# design 1

**Design 1: track usage over the die**

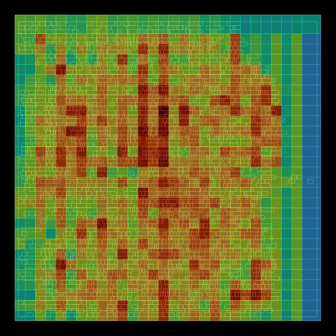

==> src/rtl/fb_pkg.sv <==
// Shared definitions for the frame-buffer arbiter: phase encoding, default widths
// and read-port client identifiers.
package fb_pkg;

    localparam int ADDR_W = 19;
    localparam int DATA_W = 8;
    localparam int DIM_W  = 16;

    typedef enum logic [1:0] {
        IDLE    = 2'd0,
        LOAD    = 2'd1,
        PROCESS = 2'd2,
        DISPLAY = 2'd3
    } phase_t;

    localparam logic [1:0] CLI_NONE  = 2'd0;
    localparam logic [1:0] CLI_SOBEL = 2'd1;
    localparam logic [1:0] CLI_VGA   = 2'd2;

endpackage

==> src/rtl/fb_addr_gen.sv <==
// Registered row*width+col address unit. When FB_OOB_CHECK_EN is defined and CHECK
// is set, out-of-frame coordinates yield address 0 and a one-cycle oob flag.
module fb_addr_gen
    import fb_pkg::*;
#(
    parameter int AW    = fb_pkg::ADDR_W,
    parameter int DW    = fb_pkg::DIM_W,
    parameter bit CHECK = 1'b1
) (
    input  logic          clk,
    input  logic          reset,
    input  logic          en,
    input  logic [DW-1:0] row,
    input  logic [DW-1:0] col,
    input  logic [DW-1:0] img_w,
    input  logic [DW-1:0] img_h,
    output logic [AW-1:0] addr,
    output logic          oob
);

    logic [2*DW-1:0] prod_s;
    logic            oob_s;

    // Full-width product plus unsigned column; truncation happens at the register
    always_comb begin
        prod_s = (2*DW)'(row) * (2*DW)'(img_w) + (2*DW)'(col);
    end

`ifdef FB_OOB_CHECK_EN
    assign oob_s = CHECK && ((row >= img_h) || (col >= img_w));
`else
    logic unused_s;
    assign unused_s = ^{img_h, CHECK};
    assign oob_s    = 1'b0;
`endif

    // Address register holds its value between requests; oob is a per-request pulse
    always_ff @(posedge clk or negedge reset) begin
        if (!reset) begin
            addr <= {AW{1'b0}};
            oob  <= 1'b0;
        end else if (en) begin
            addr <= oob_s ? {AW{1'b0}} : AW'(prod_s);
            oob  <= oob_s;
        end else begin
            oob  <= 1'b0;
        end
    end

endmodule

==> src/rtl/frame_buffer_arbiter.sv <==
// Frame-level LOAD/PROCESS/DISPLAY sequencer and read-port arbiter for the shared
// frame-buffer BRAM. Optional read range checking is enabled by FB_OOB_CHECK_EN.
module frame_buffer_arbiter
    import fb_pkg::*;
#(
    parameter int ADDR_W = fb_pkg::ADDR_W,
    parameter int DATA_W = fb_pkg::DATA_W,
    parameter int DIM_W  = fb_pkg::DIM_W
) (
    input  logic              clk,
    input  logic              reset,
    input  logic              start,
    input  logic [DIM_W-1:0]  img_h,
    input  logic [DIM_W-1:0]  img_w,
    input  logic              wr_valid,
    input  logic [DATA_W-1:0] wr_data,
    output logic              wr_ready,
    input  logic              sobel_req,
    input  logic [DIM_W-1:0]  sobel_row,
    input  logic [DIM_W-1:0]  sobel_col,
    output logic              sobel_gnt,
    output logic              sobel_rvalid,
    input  logic              sobel_done,
    input  logic              vga_req,
    input  logic [DIM_W-1:0]  vga_row,
    input  logic [DIM_W-1:0]  vga_col,
    output logic              vga_gnt,
    output logic              vga_rvalid,
    output logic [DATA_W-1:0] rd_data,
    output logic              bram_we,
    output logic [ADDR_W-1:0] bram_wr_addr,
    output logic [DATA_W-1:0] bram_wr_data,
    output logic [ADDR_W-1:0] bram_rd_addr,
    input  logic [DATA_W-1:0] bram_rd_data,
    output logic [1:0]        phase,
    output logic              load_done,
    output logic              err
);

    phase_t           phase_r;
    logic [DIM_W-1:0] img_h_r, img_w_r, wrow_r, wcol_r;
    logic [DIM_W-1:0] rd_row_s, rd_col_s;
    logic [1:0]       gnt_cli_s, tag1_r;
    logic             wr_fire_s, last_px_s, start_ok_s, dims_ok_s;
    logic             rd_en_s, rd_oob_s, wr_oob_s;

    assign phase      = phase_r;
    assign wr_fire_s  = wr_valid && wr_ready;
    assign last_px_s  = wr_fire_s && (wrow_r == img_h_r - DIM_W'(1)) && (wcol_r == img_w_r - DIM_W'(1));
    assign start_ok_s = start && ((phase_r == IDLE) || (phase_r == DISPLAY));
    assign dims_ok_s  = (img_h != {DIM_W{1'b0}}) && (img_w != {DIM_W{1'b0}});

    // Fixed-priority read grant; DISPLAY reserves the port for VGA
    always_comb begin
        sobel_gnt = 1'b0;
        vga_gnt   = 1'b0;
        case (phase_r)
            PROCESS: begin
                sobel_gnt = sobel_req;
                vga_gnt   = vga_req && !sobel_req;
            end
            DISPLAY: begin
                vga_gnt   = vga_req;
            end
            default: begin
                sobel_gnt = 1'b0;
                vga_gnt   = 1'b0;
            end
        endcase
    end

    // Route the winning client's coordinates to the read address unit
    always_comb begin
        rd_en_s = sobel_gnt || vga_gnt;
        if (sobel_gnt) begin
            rd_row_s  = sobel_row;
            rd_col_s  = sobel_col;
            gnt_cli_s = CLI_SOBEL;
        end else if (vga_gnt) begin
            rd_row_s  = vga_row;
            rd_col_s  = vga_col;
            gnt_cli_s = CLI_VGA;
        end else begin
            rd_row_s  = {DIM_W{1'b0}};
            rd_col_s  = {DIM_W{1'b0}};
            gnt_cli_s = CLI_NONE;
        end
    end

    // Phase sequencer with frame dimensions and the column-first write pointer
    always_ff @(posedge clk or negedge reset) begin
        if (!reset) begin
            phase_r  <= IDLE;
            img_h_r  <= {DIM_W{1'b0}};
            img_w_r  <= {DIM_W{1'b0}};
            wrow_r   <= {DIM_W{1'b0}};
            wcol_r   <= {DIM_W{1'b0}};
            wr_ready <= 1'b0;
        end else begin
            case (phase_r)
                IDLE, DISPLAY: begin
                    if (start && dims_ok_s) begin
                        img_h_r  <= img_h;
                        img_w_r  <= img_w;
                        wrow_r   <= {DIM_W{1'b0}};
                        wcol_r   <= {DIM_W{1'b0}};
                        phase_r  <= LOAD;
                        wr_ready <= 1'b1;
                    end
                end
                LOAD: begin
                    if (wr_fire_s) begin
                        if (wcol_r == img_w_r - DIM_W'(1)) begin
                            wcol_r <= {DIM_W{1'b0}};
                            wrow_r <= wrow_r + DIM_W'(1);
                        end else begin
                            wcol_r <= wcol_r + DIM_W'(1);
                        end
                        if (last_px_s) begin
                            phase_r  <= PROCESS;
                            wr_ready <= 1'b0;
                        end
                    end
                end
                PROCESS: begin
                    if (sobel_done) begin
                        phase_r <= DISPLAY;
                    end
                end
                default: begin
                    phase_r  <= IDLE;
                    wr_ready <= 1'b0;
                end
            endcase
        end
    end

    // Sticky error: a legal start clears it, a zero dimension or bad read sets it
    always_ff @(posedge clk or negedge reset) begin
        if (!reset) begin
            err <= 1'b0;
        end else if (start_ok_s && dims_ok_s) begin
            err <= 1'b0;
        end else if ((start_ok_s && !dims_ok_s) || rd_oob_s || wr_oob_s) begin
            err <= 1'b1;
        end
    end

    // Write-side registers aligned with the write address unit output
    always_ff @(posedge clk or negedge reset) begin
        if (!reset) begin
            bram_we      <= 1'b0;
            bram_wr_data <= {DATA_W{1'b0}};
            load_done    <= 1'b0;
        end else begin
            bram_we      <= wr_fire_s;
            load_done    <= last_px_s;
            if (wr_fire_s) begin
                bram_wr_data <= wr_data;
            end
        end
    end

    // Two-stage client tag pipe; data is squashed to zero for out-of-range reads
    always_ff @(posedge clk or negedge reset) begin
        if (!reset) begin
            tag1_r       <= CLI_NONE;
            sobel_rvalid <= 1'b0;
            vga_rvalid   <= 1'b0;
            rd_data      <= {DATA_W{1'b0}};
        end else begin
            tag1_r       <= gnt_cli_s;
            sobel_rvalid <= (tag1_r == CLI_SOBEL);
            vga_rvalid   <= (tag1_r == CLI_VGA);
            rd_data      <= rd_oob_s ? {DATA_W{1'b0}} : bram_rd_data;
        end
    end

    fb_addr_gen #(.AW(ADDR_W), .DW(DIM_W), .CHECK(1'b0)) u_wr_addr (
        .clk   (clk),
        .reset (reset),
        .en    (wr_fire_s),
        .row   (wrow_r),
        .col   (wcol_r),
        .img_w (img_w_r),
        .img_h (img_h_r),
        .addr  (bram_wr_addr),
        .oob   (wr_oob_s)
    );

    fb_addr_gen #(.AW(ADDR_W), .DW(DIM_W), .CHECK(1'b1)) u_rd_addr (
        .clk   (clk),
        .reset (reset),
        .en    (rd_en_s),
        .row   (rd_row_s),
        .col   (rd_col_s),
        .img_w (img_w_r),
        .img_h (img_h_r),
        .addr  (bram_rd_addr),
        .oob   (rd_oob_s)
    );

endmodule
==> config.mk <==
export PLATFORM = sky130hd
export DESIGN_NAME = frame_buffer_arbiter
export DESIGN_NICKNAME = d
export VERILOG_FILES = /design/src/rtl/fb_pkg.sv /design/src/rtl/fb_addr_gen.sv /design/src/rtl/frame_buffer_arbiter.sv
export SDC_FILE = /design/constraint.sdc
export NUM_CORES = 1
export LEC_CHECK = 0
export CAP_MARGIN = 10
export CORE_MARGIN = 2
export CORE_UTILIZATION = 45
export CTS_BUF_LIST = sky130_fd_sc_hd__clkbuf_4 sky130_fd_sc_hd__clkbuf_8 sky130_fd_sc_hd__clkbuf_16
export DETAILED_ROUTE_END_ITERATION = 8
export PLACE_DENSITY = 0.65
export SYNTH_ARGS = -nofsm -noshare
export SYNTH_HDL_FRONTEND = slang
export SYNTH_SLANG_ARGS = --single-unit
==> constraint.sdc <==
create_clock -name clk -period 6.8 [get_ports clk]
set_input_delay 1.02 -clock clk [delete_from_list [all_inputs] [get_ports clk]]
set_output_delay 1.02 -clock clk [all_outputs]
set_load 0.1 [all_outputs]
# design 2

File: src/rtl/mem_responder_pkg.sv
// rtl/mem_responder_pkg.sv - shared constants and helpers for the memory responder
package mem_responder_pkg;

  localparam logic [1:0] IDLE = 2'd0;
  localparam logic [1:0] WAIT = 2'd1;
  localparam logic [1:0] RESP = 2'd2;

  localparam int WORD_BYTES = 4;
  localparam int CNT_W      = 4;

  // A word access is bad if misaligned or if its last byte falls past the store.
  function automatic logic addr_bad(input logic [31:0] addr, input int addr_w);
    logic [32:0] limit;
    limit = (33'd1 << addr_w) - 33'd3;
    return (addr[1:0] != 2'b00) || ({1'b0, addr} >= limit);
  endfunction

endpackage

File: src/rtl/mem_responder_byte_ram.sv
// rtl/mem_responder_byte_ram.sv - big-endian four-lane byte store, synchronous, no reset
module byte_ram
  import mem_responder_pkg::*;
#(
  parameter int ADDR_W = 8
) (
  input  logic              clk,
  input  logic [3:0]        we,
  input  logic [ADDR_W-1:0] addr,
  input  logic [31:0]       wdata,
  output logic [31:0]       rdata
);

  localparam int WORDS = (1 << ADDR_W) / WORD_BYTES;

  // Lane 0 holds the byte at addr+0, which sits in bits 31:24.
  logic [7:0] lane0 [0:WORDS-1];
  logic [7:0] lane1 [0:WORDS-1];
  logic [7:0] lane2 [0:WORDS-1];
  logic [7:0] lane3 [0:WORDS-1];

  logic [ADDR_W-3:0] word;
  logic              unused_low;

  assign word       = addr[ADDR_W-1:2];
  assign unused_low = ^addr[1:0];

  always_ff @(posedge clk) begin
    if (we[3]) lane0[word] <= wdata[31:24];
    if (we[2]) lane1[word] <= wdata[23:16];
    if (we[1]) lane2[word] <= wdata[15:8];
    if (we[0]) lane3[word] <= wdata[7:0];
    rdata <= {lane0[word], lane1[word], lane2[word], lane3[word]};
  end

endmodule

File: src/rtl/mem_responder.sv
// rtl/mem_responder.sv - single-outstanding memory responder with programmable wait states
module mem_responder
  import mem_responder_pkg::*;
#(
  parameter int ADDR_W      = 8,
  parameter int WAIT_CYCLES = 2
) (
  input  logic        clk,
  input  logic        reset,
  input  logic        req_valid,
  output logic        req_ready,
  input  logic        req_write,
  input  logic [31:0] req_addr,
  input  logic [31:0] req_wdata,
  input  logic [3:0]  req_be,
  output logic        rsp_valid,
  input  logic        rsp_ready,
  output logic [31:0] rsp_rdata,
  output logic        rsp_err
);

  localparam logic [CNT_W-1:0] WAIT_LOAD = CNT_W'(WAIT_CYCLES);

  logic [1:0]        state;
  logic [CNT_W-1:0]  cnt;
  logic              lat_write;
  logic              lat_err;
  logic [ADDR_W-1:0] lat_addr;
  logic [31:0]       lat_wdata;
  logic [3:0]        lat_be;

  logic              in_idle;
  logic              req_err;
  logic              enter_resp;
  logic              acc_write;
  logic              acc_err;
  logic [31:0]       acc_wdata;
  logic [3:0]        acc_be;
  logic [ADDR_W-1:0] ram_addr;
  logic [3:0]        ram_we;
  logic [31:0]       ram_rdata;

  assign in_idle = (state == IDLE);
  assign req_err = addr_bad(req_addr, ADDR_W);

  // With zero wait states the accepting edge is also the access edge, so the
  // RAM is fed straight from the request port while idle.
  assign acc_write = in_idle ? req_write : lat_write;
  assign acc_err   = in_idle ? req_err   : lat_err;
  assign acc_wdata = in_idle ? req_wdata : lat_wdata;
  assign acc_be    = in_idle ? req_be    : lat_be;
  assign ram_addr  = in_idle ? req_addr[ADDR_W-1:0] : lat_addr;

  assign enter_resp = reset &&
                      ((in_idle && req_valid && (WAIT_LOAD == '0)) ||
                       ((state == WAIT) && (cnt <= CNT_W'(1))));

  assign ram_we = (enter_resp && acc_write && !acc_err) ? acc_be : 4'b0000;

  byte_ram #(
    .ADDR_W (ADDR_W)
  ) u_ram (
    .clk   (clk),
    .we    (ram_we),
    .addr  (ram_addr),
    .wdata (acc_wdata),
    .rdata (ram_rdata)
  );

  always_ff @(posedge clk or negedge reset) begin
    if (!reset) begin
      state     <= IDLE;
      cnt       <= '0;
      lat_write <= 1'b0;
      lat_err   <= 1'b0;
      lat_addr  <= '0;
      lat_wdata <= '0;
      lat_be    <= '0;
    end else begin
      case (state)
        IDLE: begin
          if (req_valid) begin
            lat_write <= req_write;
            lat_err   <= req_err;
            lat_addr  <= req_addr[ADDR_W-1:0];
            lat_wdata <= req_wdata;
            lat_be    <= req_be;
            cnt       <= WAIT_LOAD;
            state     <= (WAIT_LOAD != '0) ? WAIT : RESP;
          end
        end
        WAIT: begin
          cnt <= cnt - CNT_W'(1);
          if (cnt <= CNT_W'(1)) state <= RESP;
        end
        RESP: begin
          if (rsp_ready) state <= IDLE;
        end
        default: state <= IDLE;
      endcase
    end
  end

  // The RAM re-reads the latched address every cycle and is never written in
  // RESP, so the read word stays stable for the whole response phase.
  assign req_ready = in_idle;
  assign rsp_valid = (state == RESP);
  assign rsp_err   = rsp_valid && lat_err;
  assign rsp_rdata = (rsp_valid && !lat_write && !lat_err) ? ram_rdata : 32'h0;

endmodule

File: config.mk
export PLATFORM = sky130hd
export DESIGN_NAME = mem_responder
export DESIGN_NICKNAME = d
export VERILOG_FILES = /design/src/rtl/mem_responder_pkg.sv /design/src/rtl/mem_responder_byte_ram.sv /design/src/rtl/mem_responder.sv
export SDC_FILE = /design/constraint.sdc
export NUM_CORES = 2
export LEC_CHECK = 0
export CAP_MARGIN = 20
export CORE_ASPECT_RATIO = 1.2
export CORE_MARGIN = 2
export CORE_UTILIZATION = 44
export DETAILED_ROUTE_END_ITERATION = 10
export SLEW_MARGIN = 15
export SYNTH_ARGS = -nofsm -noshare
export SYNTH_HDL_FRONTEND = slang
export SYNTH_HIERARCHICAL = 1
export SYNTH_SLANG_ARGS = --single-unit
File: constraint.sdc
create_clock -name clk -period 8.9 [get_ports clk]
set_input_delay 1.335 -clock clk [delete_from_list [all_inputs] [get_ports clk]]
set_output_delay 1.335 -clock clk [all_outputs]
set_load 0.005 [all_outputs]
# design 3

**src/rtl/time_set_ctrl.sv**
```systemverilog
// Time-of-day sequencer: scans the sec/min/hr counters over a shared bus, issues carry advances,
// and runs the set-mode read-modify-write. Optional macro AUTO_EXIT_EN adds an inactivity timeout.
module time_set_ctrl #(
  parameter int HR_MAX  = 23,
  parameter int MS_MAX  = 59,
  parameter int TIMEOUT = 10
) (
  input  logic       clk,
  input  logic       clear,
  input  logic       tick_1hz,
  input  logic       btn_mode,
  input  logic       btn_inc,
  input  logic [5:0] databus,
  output logic [2:0] rd_en,
  output logic [2:0] ld,
  output logic [2:0] adv,
  output logic [5:0] data,
  output logic [1:0] mode,
  output logic       busy
);

  typedef enum logic [1:0] {RMW_IDLE, RMW_RD, RMW_WR} rmw_e;
  typedef enum logic [1:0] {M_RUN, M_SET_HR, M_SET_MIN, M_SET_SEC} mode_e;

  localparam logic [5:0] HR_MAX_W = 6'(HR_MAX);
  localparam logic [5:0] MS_MAX_W = 6'(MS_MAX);

  rmw_e        rmw_q, rmw_d;
  mode_e       mode_q, mode_d;
  logic [1:0]  scan_q, scan_d;
  logic [5:0]  sec_q, sec_d, min_q, min_d, hr_q, hr_d;
  logic [5:0]  tmp_q, tmp_d;
  logic [2:0]  adv_q, adv_d;

  logic        in_set, idle, mode_acc, inc_acc, to_expire, exit_now;
  logic        sec_at_max, min_at_max;
  logic [2:0]  sel_oh;
  logic [5:0]  sel_max, wr_val;

  // +1 in 7 bits; anything at or above the wrap value (including 60..63) loads 0
  function automatic logic [5:0] wrap_inc(input logic [5:0] v, input logic [5:0] max);
    logic [6:0] sum;
    sum = {1'b0, v} + 7'd1;
    return ({1'b0, v} >= {1'b0, max}) ? 6'd0 : sum[5:0];
  endfunction

  assign in_set     = (mode_q != M_RUN);
  assign idle       = (rmw_q == RMW_IDLE);
  assign mode_acc   = btn_mode && idle;
  assign inc_acc    = btn_inc && idle && in_set && !btn_mode && !to_expire;
  assign exit_now   = to_expire && idle;
  assign sec_at_max = (sec_q == MS_MAX_W);
  assign min_at_max = (min_q == MS_MAX_W);
  assign wr_val     = wrap_inc(tmp_q, sel_max);

  always_comb begin
    sel_oh  = 3'b000;
    sel_max = MS_MAX_W;
    case (mode_q)
      M_SET_HR:  begin sel_oh = 3'b100; sel_max = HR_MAX_W; end
      M_SET_MIN: sel_oh = 3'b010;
      M_SET_SEC: sel_oh = 3'b001;
      default:   sel_oh = 3'b000;
    endcase
  end

`ifdef AUTO_EXIT_EN
  localparam int TW = $clog2(TIMEOUT + 1);
  logic [TW-1:0] to_cnt_q, to_cnt_d;

  always_comb begin
    to_cnt_d = to_cnt_q;
    if (mode_acc || inc_acc)
      to_cnt_d = '0;
    else if (in_set && tick_1hz && (to_cnt_q < TW'(TIMEOUT)))
      to_cnt_d = to_cnt_q + TW'(1);
  end

  always_ff @(posedge clk) begin
    if (clear) to_cnt_q <= '0;
    else       to_cnt_q <= to_cnt_d;
  end

  // Saturated count holds the exit request until the RMW finishes
  assign to_expire = in_set && ((to_cnt_q >= TW'(TIMEOUT)) ||
                                (tick_1hz && (to_cnt_q == TW'(TIMEOUT - 1))));
`else
  assign to_expire = 1'b0;
`endif

  always_comb begin
    rmw_d  = rmw_q;
    mode_d = mode_q;
    scan_d = scan_q;
    sec_d  = sec_q;
    min_d  = min_q;
    hr_d   = hr_q;
    tmp_d  = tmp_q;
    adv_d  = 3'b000;

    // Time is frozen in any SET state, so ticks only advance in RUN
    if (!in_set && tick_1hz)
      adv_d = {sec_at_max && min_at_max, sec_at_max, 1'b1};

    if (mode_acc)      mode_d = mode_e'(mode_q + 2'd1);
    else if (exit_now) mode_d = M_RUN;

    unique case (rmw_q)
      RMW_IDLE: begin
        scan_d = (scan_q == 2'd2) ? 2'd0 : scan_q + 2'd1;
        case (scan_q)
          2'd0:    sec_d = databus;
          2'd1:    min_d = databus;
          default: hr_d  = databus;
        endcase
        if (inc_acc) rmw_d = RMW_RD;
      end
      RMW_RD: begin
        tmp_d = databus;
        rmw_d = RMW_WR;
      end
      RMW_WR: begin
        scan_d = 2'd0;
        rmw_d  = RMW_IDLE;
        case (mode_q)
          M_SET_HR:  hr_d  = wr_val;
          M_SET_MIN: min_d = wr_val;
          M_SET_SEC: sec_d = wr_val;
          default:   hr_d  = hr_q;
        endcase
      end
      default: rmw_d = RMW_IDLE;
    endcase
  end

  always_ff @(posedge clk) begin
    if (clear) begin
      rmw_q  <= RMW_IDLE;
      mode_q <= M_RUN;
      scan_q <= 2'd0;
      sec_q  <= 6'd0;
      min_q  <= 6'd0;
      hr_q   <= 6'd0;
      adv_q  <= 3'b000;
    end else begin
      rmw_q  <= rmw_d;
      mode_q <= mode_d;
      scan_q <= scan_d;
      sec_q  <= sec_d;
      min_q  <= min_d;
      hr_q   <= hr_d;
      adv_q  <= adv_d;
    end
  end

  always_ff @(posedge clk) begin
    tmp_q <= tmp_d;
  end

  // During WR nothing drives the bus so the loaded counter sees no contention
  always_comb begin
    rd_en = 3'b000;
    ld    = 3'b000;
    data  = 6'd0;
    case (rmw_q)
      RMW_IDLE: rd_en = 3'b001 << scan_q;
      RMW_RD:   rd_en = sel_oh;
      RMW_WR: begin
        ld   = sel_oh;
        data = wr_val;
      end
      default: rd_en = 3'b000;
    endcase
  end

  assign busy = !idle;
  assign adv  = adv_q;
  assign mode = mode_q;

endmodule

```
**config.mk**
```make
export PLATFORM = sky130hd
export DESIGN_NAME = time_set_ctrl
export DESIGN_NICKNAME = d
export VERILOG_FILES = /design/src/rtl/time_set_ctrl.sv
export SDC_FILE = /design/constraint.sdc
export NUM_CORES = 1
export LEC_CHECK = 0
export ABC_AREA = 0
export CAP_MARGIN = 5
export CORE_MARGIN = 1
export CORE_UTILIZATION = 42
export DETAILED_ROUTE_END_ITERATION = 8
export PLACE_DENSITY_LB_ADDON = 0.08
export SLEW_MARGIN = 15
export SYNTH_ARGS = -nofsm -noshare
export SYNTH_HDL_FRONTEND = slang
export SYNTH_SLANG_ARGS = --single-unit
export TNS_END_PERCENT = 20
```
**constraint.sdc**
```tcl
create_clock -name clk -period 2.4 [get_ports clk]
set_input_delay 0.24 -clock clk [delete_from_list [all_inputs] [get_ports clk]]
set_output_delay 0.24 -clock clk [all_outputs]
set_load 0.02 [all_outputs]
```
# design 4

<file path="src/rtl/instr_fetch_ctrl.sv">
// Instruction fetch controller: drives the program-memory address, registers the
// fetched word toward decode with a valid/ready handshake, and stops on halt or fault.
module instr_fetch_ctrl #(
  parameter int unsigned                MEMORY_DEPTH = 32,
  parameter int unsigned                DATA_WIDTH   = 32,
  parameter logic [DATA_WIDTH-1:0]      RESET_PC     = '0,
  parameter logic [DATA_WIDTH-1:0]      HALT_WORD    = '1
) (
  input  logic                  clk,
  input  logic                  reset,
  input  logic                  Start,
  input  logic                  Ready_i,
  input  logic                  Redirect,
  input  logic [DATA_WIDTH-1:0] RedirectAddr,
  input  logic [DATA_WIDTH-1:0] Instruction_i,
  output logic [DATA_WIDTH-1:0] PC_o,
  output logic [DATA_WIDTH-1:0] IF_Instruction,
  output logic [DATA_WIDTH-1:0] IF_PCPlus4,
  output logic                  IF_Valid,
  output logic                  Halted,
  output logic                  Fault,
  output logic [DATA_WIDTH-1:0] FetchCount
);

  typedef enum logic [1:0] {
    S_IDLE   = 2'd0,
    S_RUN    = 2'd1,
    S_HALTED = 2'd2
  } state_t;

  state_t                state_q, state_d;
  logic [DATA_WIDTH-1:0] pc_q, pc_d;
  logic [DATA_WIDTH-1:0] instr_q, instr_d;
  logic [DATA_WIDTH-1:0] pc4_q, pc4_d;
  logic                  valid_q, valid_d;
  logic                  fault_q, fault_d;
  logic [DATA_WIDTH-1:0] cnt_q, cnt_d;

  logic                  handshake;
  logic                  slot_free;
  logic                  out_of_range;
  logic [DATA_WIDTH-1:0] pc_plus4;
  logic [DATA_WIDTH-1:0] pc_idx;

  assign handshake    = valid_q & Ready_i;
  assign slot_free    = ~valid_q | Ready_i;
  assign pc_plus4     = pc_q + DATA_WIDTH'(4);
  assign pc_idx       = pc_q >> 2;
  assign out_of_range = (pc_idx >= DATA_WIDTH'(MEMORY_DEPTH));

  always_comb begin
    state_d = state_q;
    pc_d    = pc_q;
    instr_d = instr_q;
    pc4_d   = pc4_q;
    // An offered word drains on handshake unless something below refills or kills it.
    valid_d = valid_q & ~Ready_i;
    fault_d = fault_q;
    cnt_d   = cnt_q + DATA_WIDTH'(handshake);

    unique case (state_q)
      S_IDLE: begin
        if (Start) state_d = S_RUN;
      end
      S_RUN: begin
        if (Redirect) begin
          valid_d = 1'b0;
          if (RedirectAddr[1:0] != 2'b00) begin
            fault_d = 1'b1;
            state_d = S_HALTED;
          end else begin
            pc_d = RedirectAddr;
          end
        end else if (out_of_range) begin
          fault_d = 1'b1;
          state_d = S_HALTED;
        end else if (slot_free) begin
          if (Instruction_i == HALT_WORD) begin
            state_d = S_HALTED;
          end else begin
            instr_d = Instruction_i;
            pc4_d   = pc_plus4;
            valid_d = 1'b1;
            pc_d    = pc_plus4;
          end
        end
      end
      S_HALTED: ;
      default: state_d = S_IDLE;
    endcase
  end

  always_ff @(posedge clk) begin
    if (!reset) begin
      state_q <= S_IDLE;
      pc_q    <= RESET_PC;
      instr_q <= '0;
      pc4_q   <= '0;
      valid_q <= 1'b0;
      fault_q <= 1'b0;
      cnt_q   <= '0;
    end else begin
      state_q <= state_d;
      pc_q    <= pc_d;
      instr_q <= instr_d;
      pc4_q   <= pc4_d;
      valid_q <= valid_d;
      fault_q <= fault_d;
      cnt_q   <= cnt_d;
    end
  end

  assign PC_o           = pc_q;
  assign IF_Instruction = instr_q;
  assign IF_PCPlus4     = pc4_q;
  assign IF_Valid       = valid_q;
  assign Halted         = (state_q == S_HALTED);
  assign Fault          = fault_q;
  assign FetchCount     = cnt_q;

endmodule
</file>
<file path="config.mk">
export PLATFORM = sky130hd
export DESIGN_NAME = instr_fetch_ctrl
export DESIGN_NICKNAME = d
export VERILOG_FILES = /design/src/rtl/instr_fetch_ctrl.sv
export SDC_FILE = /design/constraint.sdc
export NUM_CORES = 1
export LEC_CHECK = 0
export CAP_MARGIN = 20
export CORE_MARGIN = 3
export CORE_UTILIZATION = 45
export DETAILED_ROUTE_END_ITERATION = 16
export GPL_ROUTABILITY_DRIVEN = 0
export PLACE_DENSITY_LB_ADDON = 0.15
export SLEW_MARGIN = 20
export SYNTH_ARGS = -nofsm -noshare
export SYNTH_HDL_FRONTEND = slang
export SYNTH_SLANG_ARGS = --single-unit
</file>
<file path="constraint.sdc">
create_clock -name clk -period 2.1 [get_ports clk]
set_input_delay 0.21 -clock clk [delete_from_list [all_inputs] [get_ports clk]]
set_output_delay 0.21 -clock clk [all_outputs]
set_load 0.02 [all_outputs]
</file>
**Design 3: where the registers sit**

Other sequential cells in the stronger grey, the rest of the logic in the fainter grey.
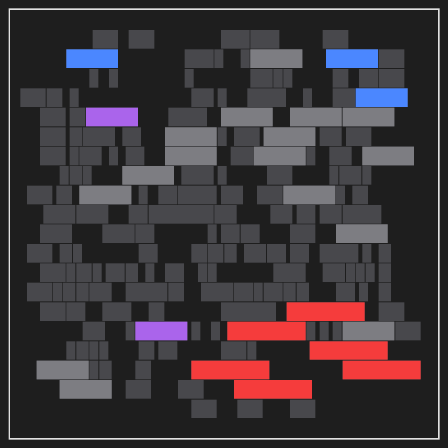
| colour | signal | flops |
|---|---|---|
| red | tmp_q | 6 |
| blue | adv | 3 |
| purple | rmw_q | 2 |

**Design 3: track usage over the die**

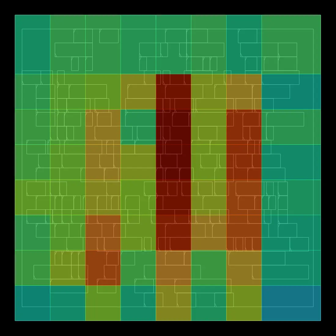
GRT Total Usage: 0.190
final core occ: 0.583
wire length per cell: 13.5 um

==> results.sh, design 3 <==
# physical design summary
export IMPL_buffers=36
export IMPL_slew_headroom=0.638
export IMPL_min_path_cells=3
export IMPL_grt_overflow_total=0
export IMPL_drc_errors=0
export IMPL_status="finished, final reports clean"
export IMPL_clkSinkCount=27
export IMPL_postCtsHoldBufs=0
export IMPL_dp_cells=220
export IMPL_num_vias=1152
export IMPL_warnings=33
export IMPL_io_pins=29
export IMPL_final_nets=202
export IMPL_synth_top_cell_by_count="nor2_1"
export IMPL_critPathArrivalTime_ns=2.05
export IMPL_critPathMaxFanout=6
export IMPL_clockPowerShare=0.203
export IMPL_fin_skew_ns=0.00764
export IMPL_synth_cell_type_count=37
export IMPL_synth_cell_area_mm2=0.00141
export IMPL_fin_area_mm2=0.00181
export IMPL_setup_tns_ns=0
export IMPL_critPathRequiredTime_ns=2.16
export IMPL_fp_row_count=20
export IMPL_postCtsSetupBuffers=1
export IMPL_ff2ff_path_depth=9
export IMPL_hold_path_class="primary input to flop"
export IMPL_grt_max_degree=20
export IMPL_post_route_period_util=0.952
## design 3: layer usage
metal	vias up	global-route usage	part of all wire
met4	0	0.0498	0.018
li1	586	-	-
met5	-	0	0
met2	31	0.337	0.48
met3	4	0.0455	0.044
met1	531	0.229	0.46
## design 3: kinds of logic after synthesis
logic type,after synthesis
xor gates and xnor gates,4
adders and majority gates,9
AOI/OAI and AO/OA,24
DFF,27
and+or+nand+nor,67
buffers and inverters,17
## design 3: flip-flops by register name (all words and copies together) (netlist names)
register	flops
mode	2
rmw_q	2
sec_q	6
tmp_q	6
min_q	6
adv	3
scan_q	2
## design 3: power by group through the flow
| stage | registers, mW | logic (mW) | clock network (mW) |
|---|---|---|---|
| floorplan | 0.545 | 0.169 | 0 |
| finish | 0.534 | 0.260 | 0.202 |
| global placement | 0.540 | 0.251 | 0 |
| global route | 0.538 | 0.291 | 0.231 |
| CTS | 0.532 | 0.259 | 0.211 |
| detailed placement | 0.542 | 0.256 | 0 |
## design 3: worst reg2reg max path: stages, from the launching register on
cell and delay, ns:
dfxtp_1 0.34, inv_1 0.10, ha_4 0.16, inv_1 0.05, ha_1 0.27, a21o_1 0.18
o211ai_4 0.13, o211ai_1 0.18, buf_4 0.17, a311oi_1 0.21
**Design 1: M2 wires**

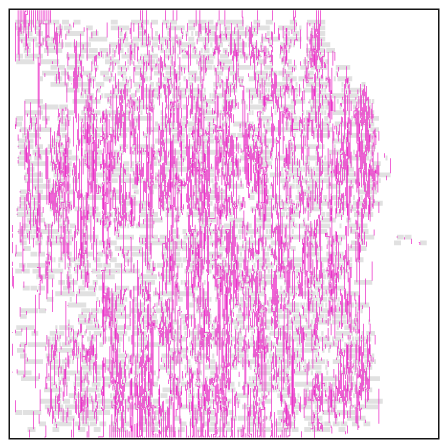
main direction: vertical
longest straight run: 76.2 um
nets with wire on the layer: 2375
wire length on this layer: 23.2 mm

Notes on 'track usage over the die' of design 1 above:
met3 usage: 0.0382
GRT Total Usage: 0.249

==> results.sh, design 1 <==
# physical design summary
export IMPL_status="finished, final reports clean"
export IMPL_hold_path_class="flop to flop"
export IMPL_insertion_delay_ns=0.46
export IMPL_comb_area_mm2=0.0133
export IMPL_largest_class="multi-input combinational cells"
export IMPL_seq_area_frac=0.145
export IMPL_num_vias=14700
export IMPL_postCtsHoldBufs=0
export IMPL_top_power_group="combinational logic"
export IMPL_critPathLaunch="vga_req"
export IMPL_drt_iter0_drc=929
export IMPL_post_route_period_util=0.959
export IMPL_cp_endpoint="u_rd_addr.addr[16]$_DFFE_PN0P_"
export IMPL_fp_util=0.459
export IMPL_ys_flops=128
export IMPL_seq_power_mw=1.41
export IMPL_ff2ff_path_depth=31
export IMPL_clkSinkCount=128
export IMPL_chipArea_mm2=0.0423
export IMPL_hold_violations=0
export IMPL_synth_top_flop_cell="dfrtp_1"
export IMPL_hold_start="tag1_r[0]$_DFF_PN0_"
export IMPL_grt_setup_unrepaired="no"
export IMPL_clk_share=0.0266
export IMPL_routedWlPerCell_um=17.6
export IMPL_comb_share=0.604
export IMPL_hpwl_mm=40.1
design 1: through the flow:
step / TNS [ns] / setup slack (ns) / power (mW)
after floorplan: 0 / 0.0696 / 7.26
after global placement: -1.58 / -0.397 / 10.0
after detailed placement: -2.17 / -0.416 / 10.2
after CTS: 0 / 0.0674 / 11.2
after global routing: 0 / 0.0610 / 12.7
final: 0 / 0.282 / 11.6
design 1: critical path, delay by kind of cell:
kind | cells | cell delay (ns)
fa+ha+maj | 7 | 2.82
buf+inv | 11 | 1.67
compound gates | 6 | 0.72
simple gates | 4 | 0.44
xor+xnor | 1 | 0.14
design 1: registers in the layout, summed over array words and instances, names as in the netlist, 8 cells and up:
name	count
bram_wr_data	8
img_h_r	16
img_w_r	16
rd_data	8
u_rd_addr.addr	19
u_wr_addr.addr	19
wcol_r	16
wrow_r	16
design 1: metal layers:
layer | track usage | vias up | share of wire
met5 | 0 | - | 0.00026
met3 | 0.0382 | 54 | 0.059
met2 | 0.398 | 393 | 0.47
met4 | 0.0742 | 2 | 0.020
li1 | - | 6827 | -
met1 | 0.350 | 7433 | 0.46
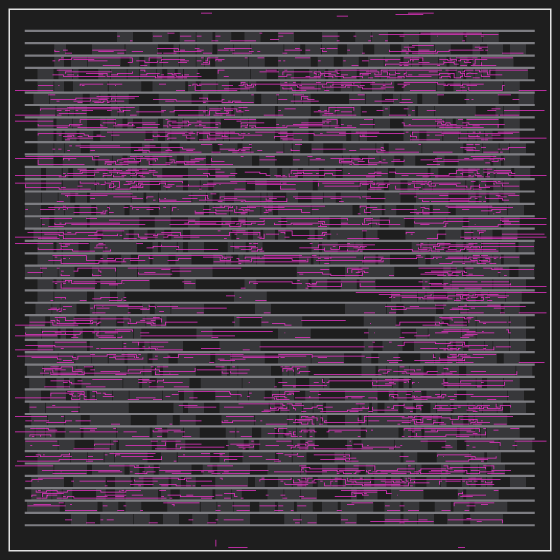
**Above:** design 4 (metal 1).
Supply wires on this layer in grey.
nets with wire on the layer: 822
longest straight run: 41.9 um
main direction: horizontal
share of all routed wire: 42%

==> results.sh, design 4 <==
# physical design summary
export IMPL_comb_share=0.325
export IMPL_status="finished, final reports clean"
export IMPL_yosys_stat_seqShare=0.461
export IMPL_path_depth=6
export IMPL_fin_cells=1043
export IMPL_post_route_period_util=0.947
export IMPL_fin_area_mm2=0.00872
export IMPL_root_buffer="clkbuf_16"
export IMPL_synthSimpleGateAreaFrac=0.254
export IMPL_edf_count=0
export IMPL_drtAntennaViolNets=0
export IMPL_drtPass1Iterations=5
export IMPL_dp_cells=1011
export IMPL_fmax_mhz=503
export IMPL_clkTransAtPathRegs_ns=0.06
export IMPL_setup_violations=0
export IMPL_min_path_cells=3
export IMPL_maxSlewViolCount=0
export IMPL_grt_pass1_wl_mm=26.4
[design 4: per-layer routing]
| layer | wire length [um] | global-route usage |
|---|---|---|
| met5 | 0 | 0 |
| met3 | 1260 | 0.0745 |
| met2 | 8030 | 0.384 |
| met4 | 302 | 0.0811 |
| met1 | 6820 | 0.276 |
[design 4: Yosys cell counts, types with 2 or more instances]
master / n
clkbuf_1: 32
buf_4: 2
buf_6: 6
buf_2: 6
o21ai_1: 30
nor2b_1: 2
a21oi_1: 44
xor2_1: 23
mux2i_1: 32
or3_1: 2
and4_1: 6
and2_1: 7
nand4_1: 17
ha_1: 4
xnor2_1: 17
nor3_4: 2
nand2_1: 50
and3_1: 27
o21ai_0: 13
nand3_1: 75
nor4_2: 3
inv_1: 10
nor4_1: 13
o21a_1: 2
a211oi_1: 5
nand2b_1: 14
nor2_1: 38
nor3_1: 11
o211ai_1: 10
dfxtp_1: 132
[design 4: tightest hold or removal path, delay by kind of cell]
kind / cells / cell delay (ns)
compound gates: 1 / 0.14
buf+inv: 2 / 0.34
[design 4: flip-flops by register name, indices dropped and copies added, names as in the netlist]
register / count
IF_PCPlus4: 32
PC_o: 32
Fault: 1
state_q: 2
FetchCount: 32
IF_Valid: 1
IF_Instruction: 32
**Design 2: track usage over the die**

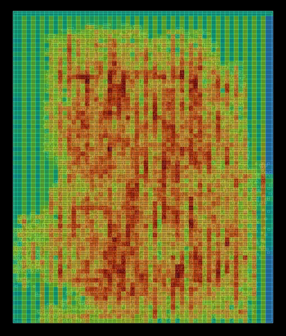
GR Util met2: 0.409
final core occ: 0.496
grt peak-use layer: met2
met3 usage: 0.0491

==> results.sh, design 2 <==
# physical design summary
export IMPL_yosysWarnings=6
export IMPL_critical_path_endpoint_type="flop"
export IMPL_drtPass1Iterations=7
export IMPL_cts_buffers=200
export IMPL_grt_setup_unrepaired="no"
export IMPL_hold_violations=0
export IMPL_postCtsHoldBufs=0
export IMPL_critPathLaunch="state[0]$_DFFE_PN0P_"
export IMPL_tightestPinTransition_ns=1.22
export IMPL_highest_layer="met5"
export IMPL_synthesis_nets=4824
export IMPL_hpwl_mm=145
export IMPL_cts_resized=0
export IMPL_grt_usage=0.256
export IMPL_postCtsSetupBuffers=0
export IMPL_status="finished, final reports clean"
export IMPL_critPathRequiredTime_ns=9.63
export IMPL_setup_violations=0
==> design 2: cell type report <==
class / instances / area, um2
flip-flops and latches: 2130 / 63400
fillers: 15200 / 93300
inverters: 7 / 31.3
clock buffers: 271 / 5460
clock inverters: 100 / 971
repair buffers: 206 / 1910
well taps: 2450 / 3070
diodes: 8 / 20.0
multi-input cells: 2251 / 16900
==> design 2: power breakdown <==
part           internal (mW)  switching (mW)  total [mW]
combinational           3.53            10.1        13.6
clock                   4.72            3.71        8.43
sequential              13.1           0.284        13.4
total                   21.4            14.0        35.4
==> design 2: flip-flops by register name, indices dropped and copies added, names as in the netlist <==
name,count
lat_wdata,32
u_ram/lane2,512
lat_be,4
u_ram/lane0,512
state,2
cnt,4
u_ram/rdata,32
u_ram/lane1,512
lat_addr,6
u_ram/lane3,512
lat_err,1
lat_write,1
==> design 2: worst max-delay path, stage by stage (launching register included) <==
cell and delay, ns:
dfrtp_1 0.50, nor2_4 0.18, buf_4 0.57, mux2_8 0.68
buf_4 0.66, buf_4 0.90, mux2_2 0.42, a221oi_1 0.32
a21oi_1 0.10, a221oi_1 0.61, o21ai_0 0.31, or3_1 0.41

==> layout pictures side by side <==
Wires at chosen ports, followed through buffers.
picture 1
Scale bar: 100 um.
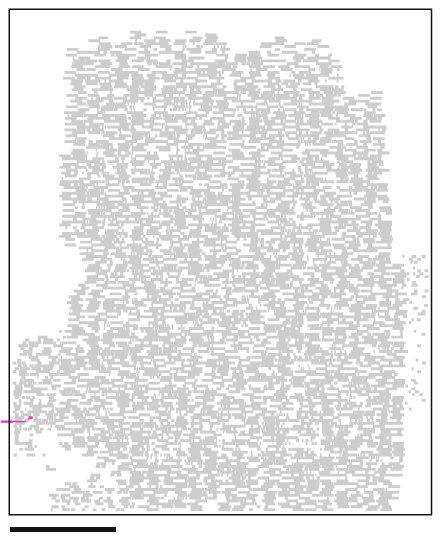
picture 2
Scale bar: 50 um.
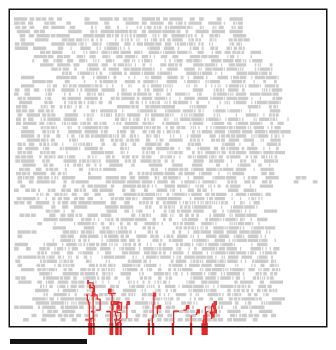
picture 3
Scale bar: 20 um.
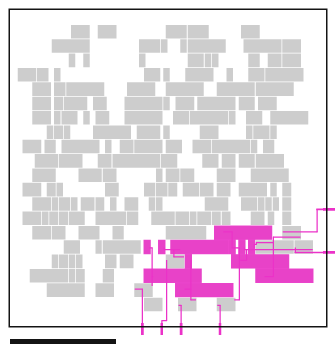
picture 4
Scale bar: 20 um.
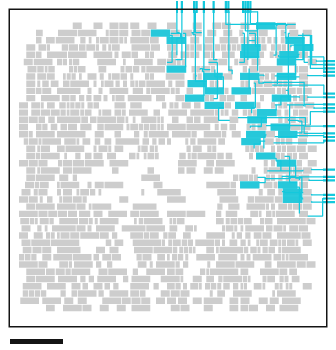
picture 1: design 2
picture 4: design 4
picture 2: design 1
picture 3: design 3
The one with the most cells is picture 1.
The one with the fewest cells is picture 3.


# design 5

$ cat config.mk
export PLATFORM = sky130hd
export DESIGN_NAME = ext_irq_arbiter
export DESIGN_NICKNAME = d
export VERILOG_FILES = /design/src/rtl/ext_irq_arbiter.sv
export SDC_FILE = /design/constraint.sdc
export NUM_CORES = 1
export LEC_CHECK = 0
export ABC_CLOCK_PERIOD_IN_PS = 3900
export CORE_MARGIN = 8
export CORE_UTILIZATION = 44
export CTS_BUF_LIST = sky130_fd_sc_hd__clkbuf_8
export CTS_CLUSTER_SIZE = 8
export DETAILED_ROUTE_END_ITERATION = 12
export HOLD_SLACK_MARGIN = 0.08
export PLACE_DENSITY = 0.76
export SETUP_SLACK_MARGIN = 0.5
export SLEW_MARGIN = 20
export SYNTH_ARGS = -nofsm -noshare
export SYNTH_HDL_FRONTEND = slang
export SYNTH_SLANG_ARGS = --single-unit
$ cat constraint.sdc
create_clock -name clk -period 3.9 [get_ports clk]
set_clock_uncertainty 0.2 [all_clocks]
set_input_delay 0.78 -clock clk [delete_from_list [all_inputs] [get_ports clk]]
set_output_delay 0.78 -clock clk [all_outputs]
set_load 0.01 [all_outputs]
$ cat src/rtl/ext_irq_arbiter.sv
// External interrupt arbiter: synchronizes 16 request lines, tracks pending and lost
// events, and presents one fixed-priority cause at a time to the interrupt controller.
module ext_irq_arbiter #(
    parameter logic [15:0] LEVEL_MASK = 16'h0000,
    parameter logic [15:0] MASK_RESET = 16'h0000
) (
    input  logic        clk,
    input  logic        rst,
    input  logic [15:0] irq_in,
    input  logic        jisr,
    input  logic [22:0] mca,
    input  logic        mask_we,
    input  logic [15:0] mask_wdata,
    input  logic        lost_clr,
    output logic [15:0] ca_part_1,
    output logic        irq_valid,
    output logic [3:0]  irq_id,
    output logic        irq_ack,
    output logic [15:0] pending,
    output logic [15:0] mask,
    output logic [15:0] lost
);

    typedef enum logic [1:0] {
        IDLE    = 2'b00,
        PRESENT = 2'b01,
        ACK     = 2'b10,
        GAP     = 2'b11
    } state_t;

    function automatic logic [3:0] lowest_set(input logic [15:0] vec);
        logic [3:0] idx;
        idx = 4'd0;
        // Scan from the top so the lowest set index is the one left standing.
        for (int i = 15; i >= 0; i--) begin
            if (vec[i]) begin
                idx = 4'(i);
            end else begin
                idx = idx;
            end
        end
        return idx;
    endfunction

    function automatic logic [15:0] one_hot(input logic [3:0] idx);
        return 16'h0001 << idx;
    endfunction

    logic [15:0] sync1_r;
    logic [15:0] sync2_r;
    logic [15:0] sync3_r;
    logic [15:0] pending_r;
    logic [15:0] mask_r;
    logic [15:0] lost_r;
    state_t      state_r;
    state_t      state_s;
    logic [3:0]  id_r;
    logic [3:0]  id_s;
    logic [15:0] ca_r;
    logic        valid_r;
    logic        ack_r;

    logic [15:0] cand_s;
    logic [3:0]  winner_s;
    logic [15:0] edge_s;
    logic [15:0] clr_s;
    logic [15:0] lost_set_s;
    logic [15:0] pending_s;
    logic [15:0] lost_s;
    logic [15:0] mca_line_s;
    logic        ack_hit_s;
    logic        drop_s;
    logic        unused_mca_s;

    assign unused_mca_s = ^mca[6:0];
    assign mca_line_s   = mca[22:7];

    // Two-flop synchronizer plus one history flop for edge detection
    always_ff @(posedge clk or posedge rst) begin
        if (rst) begin
            sync1_r <= 16'h0000;
            sync2_r <= 16'h0000;
            sync3_r <= 16'h0000;
        end else begin
            sync1_r <= irq_in;
            sync2_r <= sync1_r;
            sync3_r <= sync2_r;
        end
    end

    // Pending / lost next-state: a fresh edge in the ACK cycle re-arms without counting as lost
    always_comb begin
        edge_s     = sync2_r & ~sync3_r & ~LEVEL_MASK;
        clr_s      = 16'h0000;
        if (state_r == ACK) begin
            clr_s = one_hot(id_r) & ~LEVEL_MASK;
        end else begin
            clr_s = 16'h0000;
        end
        lost_set_s = edge_s & pending_r & ~clr_s;
        pending_s  = (LEVEL_MASK & sync2_r) | (~LEVEL_MASK & (edge_s | (pending_r & ~clr_s)));
        if (lost_clr) begin
            lost_s = lost_set_s;
        end else begin
            lost_s = lost_set_s | lost_r;
        end
    end

    // Pending, lost and mask registers
    always_ff @(posedge clk or posedge rst) begin
        if (rst) begin
            pending_r <= 16'h0000;
            lost_r    <= 16'h0000;
            mask_r    <= MASK_RESET;
        end else begin
            pending_r <= pending_s;
            lost_r    <= lost_s;
            if (mask_we) begin
                mask_r <= mask_wdata;
            end else begin
                mask_r <= mask_r;
            end
        end
    end

    assign cand_s    = pending_r & mask_r;
    assign winner_s  = lowest_set(cand_s);
    assign ack_hit_s = jisr & mca_line_s[id_r];
    assign drop_s    = ~cand_s[id_r];

    // Service FSM next-state; acknowledge takes precedence over a simultaneous drop
    always_comb begin
        state_s = state_r;
        id_s    = id_r;
        case (state_r)
            IDLE: begin
                if (cand_s != 16'h0000) begin
                    state_s = PRESENT;
                    id_s    = winner_s;
                end else begin
                    state_s = IDLE;
                end
            end
            PRESENT: begin
                if (ack_hit_s) begin
                    state_s = ACK;
                end else if (drop_s) begin
                    state_s = IDLE;
                end else begin
                    state_s = PRESENT;
                end
            end
            ACK:     state_s = GAP;
            GAP:     state_s = IDLE;
            default: state_s = IDLE;
        endcase
    end

    // FSM state and latched line index
    always_ff @(posedge clk or posedge rst) begin
        if (rst) begin
            state_r <= IDLE;
            id_r    <= 4'd0;
        end else begin
            state_r <= state_s;
            id_r    <= id_s;
        end
    end

    // Registered controller-facing outputs, decoded from the upcoming state
    always_ff @(posedge clk or posedge rst) begin
        if (rst) begin
            ca_r    <= 16'h0000;
            valid_r <= 1'b0;
            ack_r   <= 1'b0;
        end else begin
            if (state_s == PRESENT) begin
                ca_r    <= one_hot(id_s);
                valid_r <= 1'b1;
            end else begin
                ca_r    <= 16'h0000;
                valid_r <= 1'b0;
            end
            ack_r <= (state_s == ACK);
        end
    end

    assign ca_part_1 = ca_r;
    assign irq_valid = valid_r;
    assign irq_id    = id_r;
    assign irq_ack   = ack_r;
    assign pending   = pending_r;
    assign mask      = mask_r;
    assign lost      = lost_r;

endmodule

# design 6

--- config.mk ---
export PLATFORM = sky130hd
export DESIGN_NAME = pix_pack_fifo_writer_flat
export DESIGN_NICKNAME = d
export VERILOG_FILES = /design/src/rtl/pix_pack_fifo_writer_if.sv /design/src/rtl/pix_pack_fifo_writer.sv /design/src/flat_wrapper.sv
export SDC_FILE = /design/constraint.sdc
export NUM_CORES = 1
export LEC_CHECK = 0
export ABC_AREA = 1
export CORE_UTILIZATION = 59
export DETAILED_ROUTE_END_ITERATION = 6
export GPL_TIMING_DRIVEN = 0
export PLACE_DENSITY = 0.85
export SETUP_SLACK_MARGIN = 0.4
export SLEW_MARGIN = 0
export SYNTH_ARGS = -nofsm -noshare
export SYNTH_HDL_FRONTEND = slang
export SYNTH_SLANG_ARGS = --single-unit
--- constraint.sdc ---
create_clock -name wr_clk -period 18.45 [get_ports wr_clk]
set_input_delay 1.845 -clock wr_clk [delete_from_list [all_inputs] [get_ports wr_clk]]
set_output_delay 1.845 -clock wr_clk [all_outputs]
set_load 0.005 [all_outputs]
--- src/rtl/pix_pack_fifo_writer_if.sv ---
// Bundle for the pixel-stream input, the FIFO write port and the DDR burst notification.
// The master modport is the writer's view; slave is the environment's view.
interface pix_pack_fifo_writer_if #(
   parameter int unsigned IN_W  = 16,
   parameter int unsigned OUT_W = 128,
   parameter int unsigned CNT_W = 8
);
   logic [IN_W-1:0]  in_data;
   logic             in_valid;
   logic             in_ready;
   logic             in_last;
   logic [OUT_W-1:0] fifo_wr_data;
   logic             fifo_wr_en;
   logic             fifo_wr_vld;
   logic             burst_req;
   logic [CNT_W-1:0] burst_len;
   logic             line_done;

   modport master (
      input  in_data, in_valid, in_last, fifo_wr_vld,
      output in_ready, fifo_wr_data, fifo_wr_en, burst_req, burst_len, line_done
   );

   modport slave (
      output in_data, in_valid, in_last, fifo_wr_vld,
      input  in_ready, fifo_wr_data, fifo_wr_en, burst_req, burst_len, line_done
   );
endinterface

--- src/rtl/pix_pack_fifo_writer.sv ---
// Packs RATIO narrow pixels per FIFO word (little-endian, zero-padded at end of line),
// drives the FIFO write handshake and signals completed DDR bursts and line ends.
module pix_pack_fifo_writer #(
   parameter int unsigned IN_W      = 16,
   parameter int unsigned OUT_W     = 128,
   parameter int unsigned BURST_LEN = 16,
   parameter int unsigned CNT_W     = 8
) (
   input logic                    wr_clk,
   input logic                    wr_rst,
   pix_pack_fifo_writer_if.master bus
);
   localparam int unsigned RATIO  = OUT_W / IN_W;
   localparam int unsigned LANE_W = (RATIO > 1) ? $clog2(RATIO) : 1;

   if ((RATIO < 2) || ((RATIO & (RATIO - 1)) != 0) || ((RATIO * IN_W) != OUT_W)) begin : g_bad_ratio
      $error("pix_pack_fifo_writer: OUT_W/IN_W must be an exact power of two >= 2");
   end
   if ((BURST_LEN < 1) || (BURST_LEN > ((2 ** CNT_W) - 1))) begin : g_bad_burst
      $error("pix_pack_fifo_writer: BURST_LEN must lie in 1..2**CNT_W-1");
   end

   logic [OUT_W-1:0]  acc_q, acc_d;
   logic [LANE_W-1:0] lane_q, lane_d;
   logic [OUT_W-1:0]  out_data_q, out_data_d;
   logic              out_pend_q, out_pend_d;
   logic              out_last_q, out_last_d;
   logic [CNT_W-1:0]  bcnt_q, bcnt_d;
   logic              burst_req_q, burst_req_d;
   logic [CNT_W-1:0]  burst_len_q, burst_len_d;
   logic              line_done_q, line_done_d;

   logic              in_ready_c;
   logic              accept;
   logic              xfer;
   logic              complete;
   logic [OUT_W-1:0]  merged;
   logic [CNT_W-1:0]  bcnt_inc;

   // A pending word never blocks input if the FIFO takes it this same cycle.
   assign in_ready_c = ~out_pend_q | bus.fifo_wr_vld;

   always_comb begin
      accept   = bus.in_valid & in_ready_c;
      xfer     = out_pend_q & bus.fifo_wr_vld;
      complete = (lane_q == LANE_W'(RATIO - 1)) | bus.in_last;
      bcnt_inc = bcnt_q + CNT_W'(1);

      // Current pixel dropped into its lane; lanes above it forced to zero as padding.
      merged = acc_q;
      for (int k = 0; k < int'(RATIO); k++) begin
         if (LANE_W'(k) == lane_q) begin
            merged[k*IN_W +: IN_W] = bus.in_data;
         end else if (LANE_W'(k) > lane_q) begin
            merged[k*IN_W +: IN_W] = '0;
         end
      end

      acc_d       = acc_q;
      lane_d      = lane_q;
      out_data_d  = out_data_q;
      out_pend_d  = out_pend_q;
      out_last_d  = out_last_q;
      bcnt_d      = bcnt_q;
      burst_req_d = 1'b0;
      burst_len_d = burst_len_q;
      line_done_d = 1'b0;

      if (xfer) begin
         out_pend_d = 1'b0;
      end

      // A completing word overrides the clear above, giving bubble-free handoff.
      if (accept) begin
         if (complete) begin
            out_data_d = merged;
            out_pend_d = 1'b1;
            out_last_d = bus.in_last;
            lane_d     = '0;
            acc_d      = '0;
         end else begin
            acc_d  = merged;
            lane_d = lane_q + LANE_W'(1);
         end
      end

      // End of line closes the burst early, so an exact multiple yields a single request.
      if (xfer) begin
         if ((bcnt_inc == CNT_W'(BURST_LEN)) || out_last_q) begin
            burst_req_d = 1'b1;
            burst_len_d = bcnt_inc;
            line_done_d = out_last_q;
            bcnt_d      = '0;
         end else begin
            bcnt_d = bcnt_inc;
         end
      end
   end

   always_ff @(posedge wr_clk or posedge wr_rst) begin
      if (wr_rst) begin
         acc_q       <= '0;
         lane_q      <= '0;
         out_data_q  <= '0;
         out_pend_q  <= 1'b0;
         out_last_q  <= 1'b0;
         bcnt_q      <= '0;
         burst_req_q <= 1'b0;
         burst_len_q <= '0;
         line_done_q <= 1'b0;
      end else begin
         acc_q       <= acc_d;
         lane_q      <= lane_d;
         out_data_q  <= out_data_d;
         out_pend_q  <= out_pend_d;
         out_last_q  <= out_last_d;
         bcnt_q      <= bcnt_d;
         burst_req_q <= burst_req_d;
         burst_len_q <= burst_len_d;
         line_done_q <= line_done_d;
      end
   end

   assign bus.in_ready     = in_ready_c;
   assign bus.fifo_wr_data = out_data_q;
   assign bus.fifo_wr_en   = out_pend_q;
   assign bus.burst_req    = burst_req_q;
   assign bus.burst_len    = burst_len_q;
   assign bus.line_done    = line_done_q;

endmodule
--- src/flat_wrapper.sv ---
// flat-port wrapper written by rule: the top's interface ports become plain ports
module pix_pack_fifo_writer_flat 
#(
   parameter int unsigned IN_W      = 16,
   parameter int unsigned OUT_W     = 128,
   parameter int unsigned BURST_LEN = 16,
   parameter int unsigned CNT_W     = 8
)
  (wr_clk, wr_rst, bus_in_data, bus_in_valid, bus_in_last, bus_fifo_wr_vld, bus_in_ready, bus_fifo_wr_data, bus_fifo_wr_en, bus_burst_req, bus_burst_len, bus_line_done);
  pix_pack_fifo_writer_if #(.IN_W(IN_W), .OUT_W(OUT_W), .CNT_W(CNT_W)) bus_i ();
  input logic wr_clk;
  input logic wr_rst;
  input wire logic [$bits(bus_i.in_data)-1:0] bus_in_data;
  input wire logic [$bits(bus_i.in_valid)-1:0] bus_in_valid;
  input wire logic [$bits(bus_i.in_last)-1:0] bus_in_last;
  input wire logic [$bits(bus_i.fifo_wr_vld)-1:0] bus_fifo_wr_vld;
  output wire logic [$bits(bus_i.in_ready)-1:0] bus_in_ready;
  output wire logic [$bits(bus_i.fifo_wr_data)-1:0] bus_fifo_wr_data;
  output wire logic [$bits(bus_i.fifo_wr_en)-1:0] bus_fifo_wr_en;
  output wire logic [$bits(bus_i.burst_req)-1:0] bus_burst_req;
  output wire logic [$bits(bus_i.burst_len)-1:0] bus_burst_len;
  output wire logic [$bits(bus_i.line_done)-1:0] bus_line_done;
  assign bus_i.in_data = bus_in_data;
  assign bus_i.in_valid = bus_in_valid;
  assign bus_i.in_last = bus_in_last;
  assign bus_i.fifo_wr_vld = bus_fifo_wr_vld;
  assign bus_in_ready = bus_i.in_ready;
  assign bus_fifo_wr_data = bus_i.fifo_wr_data;
  assign bus_fifo_wr_en = bus_i.fifo_wr_en;
  assign bus_burst_req = bus_i.burst_req;
  assign bus_burst_len = bus_i.burst_len;
  assign bus_line_done = bus_i.line_done;
  pix_pack_fifo_writer #(.IN_W(IN_W), .OUT_W(OUT_W), .BURST_LEN(BURST_LEN), .CNT_W(CNT_W)) u_core (.wr_clk(wr_clk), .wr_rst(wr_rst), .bus(bus_i));
endmodule
# design 7

==> src/rtl/ysyx_25020047_pkg.sv <==
// Shared types and constants for the NPC memory-port arbiter.
package ysyx_25020047_pkg;

    typedef enum logic [1:0] {
        ST_IDLE  = 2'd0,
        ST_ISSUE = 2'd1,
        ST_WAIT  = 2'd2,
        ST_RESP  = 2'd3
    } arb_state_e;

    localparam logic OWN_IFU = 1'b0;
    localparam logic OWN_LSU = 1'b1;

endpackage

==> src/rtl/ysyx_25020047_rr_pick2.sv <==
// Two-way round-robin picker: on a tie the requester that did not win last time is chosen.
module ysyx_25020047_rr_pick2
    import ysyx_25020047_pkg::*;
(
    input  logic       ifu_valid,
    input  logic       lsu_valid,
    input  logic       last_grant,
    output logic [1:0] grant
);

    // grant[0] = IFU, grant[1] = LSU
    always_comb begin
        grant = 2'b00;
        if (ifu_valid && lsu_valid) begin
            grant = (last_grant == OWN_IFU) ? 2'b10 : 2'b01;
        end else if (lsu_valid) begin
            grant = 2'b10;
        end else if (ifu_valid) begin
            grant = 2'b01;
        end
    end

endmodule

==> src/rtl/ysyx_25020047_mem_arbiter.sv <==
// Shares the single core memory port between IFU and LSU, one outstanding transaction at a time.
module ysyx_25020047_mem_arbiter
    import ysyx_25020047_pkg::*;
#(
    parameter int unsigned ADDR_W  = 32,
    parameter int unsigned DATA_W  = 32,
    parameter int unsigned TIMEOUT = 255
) (
    input  logic                clk,
    input  logic                rst_n,
    input  logic                ifu_req_valid,
    output logic                ifu_req_ready,
    input  logic [ADDR_W-1:0]   ifu_addr,
    output logic                ifu_rsp_valid,
    output logic [DATA_W-1:0]   ifu_rsp_data,
    output logic                ifu_rsp_err,
    input  logic                lsu_req_valid,
    output logic                lsu_req_ready,
    input  logic [ADDR_W-1:0]   lsu_addr,
    input  logic                lsu_wen,
    input  logic [DATA_W-1:0]   lsu_wdata,
    input  logic [DATA_W/8-1:0] lsu_wmask,
    output logic                lsu_rsp_valid,
    output logic [DATA_W-1:0]   lsu_rsp_data,
    output logic                lsu_rsp_err,
    output logic                mem_req_valid,
    input  logic                mem_req_ready,
    output logic [ADDR_W-1:0]   mem_addr,
    output logic                mem_wen,
    output logic [DATA_W-1:0]   mem_wdata,
    output logic [DATA_W/8-1:0] mem_wmask,
    input  logic                mem_rsp_valid,
    input  logic [DATA_W-1:0]   mem_rsp_data
);

    localparam int unsigned CNT_W = (TIMEOUT > 0) ? $clog2(TIMEOUT + 1) : 1;

    arb_state_e          state_q, state_d;
    logic                owner_q, owner_d;
    logic                last_grant_q, last_grant_d;
    logic [ADDR_W-1:0]   addr_q, addr_d;
    logic                wen_q, wen_d;
    logic [DATA_W-1:0]   wdata_q, wdata_d;
    logic [DATA_W/8-1:0] wmask_q, wmask_d;
    logic [DATA_W-1:0]   rsp_data_q, rsp_data_d;
    logic                rsp_err_q, rsp_err_d;
    logic [CNT_W-1:0]    cnt_q, cnt_d;
    logic                mem_req_valid_q, mem_req_valid_d;
    logic                ifu_rsp_valid_q, ifu_rsp_valid_d;
    logic                lsu_rsp_valid_q, lsu_rsp_valid_d;
    logic [1:0]          grant;

    ysyx_25020047_rr_pick2 u_pick (
        .ifu_valid  (ifu_req_valid),
        .lsu_valid  (lsu_req_valid),
        .last_grant (last_grant_q),
        .grant      (grant)
    );

    assign ifu_req_ready = (state_q == ST_IDLE) && grant[0];
    assign lsu_req_ready = (state_q == ST_IDLE) && grant[1];

    always_comb begin
        state_d         = state_q;
        owner_d         = owner_q;
        last_grant_d    = last_grant_q;
        addr_d          = addr_q;
        wen_d           = wen_q;
        wdata_d         = wdata_q;
        wmask_d         = wmask_q;
        rsp_data_d      = rsp_data_q;
        rsp_err_d       = rsp_err_q;
        cnt_d           = cnt_q;
        mem_req_valid_d = mem_req_valid_q;
        ifu_rsp_valid_d = 1'b0;
        lsu_rsp_valid_d = 1'b0;
        case (state_q)
            ST_IDLE: begin
                if (grant[1]) begin
                    owner_d         = OWN_LSU;
                    last_grant_d    = OWN_LSU;
                    addr_d          = lsu_addr;
                    wen_d           = lsu_wen;
                    wdata_d         = lsu_wdata;
                    wmask_d         = lsu_wmask;
                    mem_req_valid_d = 1'b1;
                    state_d         = ST_ISSUE;
                end else if (grant[0]) begin
                    owner_d         = OWN_IFU;
                    last_grant_d    = OWN_IFU;
                    addr_d          = ifu_addr;
                    wen_d           = 1'b0;
                    wdata_d         = '0;
                    wmask_d         = '0;
                    mem_req_valid_d = 1'b1;
                    state_d         = ST_ISSUE;
                end
            end
            ST_ISSUE: begin
                if (mem_req_ready) begin
                    mem_req_valid_d = 1'b0;
                    cnt_d           = '0;
                    state_d         = ST_WAIT;
                end
            end
            ST_WAIT: begin
                // A real response wins over a timeout landing in the same cycle.
                if (mem_rsp_valid) begin
                    rsp_data_d      = mem_rsp_data;
                    rsp_err_d       = 1'b0;
                    ifu_rsp_valid_d = (owner_q == OWN_IFU);
                    lsu_rsp_valid_d = (owner_q == OWN_LSU);
                    state_d         = ST_RESP;
                end else if ((TIMEOUT != 0) && (cnt_q == CNT_W'(TIMEOUT))) begin
                    rsp_data_d      = '0;
                    rsp_err_d       = 1'b1;
                    ifu_rsp_valid_d = (owner_q == OWN_IFU);
                    lsu_rsp_valid_d = (owner_q == OWN_LSU);
                    state_d         = ST_RESP;
                end else if (cnt_q != '1) begin
                    cnt_d = cnt_q + CNT_W'(1);
                end
            end
            ST_RESP: begin
                state_d = ST_IDLE;
            end
            default: state_d = ST_IDLE;
        endcase
    end

    always_ff @(posedge clk or negedge rst_n) begin
        if (!rst_n) begin
            state_q         <= ST_IDLE;
            owner_q         <= OWN_IFU;
            last_grant_q    <= OWN_IFU;
            addr_q          <= '0;
            wen_q           <= 1'b0;
            wdata_q         <= '0;
            wmask_q         <= '0;
            rsp_data_q      <= '0;
            rsp_err_q       <= 1'b0;
            cnt_q           <= '0;
            mem_req_valid_q <= 1'b0;
            ifu_rsp_valid_q <= 1'b0;
            lsu_rsp_valid_q <= 1'b0;
        end else begin
            state_q         <= state_d;
            owner_q         <= owner_d;
            last_grant_q    <= last_grant_d;
            addr_q          <= addr_d;
            wen_q           <= wen_d;
            wdata_q         <= wdata_d;
            wmask_q         <= wmask_d;
            rsp_data_q      <= rsp_data_d;
            rsp_err_q       <= rsp_err_d;
            cnt_q           <= cnt_d;
            mem_req_valid_q <= mem_req_valid_d;
            ifu_rsp_valid_q <= ifu_rsp_valid_d;
            lsu_rsp_valid_q <= lsu_rsp_valid_d;
        end
    end

    assign mem_req_valid = mem_req_valid_q;
    assign mem_addr      = addr_q;
    assign mem_wen       = wen_q;
    assign mem_wdata     = wdata_q;
    assign mem_wmask     = wmask_q;

    // Response payload is only visible on the owner's side during its strobe.
    assign ifu_rsp_valid = ifu_rsp_valid_q;
    assign ifu_rsp_data  = ifu_rsp_valid_q ? rsp_data_q : '0;
    assign ifu_rsp_err   = ifu_rsp_valid_q & rsp_err_q;
    assign lsu_rsp_valid = lsu_rsp_valid_q;
    assign lsu_rsp_data  = lsu_rsp_valid_q ? rsp_data_q : '0;
    assign lsu_rsp_err   = lsu_rsp_valid_q & rsp_err_q;

endmodule

==> config.mk <==
export PLATFORM = sky130hd
export DESIGN_NAME = ysyx_25020047_mem_arbiter
export DESIGN_NICKNAME = d
export VERILOG_FILES = /design/src/rtl/ysyx_25020047_pkg.sv /design/src/rtl/ysyx_25020047_rr_pick2.sv /design/src/rtl/ysyx_25020047_mem_arbiter.sv
export SDC_FILE = /design/constraint.sdc
export NUM_CORES = 1
export LEC_CHECK = 0
export ABC_AREA = 1
export CELL_PAD_IN_SITES_DETAIL_PLACEMENT = 2
export CELL_PAD_IN_SITES_GLOBAL_PLACEMENT = 2
export CORE_MARGIN = 1.5
export CORE_UTILIZATION = 19
export CTS_CLUSTER_SIZE = 16
export DETAILED_ROUTE_END_ITERATION = 8
export PLACE_DENSITY = 0.75
export SYNTH_ARGS = -nofsm -noshare
export SYNTH_HDL_FRONTEND = slang
export SYNTH_SLANG_ARGS = --single-unit
==> constraint.sdc <==
create_clock -name clk -period 1.51 [get_ports clk]
set_input_delay 0.2265 -clock clk [delete_from_list [all_inputs] [get_ports clk]]
set_output_delay 0.2265 -clock clk [all_outputs]
set_load 0.05 [all_outputs]
# design 8

File: src/rtl/sfx_pkg.sv
// rtl/sfx_pkg.sv - shared types, note limit table and sine helper for the tone engine
package sfx_pkg;

    typedef enum logic {
        ST_IDLE,
        ST_PLAY
    } sfx_state_e;

    typedef enum logic [1:0] {
        NOTE_C,
        NOTE_D,
        NOTE_E,
        NOTE_G
    } sfx_note_e;

    localparam int LIMIT_W = 12;

    // Divider limit per note, indexed by sfx_note_e.
    localparam logic [LIMIT_W-1:0] NOTE_LIMIT [4] = '{12'hBAA, 12'hA64, 12'h941, 12'h7C9};

    // First quarter of a sine wave in Q8 (256 = full scale).
    localparam int unsigned SINE_Q8 [9] = '{0, 50, 98, 142, 181, 213, 237, 251, 256};

    // Positive half swings up to 2^w-1, negative half down to 0 around midscale 2^(w-1).
    function automatic int unsigned sine_sample(input logic [4:0] ph, input int unsigned tone_w);
        int unsigned mid;
        int unsigned mag;
        logic [3:0]  q;
        mid = 32'd1 << (tone_w - 32'd1);
        q   = (ph[3:0] > 4'd8) ? (4'd0 - ph[3:0]) : ph[3:0];
        if (!ph[4]) begin
            mag         = (SINE_Q8[q] * (mid - 32'd1) + 32'd128) >> 8;
            sine_sample = mid + mag;
        end else begin
            mag         = (SINE_Q8[q] * mid + 32'd128) >> 8;
            sine_sample = mid - mag;
        end
    endfunction

endpackage

File: src/rtl/sfx_wave_rom.sv
// rtl/sfx_wave_rom.sv - phase to sample lookup with registered output; SFX_SINE_EN selects sine, else square
module sfx_wave_rom
    import sfx_pkg::*;
#(
    parameter int TONE_W = 4
) (
    input  logic              clk50mhz,
    input  logic              reset_n,
    input  logic              en,
    input  logic [4:0]        phase,
    output logic [TONE_W-1:0] sample
);

    logic [TONE_W-1:0] wave;
    logic [TONE_W-1:0] sample_d;
    logic [TONE_W-1:0] sample_q;

`ifdef SFX_SINE_EN
    always_comb begin
        wave = TONE_W'(sine_sample(phase, TONE_W));
    end
`else
    always_comb begin
        wave = phase[4] ? '0 : '1;
    end
`endif

    always_comb begin
        sample_d = en ? wave : '0;
    end

    always_ff @(posedge clk50mhz or negedge reset_n) begin
        if (!reset_n) begin
            sample_q <= '0;
        end else begin
            sample_q <= sample_d;
        end
    end

    assign sample = sample_q;

endmodule

File: src/rtl/sfx_tone_engine.sv
// rtl/sfx_tone_engine.sv - prioritised multi-channel note player; waveform selected by SFX_SINE_EN
module sfx_tone_engine
    import sfx_pkg::*;
#(
    parameter int               CHANNELS  = 2,
    parameter int               TONE_W    = 4,
    parameter int               DUR_W     = 24,
    parameter logic [DUR_W-1:0] DURATION  = 24'h4C4B40,
    parameter int               DIV_SHIFT = 0,
    localparam int              CH_W      = (CHANNELS > 1) ? $clog2(CHANNELS) : 1
) (
    input  logic                  clk50mhz,
    input  logic                  reset_n,
    input  logic [CHANNELS-1:0]   trig,
    input  logic [2*CHANNELS-1:0] note,
    output logic [TONE_W-1:0]     tone,
    output logic                  busy,
    output logic [CH_W-1:0]       active_ch
);

    localparam logic [DUR_W-1:0] DUR_LAST = DURATION - DUR_W'(1);

    sfx_state_e         state_d, state_q;
    sfx_note_e          cur_note_d, cur_note_q;
    logic [CH_W-1:0]    active_ch_d, active_ch_q;
    logic [LIMIT_W-1:0] div_cnt_d, div_cnt_q;
    logic [4:0]         phase_d, phase_q;
    logic [DUR_W-1:0]   dur_cnt_d, dur_cnt_q;

    int                 win_int;
    logic [CH_W-1:0]    win_ch;
    logic [1:0]         win_note;
    logic               accept;
    logic [LIMIT_W-1:0] limit_raw;
    logic [LIMIT_W-1:0] div_last;
    logic               play_next;

    always_comb begin
        win_int = 0;
        for (int k = 0; k < CHANNELS; k++) begin
            if (trig[k]) begin
                win_int = k;
            end
        end
        win_ch   = CH_W'(win_int);
        win_note = note[2*win_int +: 2];
        // Equal-priority retrigger is accepted so a channel can restart its own note.
        accept   = (|trig) && ((state_q == ST_IDLE) || (win_ch >= active_ch_q));

        limit_raw = NOTE_LIMIT[cur_note_q] >> DIV_SHIFT;
        div_last  = (limit_raw == '0) ? '0 : (limit_raw - LIMIT_W'(1));
    end

    always_comb begin
        state_d     = state_q;
        cur_note_d  = cur_note_q;
        active_ch_d = active_ch_q;
        div_cnt_d   = div_cnt_q;
        phase_d     = phase_q;
        dur_cnt_d   = dur_cnt_q;

        case (state_q)
            ST_IDLE: begin
                if (accept) begin
                    state_d = ST_PLAY;
                end
            end
            ST_PLAY: begin
                if (!accept && (dur_cnt_q == DUR_LAST)) begin
                    state_d = ST_IDLE;
                end
            end
            default: begin
                state_d = ST_IDLE;
            end
        endcase

        if (accept) begin
            cur_note_d  = sfx_note_e'(win_note);
            active_ch_d = win_ch;
            div_cnt_d   = '0;
            phase_d     = '0;
            dur_cnt_d   = '0;
        end else if ((state_q == ST_PLAY) && (state_d == ST_PLAY)) begin
            dur_cnt_d = dur_cnt_q + DUR_W'(1);
            if (div_cnt_q >= div_last) begin
                div_cnt_d = '0;
                phase_d   = phase_q + 5'd1;
            end else begin
                div_cnt_d = div_cnt_q + LIMIT_W'(1);
            end
        end

        // The sample register only follows the phase while the note continues into the next cycle.
        play_next = (state_q == ST_PLAY) && (state_d == ST_PLAY);
    end

    always_ff @(posedge clk50mhz or negedge reset_n) begin
        if (!reset_n) begin
            state_q     <= ST_IDLE;
            cur_note_q  <= NOTE_C;
            active_ch_q <= '0;
            div_cnt_q   <= '0;
            phase_q     <= '0;
            dur_cnt_q   <= '0;
        end else begin
            state_q     <= state_d;
            cur_note_q  <= cur_note_d;
            active_ch_q <= active_ch_d;
            div_cnt_q   <= div_cnt_d;
            phase_q     <= phase_d;
            dur_cnt_q   <= dur_cnt_d;
        end
    end

    sfx_wave_rom #(
        .TONE_W (TONE_W)
    ) u_wave_rom (
        .clk50mhz (clk50mhz),
        .reset_n  (reset_n),
        .en       (play_next),
        .phase    (phase_q),
        .sample   (tone)
    );

    assign busy      = (state_q == ST_PLAY);
    assign active_ch = active_ch_q;

endmodule

File: config.mk
export PLATFORM = sky130hd
export DESIGN_NAME = sfx_tone_engine
export DESIGN_NICKNAME = d
export VERILOG_FILES = /design/src/rtl/sfx_pkg.sv /design/src/rtl/sfx_wave_rom.sv /design/src/rtl/sfx_tone_engine.sv
export SDC_FILE = /design/constraint.sdc
export NUM_CORES = 1
export LEC_CHECK = 0
export CAP_MARGIN = 20
export CORE_MARGIN = 3
export CORE_UTILIZATION = 25
export CTS_CLUSTER_DIAMETER = 120
export DETAILED_ROUTE_END_ITERATION = 8
export HOLD_SLACK_MARGIN = 0.03
export SYNTH_ARGS = -nofsm -noshare
export SYNTH_HDL_FRONTEND = slang
export SYNTH_SLANG_ARGS = --single-unit
export TNS_END_PERCENT = 5
File: constraint.sdc
create_clock -name clk50mhz -period 5.5 [get_ports clk50mhz]
set_input_delay 0.825 -clock clk50mhz [delete_from_list [all_inputs] [get_ports clk50mhz]]
set_output_delay 0.825 -clock clk50mhz [all_outputs]
set_load 0.01 [all_outputs]
**Design 8: track usage over the die**

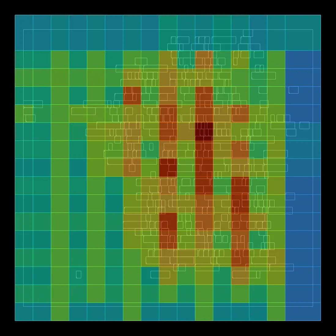
GRT Total Usage: 0.108
GR Util met2: 0.183
final core occ: 0.295

==> results.sh, design 8 <==
# physical design summary
export IMPL_yosys_stat_seqShare=0.373
export IMPL_tightestPinTransition_ns=1.19
export IMPL_vias_per_cell=5.11
export IMPL_p_leak_nw=1.35
export IMPL_drtAntennaViolNets=0
export IMPL_insertion_delay_ns=0.29
export IMPL_cts_tree="done"
export IMPL_drc_errors=0
export IMPL_ff2ff_path_depth=8
export IMPL_critical_path_endpoint_type="flop"
export IMPL_drtPass1Iterations=4
export IMPL_fin_skew_ns=0.00485
export IMPL_setup_ws_ns=2.25
export IMPL_async_reset_ff_frac=1.00
export IMPL_cp_cell_sequence="inv_1 -> ha_1 -> ha_1 -> a21oi_1 -> o21ai_0 -> a221oi_1 -> nand3_1 -> o21ai_0"
export IMPL_max_stage_delay_ns=0.98
export IMPL_clockBufferDepth=2
export IMPL_core_area_mm2=0.0118
export IMPL_pre_cts_ws_ns=2.33
export IMPL_critPathArrivalTime_ns=3.45
export IMPL_io_pins=14
export IMPL_lay_top_cells="dfrtp_1, nand2_1, ha_1"
export IMPL_yosys_top_cells_count="dfrtp_1, nand2_1, ha_1"
export IMPL_critPathMaxFanout=9
export IMPL_status="finished, final reports clean"
export IMPL_edf_count=0
export IMPL_ys_chip_area_mm2=0.00309
export IMPL_finalPower_mw=0.759
export IMPL_ys_flops=46
export IMPL_period_minus_slack_ns=3.25
[design 8: flip-flops by register name, summed over array words and instances (netlist names)]
signal	count
active_ch	1
busy	1
div_cnt_q	12
u_wave_rom.sample	1
phase_q	5
cur_note_q	2
dur_cnt_q	24
[design 8: where the power goes]
group          internal, mW  total, mW  switching, mW
clock                 0.183      0.319          0.137
sequential            0.346      0.359         0.0130
combinational        0.0319     0.0799         0.0480
[design 8: metal layers]
metal,GRT usage,vias to the layer above,routed length (um)
met4,0.0245,0,12
li1,-,1274,-
met1,0.143,1252,3270
met3,0.0221,2,357
met5,0,-,0
met2,0.183,69,3330
[design 8: area by class of cell]
type / count / share of cell area
inverters: 19 / 0.0205
clock inverters: 2 / 0.00468
flip-flops and latches: 46 / 0.331
well taps: 164 / 0.0591
clock buffers: 6 / 0.0400
repair buffers: 16 / 0.0461
multi-input cells: 255 / 0.498
[design 8: worst reg2reg max path: stages, from the launching register on]
cell      delay, ns
dfrtp_1        0.50
inv_1          0.16
ha_1           0.32
ha_1           0.30
a21oi_1        0.14
o21ai_0        0.10
a221oi_1       0.98
nand3_1        0.40
o21ai_0        0.26
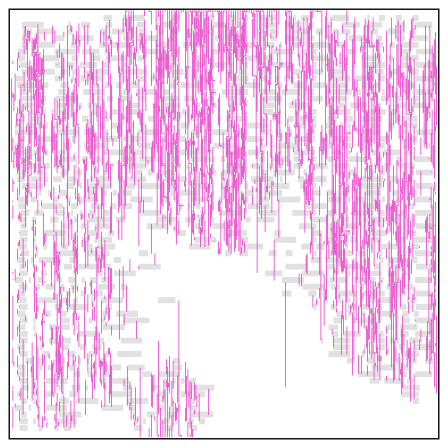
**Above:** design 7 (M2 wires).
wire length on this layer: 16500 um
share of all routed wire: 54%
longest straight run: 77.9 um
nets with wire on the layer: 1084

**Design 7: where the registers sit**

Other sequential cells in the stronger grey, the rest of the logic in the fainter grey.
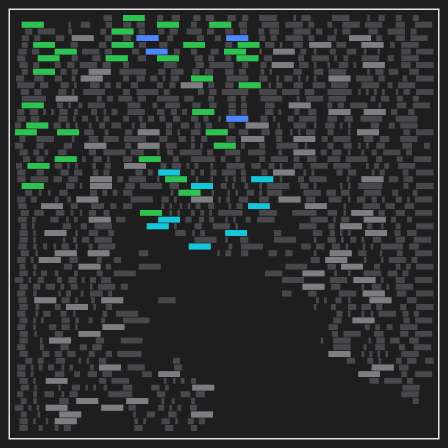
| colour | signal | flops |
|---|---|---|
| green | mem_wdata | 32 |
| cyan | cnt_q | 8 |
| blue | mem_wmask | 4 |
not coloured: 72

==> results.sh, design 7 <==
# physical design summary
export IMPL_inverters=113
export IMPL_taps=384
export IMPL_seq_area_frac=0.237
export IMPL_yosys_area_top_type="dfrtp_1"
export IMPL_async_reset_ff_frac=1.00
export IMPL_fillCellCount=2933
export IMPL_critPathRequiredTime_ns=1.85
export IMPL_p_sw_mw=12.5
export IMPL_setup_violations=184
export IMPL_grt_usage=0.185
export IMPL_io_buffers=278
export IMPL_edf_count=0
export IMPL_pre_cts_ws_ns=-0.193
export IMPL_status="finished, violations left"
export IMPL_pwr_share_comb=0.593
export IMPL_fin_hold_ws_ns=0.255
export IMPL_setup_ws_ns=-0.333
export IMPL_crit_buf_inv=7
export IMPL_drc_errors=0
export IMPL_bufAreaShareNonClock=0.384
export IMPL_cp_endpoint="rsp_data_q[15]$_DFFE_PN0P_"
export IMPL_yosys_stat_seqShare=0.527
export IMPL_violations="setup timing"
export IMPL_tightestPinTransition_ns=0.298
design 7: kinds of logic (layout without fill, tap and decap cells):
logic type / Yosys count / count (layout) / share of synthesized area
other: 0 / 1 / 0
adders and majority gates: 5 / 5 / 0.0114
AOI/OAI and AO/OA: 116 / 116 / 0.135
DFF: 116 / 116 / 0.527
buffers and inverters: 150 / 516 / 0.113
xor gates and xnor gates: 1 / 1 / 0.00159
and+or+nand+nor: 288 / 289 / 0.211
design 7: repair_timing:
| action | 4_1_cts | 5_1_grt |
|---|---|---|
| hold endpoints to repair | 94 | 0 |
| setup buffers | 34 | 12 |
| hold buffers | 1 | 0 |
| cloned | 15 | 6 |
| gates resized | 165 | 192 |
| endpoints found under the setup margin | 178 | 183 |
| pin swaps | 16 | 34 |
design 7: power by group through the flow:
stage          registers (mW)  clock network (mW)  logic (mW)
6_report                 6.26                4.38        15.5
5_1_grt                  6.42                4.65        16.3
2_1_floorplan            8.58                   0        3.51
3_3_place_gp             5.57                   0        11.0
3_5_place_dp             5.63                   0        11.4
4_1_cts                  5.81                4.50        14.3
design 7: routing by layer:
layer	track usage	vias up
met5	0	-
met4	0.0565	0
met3	0.0513	29
met2	0.348	239
met1	0.199	3038
li1	-	2803
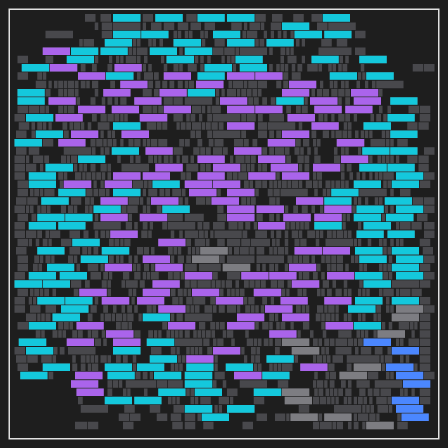
**Above:** design 6 (where the registers sit).
Other sequential cells in the stronger grey, the rest of the logic in the fainter grey.
| colour | signal | flops |
|---|---|---|
| cyan | u_core.bus.fifo_wr_data | 128 |
| blue | u_core.bus.burst_len | 8 |
| purple | u_core.acc_q | 112 |

==> results.sh, design 6 <==
# physical design summary
export IMPL_status="finished, final reports clean"
export IMPL_fillCellCount=1292
export IMPL_ys_chip_area_mm2=0.0112
export IMPL_utilization=0.750
export IMPL_comb_power_mw=0.281
export IMPL_hpwl_mm=20.1
export IMPL_min_to="u_core.bus.burst_len[7]$_DFFE_PP0P_"
export IMPL_die_y_um=140
export IMPL_syn_inst=1243
export IMPL_lay_top_cells="nand2_1, dfrtp_1, clkdlybuf4s50_1"
export IMPL_critPathArrivalTime_ns=3.04
export IMPL_chipArea_mm2=0.0196
export IMPL_syn_to_final_growth_pct=25.0
export IMPL_root_buffer="clkbuf_16"
export IMPL_cp_endpoint="bus_in_ready"
export IMPL_p_sw_mw=0.429
export IMPL_hold_violations=0
export IMPL_finalPower_mw=1.49
export IMPL_yosys_area_top_type="dfrtp_1"
export IMPL_critPathLaunch="bus_fifo_wr_vld"
[design 6: cell families (layout without fill, tap and decap cells)]
family                   count (synthesis)  count (layout)
adder cells (fa/ha/maj)                  6               6
AND-OR/OR-AND                          287             287
AND/OR/NAND/NOR                        519             519
buffers and inverters                  168             377
flip-flops                             263             263
[design 6: through the flow]
step	hold slack [ns]	setup slack, ns
CTS	0.473	13.56
detailed placement	0.458	13.56
finish	0.467	13.56
global route	0.481	13.51
global placement	0.455	6.38
floorplan	0.454	9.36
[design 6: layout make-up]
cell class	count	share of cell area
Sequential cell	263	0.469
Multi-Input combinational cell	812	0.277
Timing Repair Buffer	161	0.116
Clock buffer	33	0.0526
Buffer	75	0.0284
Inverter	93	0.0259
Tap cell	234	0.0209
Clock inverter	15	0.00972
[design 6: sequential cells by signal, summed over array words and instances, names as in the netlist]
signal / flops
u_core.bus.burst_len: 8
u_core.bus.line_done: 1
u_core.bcnt_q: 8
u_core.acc_q: 112
u_core.out_last_q: 1
u_core.bus.fifo_wr_en: 1
u_core.lane_q: 3
u_core.bus.burst_req: 1
u_core.bus.fifo_wr_data: 128
**Design 5: pin map**

Scale bar: 20 um. Pins as bars across the die edge, other pins in grey.
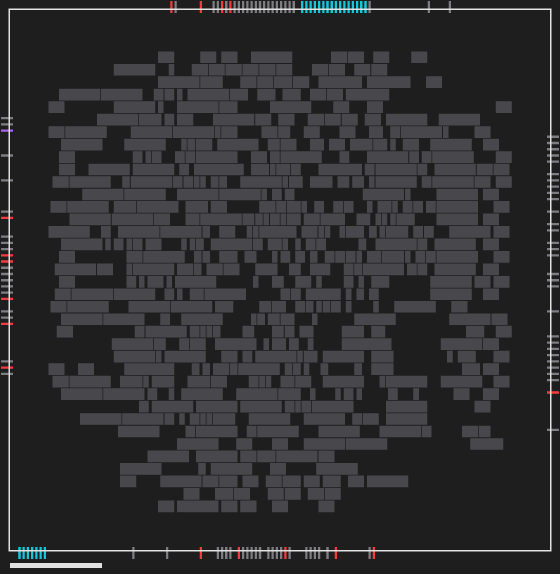
| colour | port | pins | direction | edge |
|---|---|---|---|---|
| red | lost | 16 | output | 6 west, 5 south, 4 north, 1 east |
| purple | clk | 1 | input | west |
| cyan | mca | 23 | input | 16 north, 7 south |
all pins by edge: 42 north, 34 south, 30 east, 24 west

==> results.sh, design 5 <==
# physical design summary
export IMPL_clkTransAtPathRegs_ns=0.08
export IMPL_final_nets=550
export IMPL_fp_row_count=37
export IMPL_crit_family="flip-flops"
export IMPL_synth_stat_cells=360
export IMPL_grt_util_met3=0.0791
export IMPL_setup_violations=0
export IMPL_maxSlewViolCount=0
export IMPL_comb_cells=202
export IMPL_pwr_share_seq=0.406
export IMPL_status="finished, final reports clean"
export IMPL_synth_cell_type_count=48
export IMPL_period_minus_slack_ns=2.72
export IMPL_inverters=26
export IMPL_routed_wl_mm=11.2
export IMPL_num_vias=3273
export IMPL_routedWlPerCell_um=17.5
export IMPL_grt_pass1_vias=3555
design 5: how the worst min path moves through the flow:
stage                     depth (start not counted)               endpoint             startpoint
after global routing                              0  sync2_r[10]$_DFF_PP0_  sync1_r[10]$_DFF_PP0_
after global placement                            0   sync2_r[2]$_DFF_PP0_   sync1_r[2]$_DFF_PP0_
final                                             0  sync2_r[10]$_DFF_PP0_  sync1_r[10]$_DFF_PP0_
after detailed placement                          0   sync2_r[0]$_DFF_PP0_   sync1_r[0]$_DFF_PP0_
after CTS                                         0  sync2_r[10]$_DFF_PP0_  sync1_r[10]$_DFF_PP0_
after floorplan                                   0   sync2_r[0]$_DFF_PP0_   sync1_r[0]$_DFF_PP0_
design 5: stage by stage:
step | cell area, um2 | worst slack (ns) | std cells | hold WS [ns] | utilization
floorplan | 4560 | 1.40 | 360 | 0.131 | -
global placement | 5910 | 0.864 | 607 | 0.131 | 0.580
detailed placement | 5910 | 0.769 | 607 | 0.135 | 0.580
CTS | 6330 | 1.16 | 639 | 0.146 | 0.621
global route | 6330 | 1.03 | 639 | 0.151 | 0.621
finish | 6330 | 1.18 | 639 | 0.144 | 0.621

# design 9

**Design 9: M2 wires**

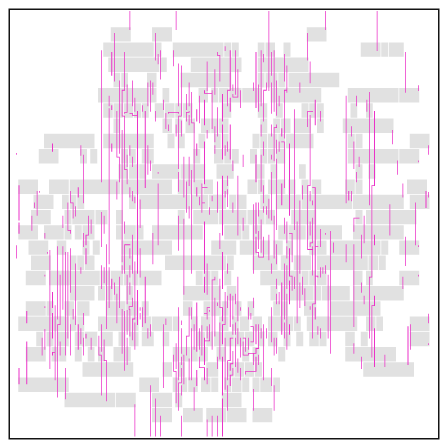

===== src/rtl/logdrop_window_accum.sv =====
// Windowed accumulator around the logdropWindow datapath. The sample at window position t is
// weighted by 2^-floor(log2(t+1)), and each completed window sum is offered on a valid/ready port.

module logdropWindow #(
    parameter int DATA_W         = 8,
    parameter int WINLEN         = 64,
    parameter int ABSTRACT_MODEL = 0,
    localparam int T_W           = $clog2(WINLEN)
) (
    input  logic [T_W-1:0]    i_t,
    input  logic [DATA_W-1:0] i_x,
    output logic [DATA_W-1:0] o_y
);
    logic [T_W:0] w_tp1;

    assign w_tp1 = {1'b0, i_t} + (T_W + 1)'(1);

    generate
        if (ABSTRACT_MODEL != 0) begin : g_abstract
            logic [31:0] w_div;

            always_comb begin
                w_div = 32'd1;
                for (int k = 1; k <= T_W; k++) begin
                    if (32'(w_tp1) >= (32'd1 << k)) w_div = 32'd1 << k;
                end
                o_y = DATA_W'(32'(i_x) / w_div);
            end
        end else begin : g_struct
            logic [31:0] w_shift;

            // The shift is the position of the leading one of t+1.
            always_comb begin
                w_shift = '0;
                for (int k = 0; k <= T_W; k++) begin
                    if (w_tp1[k]) w_shift = 32'(k);
                end
            end

            assign o_y = i_x >> w_shift;
        end
    endgenerate
endmodule

module logdrop_window_accum #(
    parameter int DATA_W         = 8,
    parameter int WINLEN         = 64,
    parameter int ABSTRACT_MODEL = 0,
    localparam int T_W           = $clog2(WINLEN),
    localparam int SUM_W         = DATA_W + T_W
) (
    input  logic              i_clk,
    input  logic              i_rst,
    input  logic              i_cg,
    input  logic              i_clear,
    input  logic [DATA_W-1:0] i_x,
    input  logic              i_xValid,
    output logic              o_xReady,
    output logic [T_W-1:0]    o_t,
    output logic [SUM_W-1:0]  o_sum,
    output logic              o_sumValid,
    input  logic              i_sumReady
);
    logic [T_W-1:0]    r_t;
    logic [SUM_W-1:0]  r_acc;
    logic [SUM_W-1:0]  r_sum;
    logic              r_sum_valid;
    logic [DATA_W-1:0] w_y;
    logic [SUM_W-1:0]  w_acc_next;
    logic              w_last;
    logic              w_x_acc;
    logic              w_s_acc;

    logdropWindow #(
        .DATA_W         (DATA_W),
        .WINLEN         (WINLEN),
        .ABSTRACT_MODEL (ABSTRACT_MODEL)
    ) u_window (
        .i_t (r_t),
        .i_x (i_x),
        .o_y (w_y)
    );

    assign w_last     = (r_t == T_W'(WINLEN - 1));
    assign w_acc_next = r_acc + SUM_W'(w_y);
    // Stall only the final sample of a window while the previous result is still unclaimed.
    assign o_xReady   = !(r_sum_valid && !i_sumReady && w_last);
    assign w_x_acc    = i_cg && i_xValid && o_xReady;
    assign w_s_acc    = i_cg && r_sum_valid && i_sumReady;

    // NOTE: sequential state uses non-blocking assignments so every register samples pre-edge values.
    always_ff @(posedge i_clk or posedge i_rst) begin
        if (i_rst) begin
            r_t         <= '0;
            r_acc       <= '0;
            r_sum       <= '0;
            r_sum_valid <= 1'b0;
        end else if (i_cg) begin
            if (w_s_acc) r_sum_valid <= 1'b0;
            if (i_clear) begin
                r_t   <= '0;
                r_acc <= '0;
            end else if (w_x_acc) begin
                if (w_last) begin
                    // A completion on the same edge as a consume reloads the result with no bubble.
                    r_sum       <= w_acc_next;
                    r_sum_valid <= 1'b1;
                    r_acc       <= '0;
                    r_t         <= '0;
                end else begin
                    r_acc <= w_acc_next;
                    r_t   <= r_t + T_W'(1);
                end
            end
        end
    end

    assign o_t        = r_t;
    assign o_sum      = r_sum;
    assign o_sumValid = r_sum_valid;
endmodule


===== config.mk =====
export PLATFORM = sky130hd
export DESIGN_NAME = logdrop_window_accum
export DESIGN_NICKNAME = d
export VERILOG_FILES = /design/src/rtl/logdrop_window_accum.sv
export SDC_FILE = /design/constraint.sdc
export NUM_CORES = 1
export LEC_CHECK = 0
export ABC_AREA = 1
export CAP_MARGIN = 20
export CORE_UTILIZATION = 40
export DETAILED_ROUTE_END_ITERATION = 12
export PLACE_DENSITY = 0.66
export SLEW_MARGIN = 30
export SYNTH_ARGS = -nofsm -noshare
export SYNTH_HDL_FRONTEND = slang
export SYNTH_SLANG_ARGS = --single-unit

===== constraint.sdc =====
create_clock -name i_clk -period 4.6 [get_ports i_clk]
set_input_delay 0.92 -clock i_clk [delete_from_list [all_inputs] [get_ports i_clk]]
set_output_delay 0.92 -clock i_clk [all_outputs]
set_load 0.05 [all_outputs]

# design 10

### src/rtl/lock_ctrl_fsm.sv
// Password-lock controller: keypad entry, password storage and the lock state machine.
// Every output comes straight from a register or decodes the registered state.
module lock_ctrl_fsm #(
    parameter logic [15:0] DEFAULT_PW = 16'h1234,
    parameter int          MAX_ERR    = 3,
    parameter int          T_INPUT    = 1000000,
    parameter int          T_UNLOCK   = 2000000,
    parameter int          T_ERR      = 300000,
    parameter int          T_ALARM    = 2000000
) (
    input  logic        CLK,
    input  logic        RST,
    input  logic        TICK,
    input  logic        KEY_VALID,
    input  logic [3:0]  KEY_DIGIT,
    input  logic        KEY_OK,
    input  logic        KEY_CLR,
    input  logic        ADMIN_REQ,
    output logic [2:0]  Current_State,
    output logic [15:0] Code,
    output logic [3:0]  Error_Times,
    output logic [20:0] COUNT_CLK,
    output logic        LOCK_OPEN,
    output logic        ALARM_ON
);

    typedef enum logic [2:0] {
        S_WAIT   = 3'b000,
        S_INPUT  = 3'b001,
        S_UNLOCK = 3'b010,
        S_ERROR  = 3'b011,
        S_ALARM  = 3'b100,
        S_ADMIN  = 3'b101
    } state_t;

    localparam logic [20:0] LD_INPUT  = 21'(T_INPUT);
    localparam logic [20:0] LD_UNLOCK = 21'(T_UNLOCK);
    localparam logic [20:0] LD_ERR    = 21'(T_ERR);
    localparam logic [20:0] LD_ALARM  = 21'(T_ALARM);
    localparam logic [3:0]  MAX_ERR_V = 4'(MAX_ERR);

    state_t      state, state_n;
    logic [15:0] code, code_n;
    logic [2:0]  cnt, cnt_n;
    logic [3:0]  err, err_n;
    logic [20:0] count, count_n;
    logic [15:0] pw, pw_n;

    logic        digit_ok;
    logic        timeout;
    logic [3:0]  err_inc;

    always_ff @(posedge CLK or posedge RST) begin
        if (RST) begin
            state <= S_WAIT;
            code  <= 16'h0;
            cnt   <= 3'd0;
            err   <= 4'd0;
            count <= 21'd0;
            pw    <= DEFAULT_PW;
        end else begin
            state <= state_n;
            code  <= code_n;
            cnt   <= cnt_n;
            err   <= err_n;
            count <= count_n;
            pw    <= pw_n;
        end
    end

    // A key that is ignored in the current state does not mask lower-priority keys.
    always_comb begin
        state_n  = state;
        code_n   = code;
        cnt_n    = cnt;
        err_n    = err;
        pw_n     = pw;
        count_n  = (TICK && count != 21'd0) ? count - 21'd1 : count;
        digit_ok = KEY_VALID && (KEY_DIGIT <= 4'd9) && (cnt != 3'd4);
        timeout  = (count == 21'd0);
        err_inc  = (err == 4'hF) ? 4'hF : err + 4'd1;

        case (state)
            S_WAIT: begin
                code_n  = 16'h0;
                cnt_n   = 3'd0;
                count_n = 21'd0;
                if (KEY_VALID && KEY_DIGIT <= 4'd9) begin
                    code_n  = {12'h0, KEY_DIGIT};
                    cnt_n   = 3'd1;
                    count_n = LD_INPUT;
                    state_n = S_INPUT;
                end
            end
            S_INPUT: begin
                if (timeout) begin
                    state_n = S_WAIT;
                    code_n  = 16'h0;
                    cnt_n   = 3'd0;
                end else if (KEY_CLR) begin
                    code_n  = 16'h0;
                    cnt_n   = 3'd0;
                    count_n = LD_INPUT;
                end else if (KEY_OK) begin
                    if (cnt == 3'd4 && code == pw) begin
                        state_n = S_UNLOCK;
                        err_n   = 4'd0;
                        count_n = LD_UNLOCK;
                    end else begin
                        err_n = err_inc;
                        if (err_inc >= MAX_ERR_V) begin
                            state_n = S_ALARM;
                            count_n = LD_ALARM;
                        end else begin
                            state_n = S_ERROR;
                            count_n = LD_ERR;
                        end
                    end
                end else if (digit_ok) begin
                    code_n  = {code[11:0], KEY_DIGIT};
                    cnt_n   = cnt + 3'd1;
                    count_n = LD_INPUT;
                end
            end
            S_UNLOCK: begin
                if (timeout) begin
                    state_n = S_WAIT;
                    code_n  = 16'h0;
                    cnt_n   = 3'd0;
                end else if (ADMIN_REQ) begin
                    state_n = S_ADMIN;
                    code_n  = 16'h0;
                    cnt_n   = 3'd0;
                    count_n = LD_INPUT;
                end
            end
            S_ERROR: begin
                if (timeout) begin
                    state_n = S_WAIT;
                    code_n  = 16'h0;
                    cnt_n   = 3'd0;
                end
            end
            S_ALARM: begin
                if (timeout) begin
                    state_n = S_WAIT;
                    code_n  = 16'h0;
                    cnt_n   = 3'd0;
                    err_n   = 4'd0;
                end
            end
            S_ADMIN: begin
                if (timeout) begin
                    state_n = S_WAIT;
                    code_n  = 16'h0;
                    cnt_n   = 3'd0;
                end else if (KEY_CLR) begin
                    code_n = 16'h0;
                    cnt_n  = 3'd0;
                end else if (KEY_OK && cnt == 3'd4) begin
                    pw_n    = code;
                    state_n = S_WAIT;
                    code_n  = 16'h0;
                    cnt_n   = 3'd0;
                    count_n = 21'd0;
                end else if (digit_ok) begin
                    code_n  = {code[11:0], KEY_DIGIT};
                    cnt_n   = cnt + 3'd1;
                    count_n = LD_INPUT;
                end
            end
            default: begin
                state_n = S_WAIT;
                code_n  = 16'h0;
                cnt_n   = 3'd0;
                count_n = 21'd0;
            end
        endcase
    end

    assign Current_State = state;
    assign Code          = code;
    assign Error_Times   = err;
    assign COUNT_CLK     = count;
    assign LOCK_OPEN     = (state == S_UNLOCK) || (state == S_ADMIN);
    assign ALARM_ON      = (state == S_ALARM);

endmodule

### config.mk
export PLATFORM = sky130hd
export DESIGN_NAME = lock_ctrl_fsm
export DESIGN_NICKNAME = d
export VERILOG_FILES = /design/src/rtl/lock_ctrl_fsm.sv
export SDC_FILE = /design/constraint.sdc
export NUM_CORES = 1
export LEC_CHECK = 0
export ABC_AREA = 1
export CORE_AREA = 10 10 102 104
export DETAILED_ROUTE_END_ITERATION = 7
export DIE_AREA = 0 0 112 114
export GPL_TIMING_DRIVEN = 0
export PLACE_DENSITY = 0.82
export SYNTH_ARGS = -nofsm -noshare
export SYNTH_HDL_FRONTEND = slang
export SYNTH_SLANG_ARGS = --single-unit
export TNS_END_PERCENT = 20
### constraint.sdc
create_clock -name CLK -period 5.3 [get_ports CLK]
set_input_delay 0.53 -clock CLK [delete_from_list [all_inputs] [get_ports CLK]]
set_output_delay 0.53 -clock CLK [all_outputs]
set_load 0.005 [all_outputs]
# design 11

## src/rtl/acceptance_filter.sv

```systemverilog
// CAN standard-ID acceptance filter: deserialises the identifier MSB first, then compares it to code/mask.
// Optional ACCEPT_COUNT_EN adds an 8-bit saturating count of accepted frames (accept_cnt).
module acceptance_filter #(
  parameter int ID_W = 11
) (
  input  logic            clk,
  input  logic            reset,
  input  logic [ID_W-1:0] mask_param,
  input  logic [ID_W-1:0] code_param,
  input  logic            sof,
  input  logic            id_bit,
  input  logic            id_bit_vld,
  input  logic            abort,
  output logic [ID_W-1:0] rx_id,
  output logic            id_done,
  output logic            accept,
  output logic            busy
`ifdef ACCEPT_COUNT_EN
  ,
  output logic [7:0]      accept_cnt
`endif
);

  localparam int CNT_W = 4;

  typedef enum logic [1:0] {IDLE, SHIFT, EVAL} state_t;

  state_t           r_state, w_state_nxt;
  logic [ID_W-1:0]  r_shift, w_shift_nxt;
  logic [CNT_W-1:0] r_cnt, w_cnt_nxt;
  logic [ID_W-1:0]  r_rx_id, w_rx_id_nxt;
  logic             r_accept, w_accept_nxt;
  logic             r_id_done, w_id_done_nxt;
  logic             w_match;
  logic             w_last;

  assign w_match = ((r_shift ^ code_param) & mask_param) == '0;
  assign w_last  = (r_cnt == CNT_W'(ID_W - 1));

  always_comb begin
    w_state_nxt   = r_state;
    w_shift_nxt   = r_shift;
    w_cnt_nxt     = r_cnt;
    w_rx_id_nxt   = r_rx_id;
    w_accept_nxt  = r_accept;
    w_id_done_nxt = 1'b0;
    case (r_state)
      IDLE: begin
        if (!abort && sof) begin
          w_state_nxt = SHIFT;
          w_cnt_nxt   = '0;
          if (id_bit_vld) begin
            w_shift_nxt = {r_shift[ID_W-2:0], id_bit};
            w_cnt_nxt   = CNT_W'(1);
          end
        end
      end
      SHIFT: begin
        if (abort) begin
          w_state_nxt = IDLE;
        end else if (sof) begin
          // A new SOF discards the partial identifier; a coincident bit is the new MSB.
          w_cnt_nxt = '0;
          if (id_bit_vld) begin
            w_shift_nxt = {r_shift[ID_W-2:0], id_bit};
            w_cnt_nxt   = CNT_W'(1);
          end
        end else if (id_bit_vld) begin
          w_shift_nxt = {r_shift[ID_W-2:0], id_bit};
          w_cnt_nxt   = r_cnt + CNT_W'(1);
          if (w_last) begin
            w_state_nxt = EVAL;
          end
        end
      end
      EVAL: begin
        if (abort) begin
          w_state_nxt = IDLE;
        end else begin
          w_rx_id_nxt   = r_shift;
          w_accept_nxt  = w_match;
          w_id_done_nxt = 1'b1;
          w_state_nxt   = IDLE;
          if (sof) begin
            w_state_nxt = SHIFT;
            w_cnt_nxt   = '0;
            if (id_bit_vld) begin
              w_shift_nxt = {r_shift[ID_W-2:0], id_bit};
              w_cnt_nxt   = CNT_W'(1);
            end
          end
        end
      end
      default: w_state_nxt = IDLE;
    endcase
  end

  always_ff @(posedge clk) begin
    if (reset) begin
      r_state   <= IDLE;
      r_shift   <= '0;
      r_cnt     <= '0;
      r_rx_id   <= '0;
      r_accept  <= 1'b0;
      r_id_done <= 1'b0;
    end else begin
      r_state   <= w_state_nxt;
      r_shift   <= w_shift_nxt;
      r_cnt     <= w_cnt_nxt;
      r_rx_id   <= w_rx_id_nxt;
      r_accept  <= w_accept_nxt;
      r_id_done <= w_id_done_nxt;
    end
  end

  assign rx_id   = r_rx_id;
  assign accept  = r_accept;
  assign id_done = r_id_done;
  assign busy    = (r_state != IDLE);

`ifdef ACCEPT_COUNT_EN
  logic [7:0] r_accept_cnt;

  always_ff @(posedge clk) begin
    if (reset) begin
      r_accept_cnt <= 8'd0;
    end else if (r_id_done && r_accept && (r_accept_cnt != 8'hFF)) begin
      r_accept_cnt <= r_accept_cnt + 8'd1;
    end
  end

  assign accept_cnt = r_accept_cnt;
`endif

endmodule
```

## config.mk

```make
export PLATFORM = sky130hd
export DESIGN_NAME = acceptance_filter
export DESIGN_NICKNAME = d
export VERILOG_FILES = /design/src/rtl/acceptance_filter.sv
export SDC_FILE = /design/constraint.sdc
export NUM_CORES = 1
export LEC_CHECK = 0
export ABC_AREA = 0
export CORE_ASPECT_RATIO = 1.75
export CORE_MARGIN = 4
export CORE_UTILIZATION = 45
export CTS_CLUSTER_DIAMETER = 200
export CTS_CLUSTER_SIZE = 20
export DETAILED_ROUTE_END_ITERATION = 8
export GPL_TIMING_DRIVEN = 1
export PLACE_DENSITY = 0.87
export SKIP_CTS_REPAIR_TIMING = 1
export SYNTH_ARGS = -nofsm -noshare
export SYNTH_HDL_FRONTEND = slang
export SYNTH_SLANG_ARGS = --single-unit
```

## constraint.sdc

```tcl
create_clock -name clk -period 1.9 [get_ports clk]
set_input_delay 0.19 -clock clk [delete_from_list [all_inputs] [get_ports clk]]
set_output_delay 0.19 -clock clk [all_outputs]
set_load 0.01 [all_outputs]
```

# design 12

**config.mk**
```make
export PLATFORM = sky130hd
export DESIGN_NAME = eth_mdio_slave
export DESIGN_NICKNAME = d
export VERILOG_FILES = /design/src/rtl/eth_mdio_slave.sv
export SDC_FILE = /design/constraint.sdc
export NUM_CORES = 1
export LEC_CHECK = 0
export ABC_AREA = 1
export ABC_CLOCK_PERIOD_IN_PS = 6890
export CAP_MARGIN = 40
export CELL_PAD_IN_SITES_DETAIL_PLACEMENT = 0
export CELL_PAD_IN_SITES_GLOBAL_PLACEMENT = 1
export CORE_AREA = 2 2 286 288
export DETAILED_ROUTE_END_ITERATION = 16
export DIE_AREA = 0 0 288 290
export HOLD_SLACK_MARGIN = 0.15
export PLACE_DENSITY_LB_ADDON = 0.12
export SYNTH_ARGS = -nofsm -noshare
export SYNTH_HDL_FRONTEND = slang
export SYNTH_SLANG_ARGS = --single-unit
```
**constraint.sdc**
```tcl
create_clock -name Clk -period 6.89 [get_ports Clk]
set_input_delay 1.0335 -clock Clk [delete_from_list [all_inputs] [get_ports Clk]]
set_output_delay 1.0335 -clock Clk [all_outputs]
set_load 0.01 [all_outputs]
```
**src/rtl/eth_mdio_slave.sv**
```systemverilog
// Clause-22 MDIO responder with a 32 x 16-bit register file. MDC is sampled as data on Clk.
// Build option MDIO_BCAST_EN: writes addressed to PHYAD 0 are also accepted.

module eth_mdio_slave #(
    parameter logic [4:0] pPhy_Addr     = 5'd1,
    parameter int         pPreamble_Len = 32,
    parameter int         pSync_Stages  = 2
) (
    input  logic        Clk,
    input  logic        Rst,
    input  logic        MDC,
    input  logic        MDIO_I,
    output logic        MDIO_O,
    output logic        MDIO_Oe,
    output logic        Reg_Wr_Strb,
    output logic [4:0]  Reg_Wr_Addr,
    output logic [15:0] Reg_Wr_Data,
    output logic        Busy
);

    typedef enum logic [2:0] {IDLE, ST, OP, PHYAD, REGAD, TA, DATA, SKIP} state_t;

    localparam int            PW      = $clog2(pPreamble_Len + 1);
    localparam logic [PW-1:0] PRE_MAX = PW'(pPreamble_Len);

    state_t                  state, state_n;
    logic [pSync_Stages-1:0] mdc_sync, mdio_sync;
    logic                    bit_evt, bit_val;
    logic [PW-1:0]           pre_cnt;
    logic [4:0]              bit_cnt, cur_field, reg_addr;
    logic [3:0]              field_sr;
    logic                    op_read, addr_ok;
    logic [15:0]             shift_sr, wr_word;
    logic [15:0]             regs [32];
    logic                    mdio_o_n, mdio_oe_n, commit, soft_rst;

    function automatic logic [15:0] reg_default(input int idx);
        case (idx)
            0:       return 16'h3100;
            1:       return 16'h7849;
            2:       return 16'h0007;
            3:       return 16'hC0F1;
            default: return 16'h0000;
        endcase
    endfunction

    // Synchronisers are deliberately unreset so a reset with MDC high creates no bit event.
    always_ff @(posedge Clk) begin
        mdc_sync  <= {mdc_sync[pSync_Stages-2:0], MDC};
        mdio_sync <= {mdio_sync[pSync_Stages-2:0], MDIO_I};
    end

    assign bit_evt   = mdc_sync[pSync_Stages-2] & ~mdc_sync[pSync_Stages-1];
    assign bit_val   = mdio_sync[pSync_Stages-1];
    assign cur_field = {field_sr, bit_val};
    assign wr_word   = {shift_sr[14:0], bit_val};
    assign Busy      = (state != IDLE);
    assign soft_rst  = commit && (reg_addr == 5'd0) && wr_word[15];

`ifdef MDIO_BCAST_EN
    assign addr_ok = (cur_field == pPhy_Addr) || ((cur_field == 5'd0) && !op_read);
`else
    assign addr_ok = (cur_field == pPhy_Addr);
`endif

    always_ff @(posedge Clk) begin
        if (Rst) state <= IDLE;
        else     state <= state_n;
    end

    always_comb begin
        state_n = state;
        if (bit_evt) begin
            case (state)
                IDLE:  if (!bit_val && pre_cnt == PRE_MAX) state_n = ST;
                ST:    state_n = bit_val ? OP : IDLE;
                OP:    if (bit_cnt == 5'd1)
                           state_n = (cur_field[1] != cur_field[0]) ? PHYAD : IDLE;
                PHYAD: if (bit_cnt == 5'd4) state_n = addr_ok ? REGAD : SKIP;
                REGAD: if (bit_cnt == 5'd4) state_n = TA;
                TA: begin
                    if (op_read) begin
                        if (bit_cnt == 5'd1) state_n = DATA;
                    end else if (bit_cnt == 5'd0) begin
                        if (!bit_val) state_n = IDLE;
                    end else begin
                        state_n = bit_val ? IDLE : DATA;
                    end
                end
                DATA:    if (bit_cnt == 5'd15) state_n = IDLE;
                SKIP:    if (bit_cnt == 5'd17) state_n = IDLE;
                default: state_n = IDLE;
            endcase
        end
    end

    // Read data leaves one bit event ahead of the master's sample point.
    always_comb begin
        mdio_o_n  = MDIO_O;
        mdio_oe_n = MDIO_Oe;
        commit    = 1'b0;
        if (bit_evt) begin
            if (state == TA && op_read) begin
                if (bit_cnt == 5'd0) begin
                    mdio_oe_n = 1'b1;
                    mdio_o_n  = 1'b0;
                end else begin
                    mdio_o_n = regs[reg_addr][15];
                end
            end else if (state == DATA && op_read) begin
                if (bit_cnt == 5'd15) begin
                    mdio_oe_n = 1'b0;
                    mdio_o_n  = 1'b1;
                end else begin
                    mdio_o_n = shift_sr[15];
                end
            end else if (state == DATA && bit_cnt == 5'd15) begin
                commit = 1'b1;
            end
        end
    end

    always_ff @(posedge Clk) begin
        if (Rst) begin
            MDIO_O      <= 1'b1;
            MDIO_Oe     <= 1'b0;
            Reg_Wr_Strb <= 1'b0;
            Reg_Wr_Addr <= '0;
            Reg_Wr_Data <= '0;
            pre_cnt     <= '0;
            bit_cnt     <= '0;
            field_sr    <= '0;
            reg_addr    <= '0;
            op_read     <= 1'b0;
            shift_sr    <= '0;
        end else begin
            MDIO_O      <= mdio_o_n;
            MDIO_Oe     <= mdio_oe_n;
            Reg_Wr_Strb <= commit;
            if (commit) begin
                Reg_Wr_Addr <= reg_addr;
                Reg_Wr_Data <= wr_word;
            end
            if (state != IDLE) pre_cnt <= '0;
            if (bit_evt) begin
                field_sr <= cur_field[3:0];
                bit_cnt  <= (state_n != state) ? 5'd0 : bit_cnt + 5'd1;
                if (state == IDLE) begin
                    if (!bit_val)                pre_cnt <= '0;
                    else if (pre_cnt != PRE_MAX) pre_cnt <= pre_cnt + PW'(1);
                end
                if (state == OP && bit_cnt == 5'd1)    op_read  <= cur_field[1];
                if (state == REGAD && bit_cnt == 5'd4) reg_addr <= cur_field;
                if (state == TA && op_read && bit_cnt == 5'd1)
                    shift_sr <= {regs[reg_addr][14:0], 1'b0};
                else if (state == DATA)
                    shift_sr <= op_read ? {shift_sr[14:0], 1'b0} : wr_word;
            end
        end
    end

    // Registers 1-3 are read-only; soft reset through reg0 bit 15 restores the whole file.
    for (genvar g = 0; g < 32; g++) begin : g_regs
        localparam logic [15:0] DFLT = reg_default(g);
        always_ff @(posedge Clk) begin
            if (Rst || soft_rst)
                regs[g] <= DFLT;
            else if (commit && reg_addr == 5'(g) && (g == 0 || g > 3))
                regs[g] <= wr_word;
        end
    end

endmodule
```
**Design 9: where the registers sit**

Other sequential cells in the stronger grey, the rest of the logic in the fainter grey.
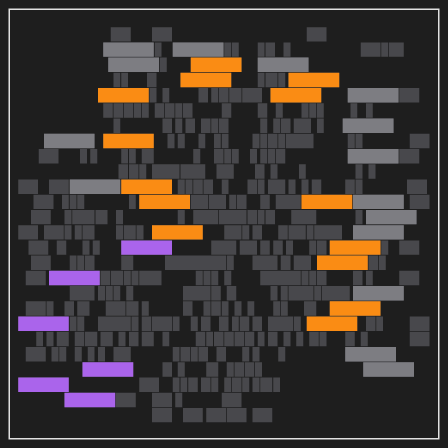
| colour | signal | flops |
|---|---|---|
| purple | o_t | 6 |
| orange | r_acc | 14 |
not coloured: 15

**Design 9: metal 1**

Supply wires on this layer in grey.
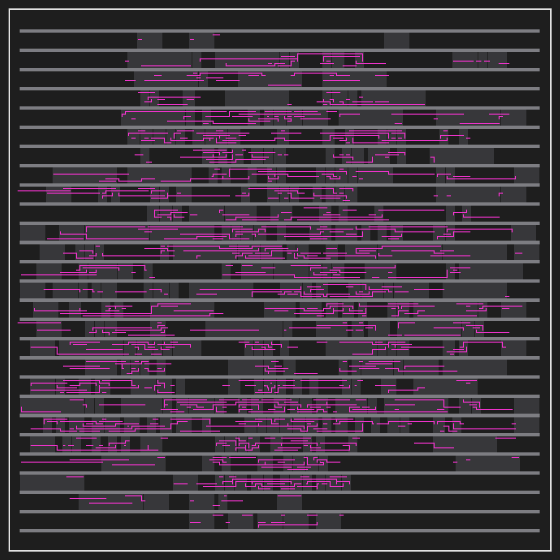
wire length on this layer: 2330 um
nets with wire on the layer: 330
longest straight run: 17.9 um
main direction: horizontal

## Picture notes: 'M2 wires' of design 9
main direction: vertical
nets with wire on the layer: 296

==> results.sh, design 9 <==
# physical design summary
export IMPL_clockBufferDepth=2
export IMPL_finalPower_mw=1.01
export IMPL_postCtsSetupBuffers=0
export IMPL_critPathMaxFanout=8
export IMPL_start_kind="flop"
export IMPL_rrSetupSlack_ns=0.81
export IMPL_taps=70
export IMPL_swShare=0.354
export IMPL_diodes=0
export IMPL_irDropWorstVdd_mv=0.167
export IMPL_grt_overflow_total=0
export IMPL_io_pins=36
export IMPL_pwr_share_comb=0.373
export IMPL_seq_area_frac=0.319
export IMPL_final_layout_top_logic_cell="nand2_1"
export IMPL_critical_path_endpoint_type="flop"
export IMPL_drtPass1Iterations=4
export IMPL_slew_headroom=0.605
export IMPL_die_width_um=76.4
export IMPL_clockPowerShare=0.278
export IMPL_cp_cell_sequence="ha_1 -> nand3_2 -> xor2_1 -> nand3_1 -> nand2_1 -> inv_2 -> nand3_1 -> nand3_1 -> nand2_1 -> ha_1 -> inv_1 -> fa_1 -> nor3_1 -> nor2_1 -> o21ai_0 -> nand3_1 -> nand3_1 -> o21ai_0"
export IMPL_status="finished, final reports clean"
export IMPL_hold_path_class="flop to flop"
export IMPL_num_vias=2042
export IMPL_fmax_mhz=264
export IMPL_p_sw_mw=0.358
export IMPL_insertion_delay_ns=0.28
[design 9: per-layer routing]
layer	wire length [um]	vias up	GRT usage
met5	0	-	0
met4	33	0	0.0558
met3	239	4	0.0323
met2	2130	44	0.288
met1	2330	925	0.243
li1	-	1069	-
[design 9: cell usage after synthesis (all sizes together)]
| cell | instances | area, um2 |
|---|---|---|
| nand4 | 2 | 12.5 |
| a22o | 2 | 17.5 |
| nand3 | 45 | 235 |
| xnor2 | 6 | 52.6 |
| dfrtp | 35 | 876 |
| nand3b | 1 | 11.3 |
| o21ai | 19 | 95.1 |
| ha | 9 | 113 |
| or2 | 2 | 12.5 |
| and2 | 1 | 6.26 |
| buf | 3 | 30.0 |
| nand2 | 114 | 445 |
| fa | 1 | 20.0 |
| o22ai | 5 | 31.3 |
| nor2 | 15 | 63.8 |
| inv | 28 | 105 |
| a21oi | 8 | 40.0 |
| xor2 | 2 | 17.5 |
| nor3 | 4 | 31.3 |
[design 9: cells by family after synthesis]
| kind of cell | after synthesis |
|---|---|
| adders and majority gates | 10 |
| and+or+nand+nor | 184 |
| DFF | 35 |
| xor gates and xnor gates | 8 |
| buffers and inverters | 31 |
| AOI/OAI and AO/OA | 34 |
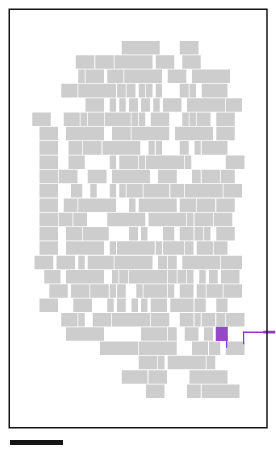
**Above:** design 11 (wires at chosen ports, followed through buffers).
Scale bar: 10 um.
| colour | port | bits | direction | edge | end cells | wire |
|---|---|---|---|---|---|---|
| purple | busy | 1 | output | east | 1 | 8.20 um |

==> results.sh, design 11 <==
# physical design summary
export IMPL_cts_buffers=5
export IMPL_hold_path_class="flop to flop"
export IMPL_synth_stat_cells=147
export IMPL_die_width_um=48.7
export IMPL_clk_share=0.0593
export IMPL_yosys_area_top_type="dfxtp_1"
export IMPL_setup_ws_ns=0.278
export IMPL_core_area_mm2=0.00275
export IMPL_ys_chip_area_mm2=0.00131
export IMPL_maxCapViolations=0
export IMPL_bufAreaShareNonClock=0.233
export IMPL_pre_cts_ws_ns=0.0657
export IMPL_io_buffers=41
export IMPL_drt_iter0_drc=26
export IMPL_synth_cell_type_count=29
export IMPL_critical_path_endpoint_type="output port"
export IMPL_comb_share=0.361
export IMPL_fp_row_count=25
export IMPL_synthAoiAreaFrac=0.119
export IMPL_cts_tree="done"
export IMPL_fp_util=0.474
export IMPL_status="finished, final reports clean"
export IMPL_synth_top_cell_by_count="dfxtp_1"
export IMPL_min_path_cells=2
export IMPL_postSynthAreaPerCell_um2=8.88
export IMPL_antenna_found_initial=0
[design 11: power breakdown]
group          switching, mW  internal [mW]  total (mW)
clock network          0.237          0.365       0.602
registers            0.00409          0.632       0.636
logic                 0.0472         0.0771       0.124
total                  0.288           1.07        1.36
[design 11: flip-flops by register name, summed over array words and instances (netlist names)]
register,count
r_cnt,4
r_state,2
id_done,1
r_shift,11
rx_id,11
accept,1
[design 11: metrics by stage]
step | utilization | power [mW] | instances
4_1_cts | 0.674 | 1.37 | 220
2_1_floorplan | - | 0.699 | 147
3_5_place_dp | 0.634 | 0.775 | 212
6_report | 0.674 | 1.36 | 220
5_1_grt | 0.674 | 1.40 | 220
3_3_place_gp | 0.634 | 0.770 | 212
[design 11: metal layers]
layer  vias up  share of wire
met5         -              0
met4         0          0.028
met3        10          0.070
met2        53           0.53
met1       567           0.37
li1        594              -
[design 11: tightest hold or removal path, stage by stage, from the launching register on]
cell,delay (ns)
dfxtp_1,0.31
nand2_1,0.05
a21oi_1,0.06
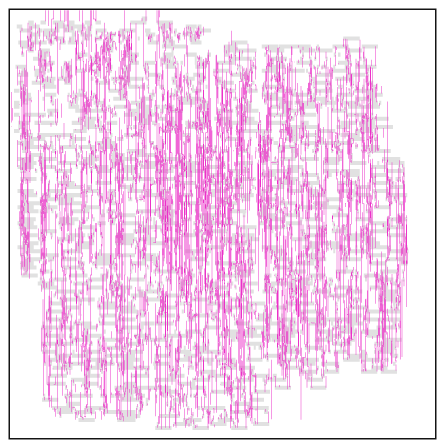
**Above:** design 12 (M2 wires).
main direction: vertical
wire length on this layer: 38.9 mm
share of all routed wire: 46%
nets with wire on the layer: 1857
longest straight run: 145 um

==> results.sh, design 12 <==
# physical design summary
export IMPL_status="finished, final reports clean"
export IMPL_buffers=95
export IMPL_grt_util_met3=0.0237
export IMPL_start_kind="flop"
export IMPL_power_density_mw_per_mm2=265
export IMPL_insertion_delay_ns=0.61
export IMPL_vias_per_cell=4.96
export IMPL_utilization=0.344
export IMPL_synth_stat_cells=2504
export IMPL_lay_top_cells="nor2_1, edfxtp_1, nand2_1"
export IMPL_postCtsHoldBufs=0
export IMPL_swShare=0.214
export IMPL_intPower_mw=5.75
export IMPL_clk_share=0.0752
export IMPL_largest_class="sequential cells"
export IMPL_fmax_mhz=232
export IMPL_inverters=87
export IMPL_path_depth=12
export IMPL_fin_area_mm2=0.0276
export IMPL_tightestPinTransition_ns=0.898
export IMPL_yosys_area_top_type="edfxtp_1"
export IMPL_edf_count=464
export IMPL_power_clock_mw=3.41
## design 12: flip-flops by register name, indices dropped and copies added (netlist names), 2 cells and up, named ones only
| name | count |
|---|---|
| shift_sr | 16 |
| reg_addr | 5 |
| mdio_sync | 2 |
| bit_cnt | 5 |
| Reg_Wr_Data | 16 |
| pre_cnt | 6 |
| Reg_Wr_Addr | 5 |
| field_sr | 4 |
| mdc_sync | 2 |
| state | 3 |
| regs | 464 |
## design 12: final timing paths
check | to | startpoint | slack [ns]
setup / recovery | regs[8][10]$_SDFFCE_PN0P_ | bit_cnt[0]$_SDFFE_PP0P_ | 2.58
hold / removal | mdio_sync[1]$_DFF_P_ | mdio_sync[0]$_DFF_P_ | 0.32
setup reg to reg | regs[8][10]$_SDFFCE_PN0P_ | bit_cnt[0]$_SDFFE_PP0P_ | 2.58
hold reg to reg | mdio_sync[1]$_DFF_P_ | mdio_sync[0]$_DFF_P_ | 0.32
## design 12: routing by layer
layer / part of all wire / wire [um] / vias up
li1: - / - / 8380
met1: 0.47 / 39100 / 8887
met2: 0.46 / 38900 / 417
met3: 0.041 / 3480 / 102
met4: 0.030 / 2500 / 0
met5: 0 / 0 / -
**Design 10: track usage over the die**

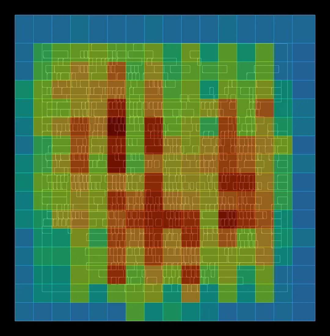
grt peak-use layer: met2
final core occ: 0.594
met3 usage: 0.0472
Global Route met1 Usage: 0.201
GR Util met2: 0.307

==> results.sh, design 10 <==
# physical design summary
export IMPL_status="finished, final reports clean"
export IMPL_wl_met3_um=903
export IMPL_p_leak_nw=2.48
export IMPL_critPathMaxFanout=5
export IMPL_post_route_period_util=0.466
export IMPL_final_layout_top_logic_cell="nand2_1"
export IMPL_highest_layer="met4"
export IMPL_clockBufferDepth=2
export IMPL_cts_resized=0
export IMPL_finalPower_mw=3.03
export IMPL_ys_flops=63
export IMPL_slew_headroom=0.629
export IMPL_start_kind="flop"
export IMPL_diodes=0
export IMPL_grt_pass1_vias=3947
export IMPL_clkTransAtPathRegs_ns=0.08
export IMPL_placed_cell_area_mm2=0.00485
export IMPL_die_y_um=114
export IMPL_grt_max_degree=40
export IMPL_setup_ws_ns=2.83
export IMPL_maxCapViolations=0
export IMPL_postCtsHoldBufs=0
export IMPL_comb_power_mw=1.81
export IMPL_antenna_found_initial=0
export IMPL_die_width_um=112
export IMPL_clockPowerShare=0.127
export IMPL_met2WireLength_mm=5.55
export IMPL_fin_cells=781
==> design 10: synth_stat cells (3+ instances only) <==
master / count
a21oi_1: 25
dfstp_2: 5
o21ai_0: 35
inv_2: 4
clkbuf_1: 3
buf_2: 5
dfrtp_1: 58
or2_2: 3
o21ai_1: 7
nand2_2: 6
a31oi_1: 3
a21oi_2: 10
nor2_1: 90
nand3_1: 51
nor2_2: 7
inv_1: 75
xor2_1: 8
nand2_1: 158
nand4_1: 3
ha_1: 5
xnor2_1: 9
nor3_1: 8
==> design 10: state kept, by name, indices dropped and copies added, names as in the netlist <==
| signal | cells |
|---|---|
| COUNT_CLK | 21 |
| Code | 16 |
| Current_State | 3 |
| Error_Times | 4 |
| cnt | 3 |
| pw | 16 |
==> design 10: critical path, stage by stage, from the launching register on <==
cell,delay (ns)
dfrtp_1,0.42
nor2_1,0.19
inv_1,0.09
nor2_1,0.23
inv_1,0.09
nand2_1,0.08
clkdlybuf4s50_1,0.51
==> design 10: layout make-up <==
cell class	instances	area [um2]
buffer	11	62.6
clock buffer	9	124
clock inverter	7	55.1
fill	769	3440
inverter	80	302
multi-input combinational	446	2190
sequential	63	1580
tap	108	135
timing repair buffer	57	581


## Gallery

Track usage over the die.
image #1
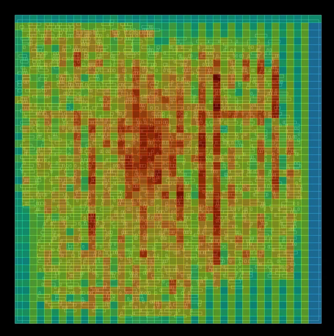
image #2
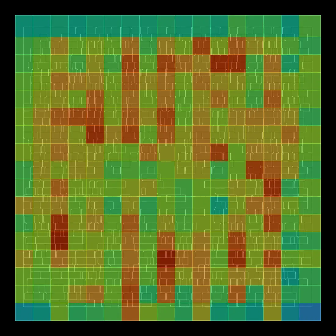
image #3
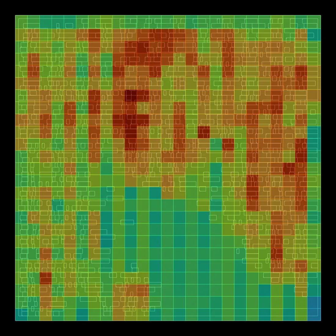
image #4
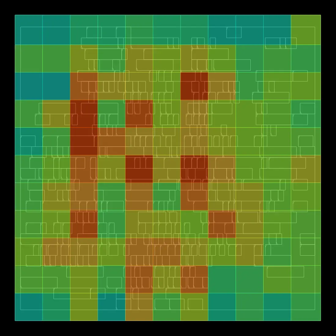
image #5
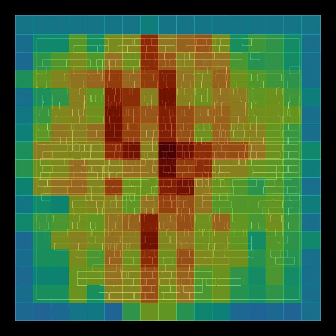
image #6
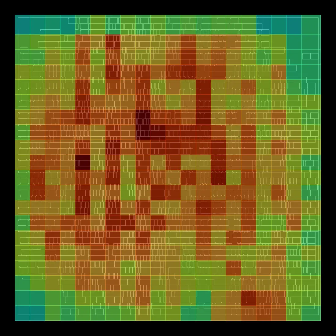
Image #2 comes from design 4.
Image #6 comes from design 6.
Image #1 comes from design 12.
Image #3 comes from design 7.
Image #5 comes from design 5.
Image #4 comes from design 9.


==> gallery <==
Metal 1.
Supply wires on this layer in grey.
shot_01.png
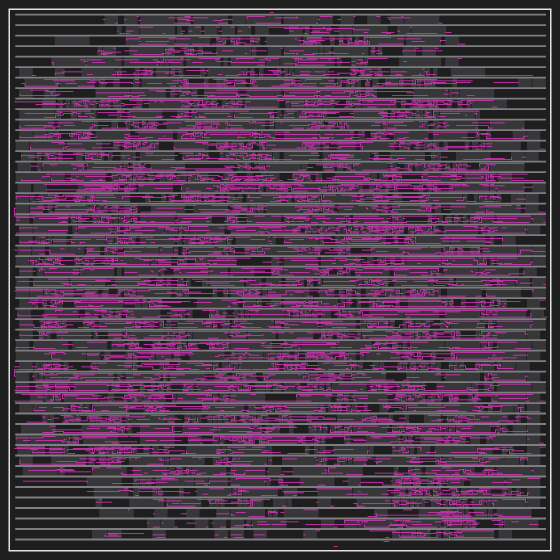
shot_02.png
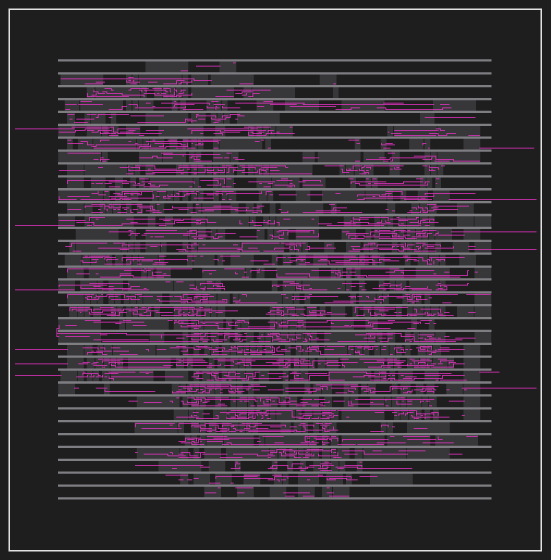
shot_03.png
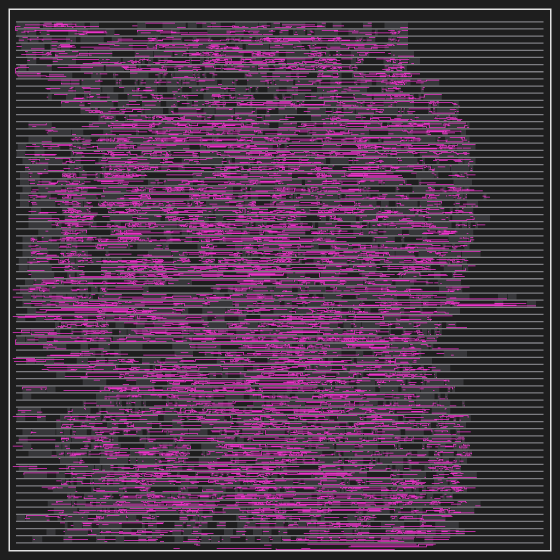
shot_04.png
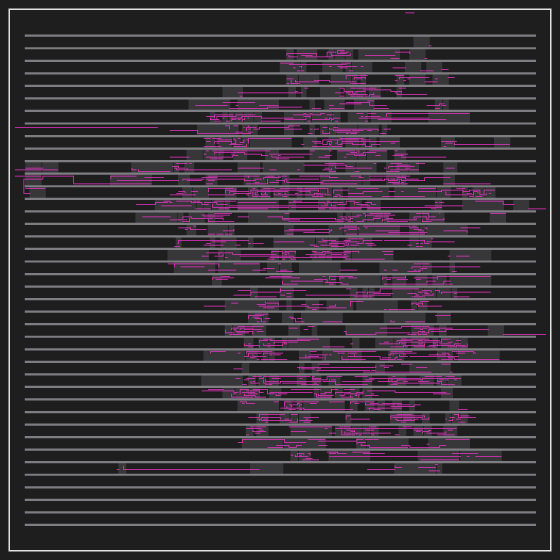
shot_05.png
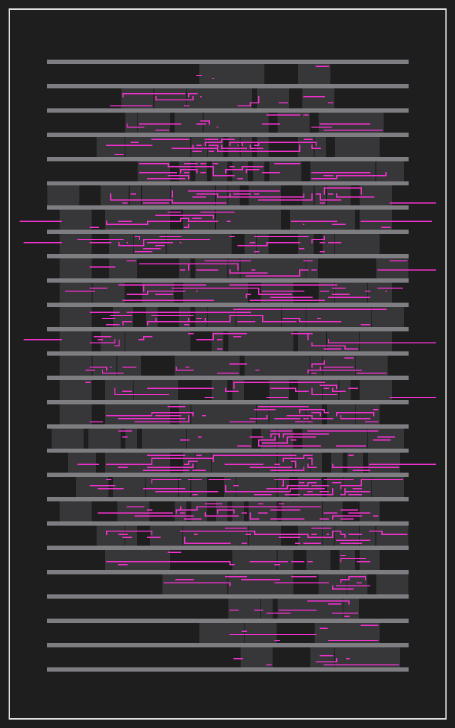
shot_06.png
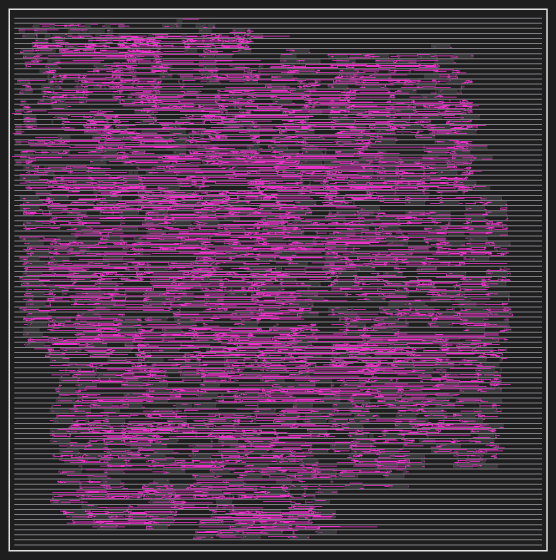
| from | picture |
|---|---|
| design 11 | shot_05.png |
| design 12 | shot_06.png |
| design 6 | shot_01.png |
| design 8 | shot_04.png |
| design 10 | shot_02.png |
| design 1 | shot_03.png |

Key to shot_01.png:
share of all routed wire: 41%
nets with wire on the layer: 1310
main direction: horizontal

No activity file was given, so power comes from the tool's default toggle rates.
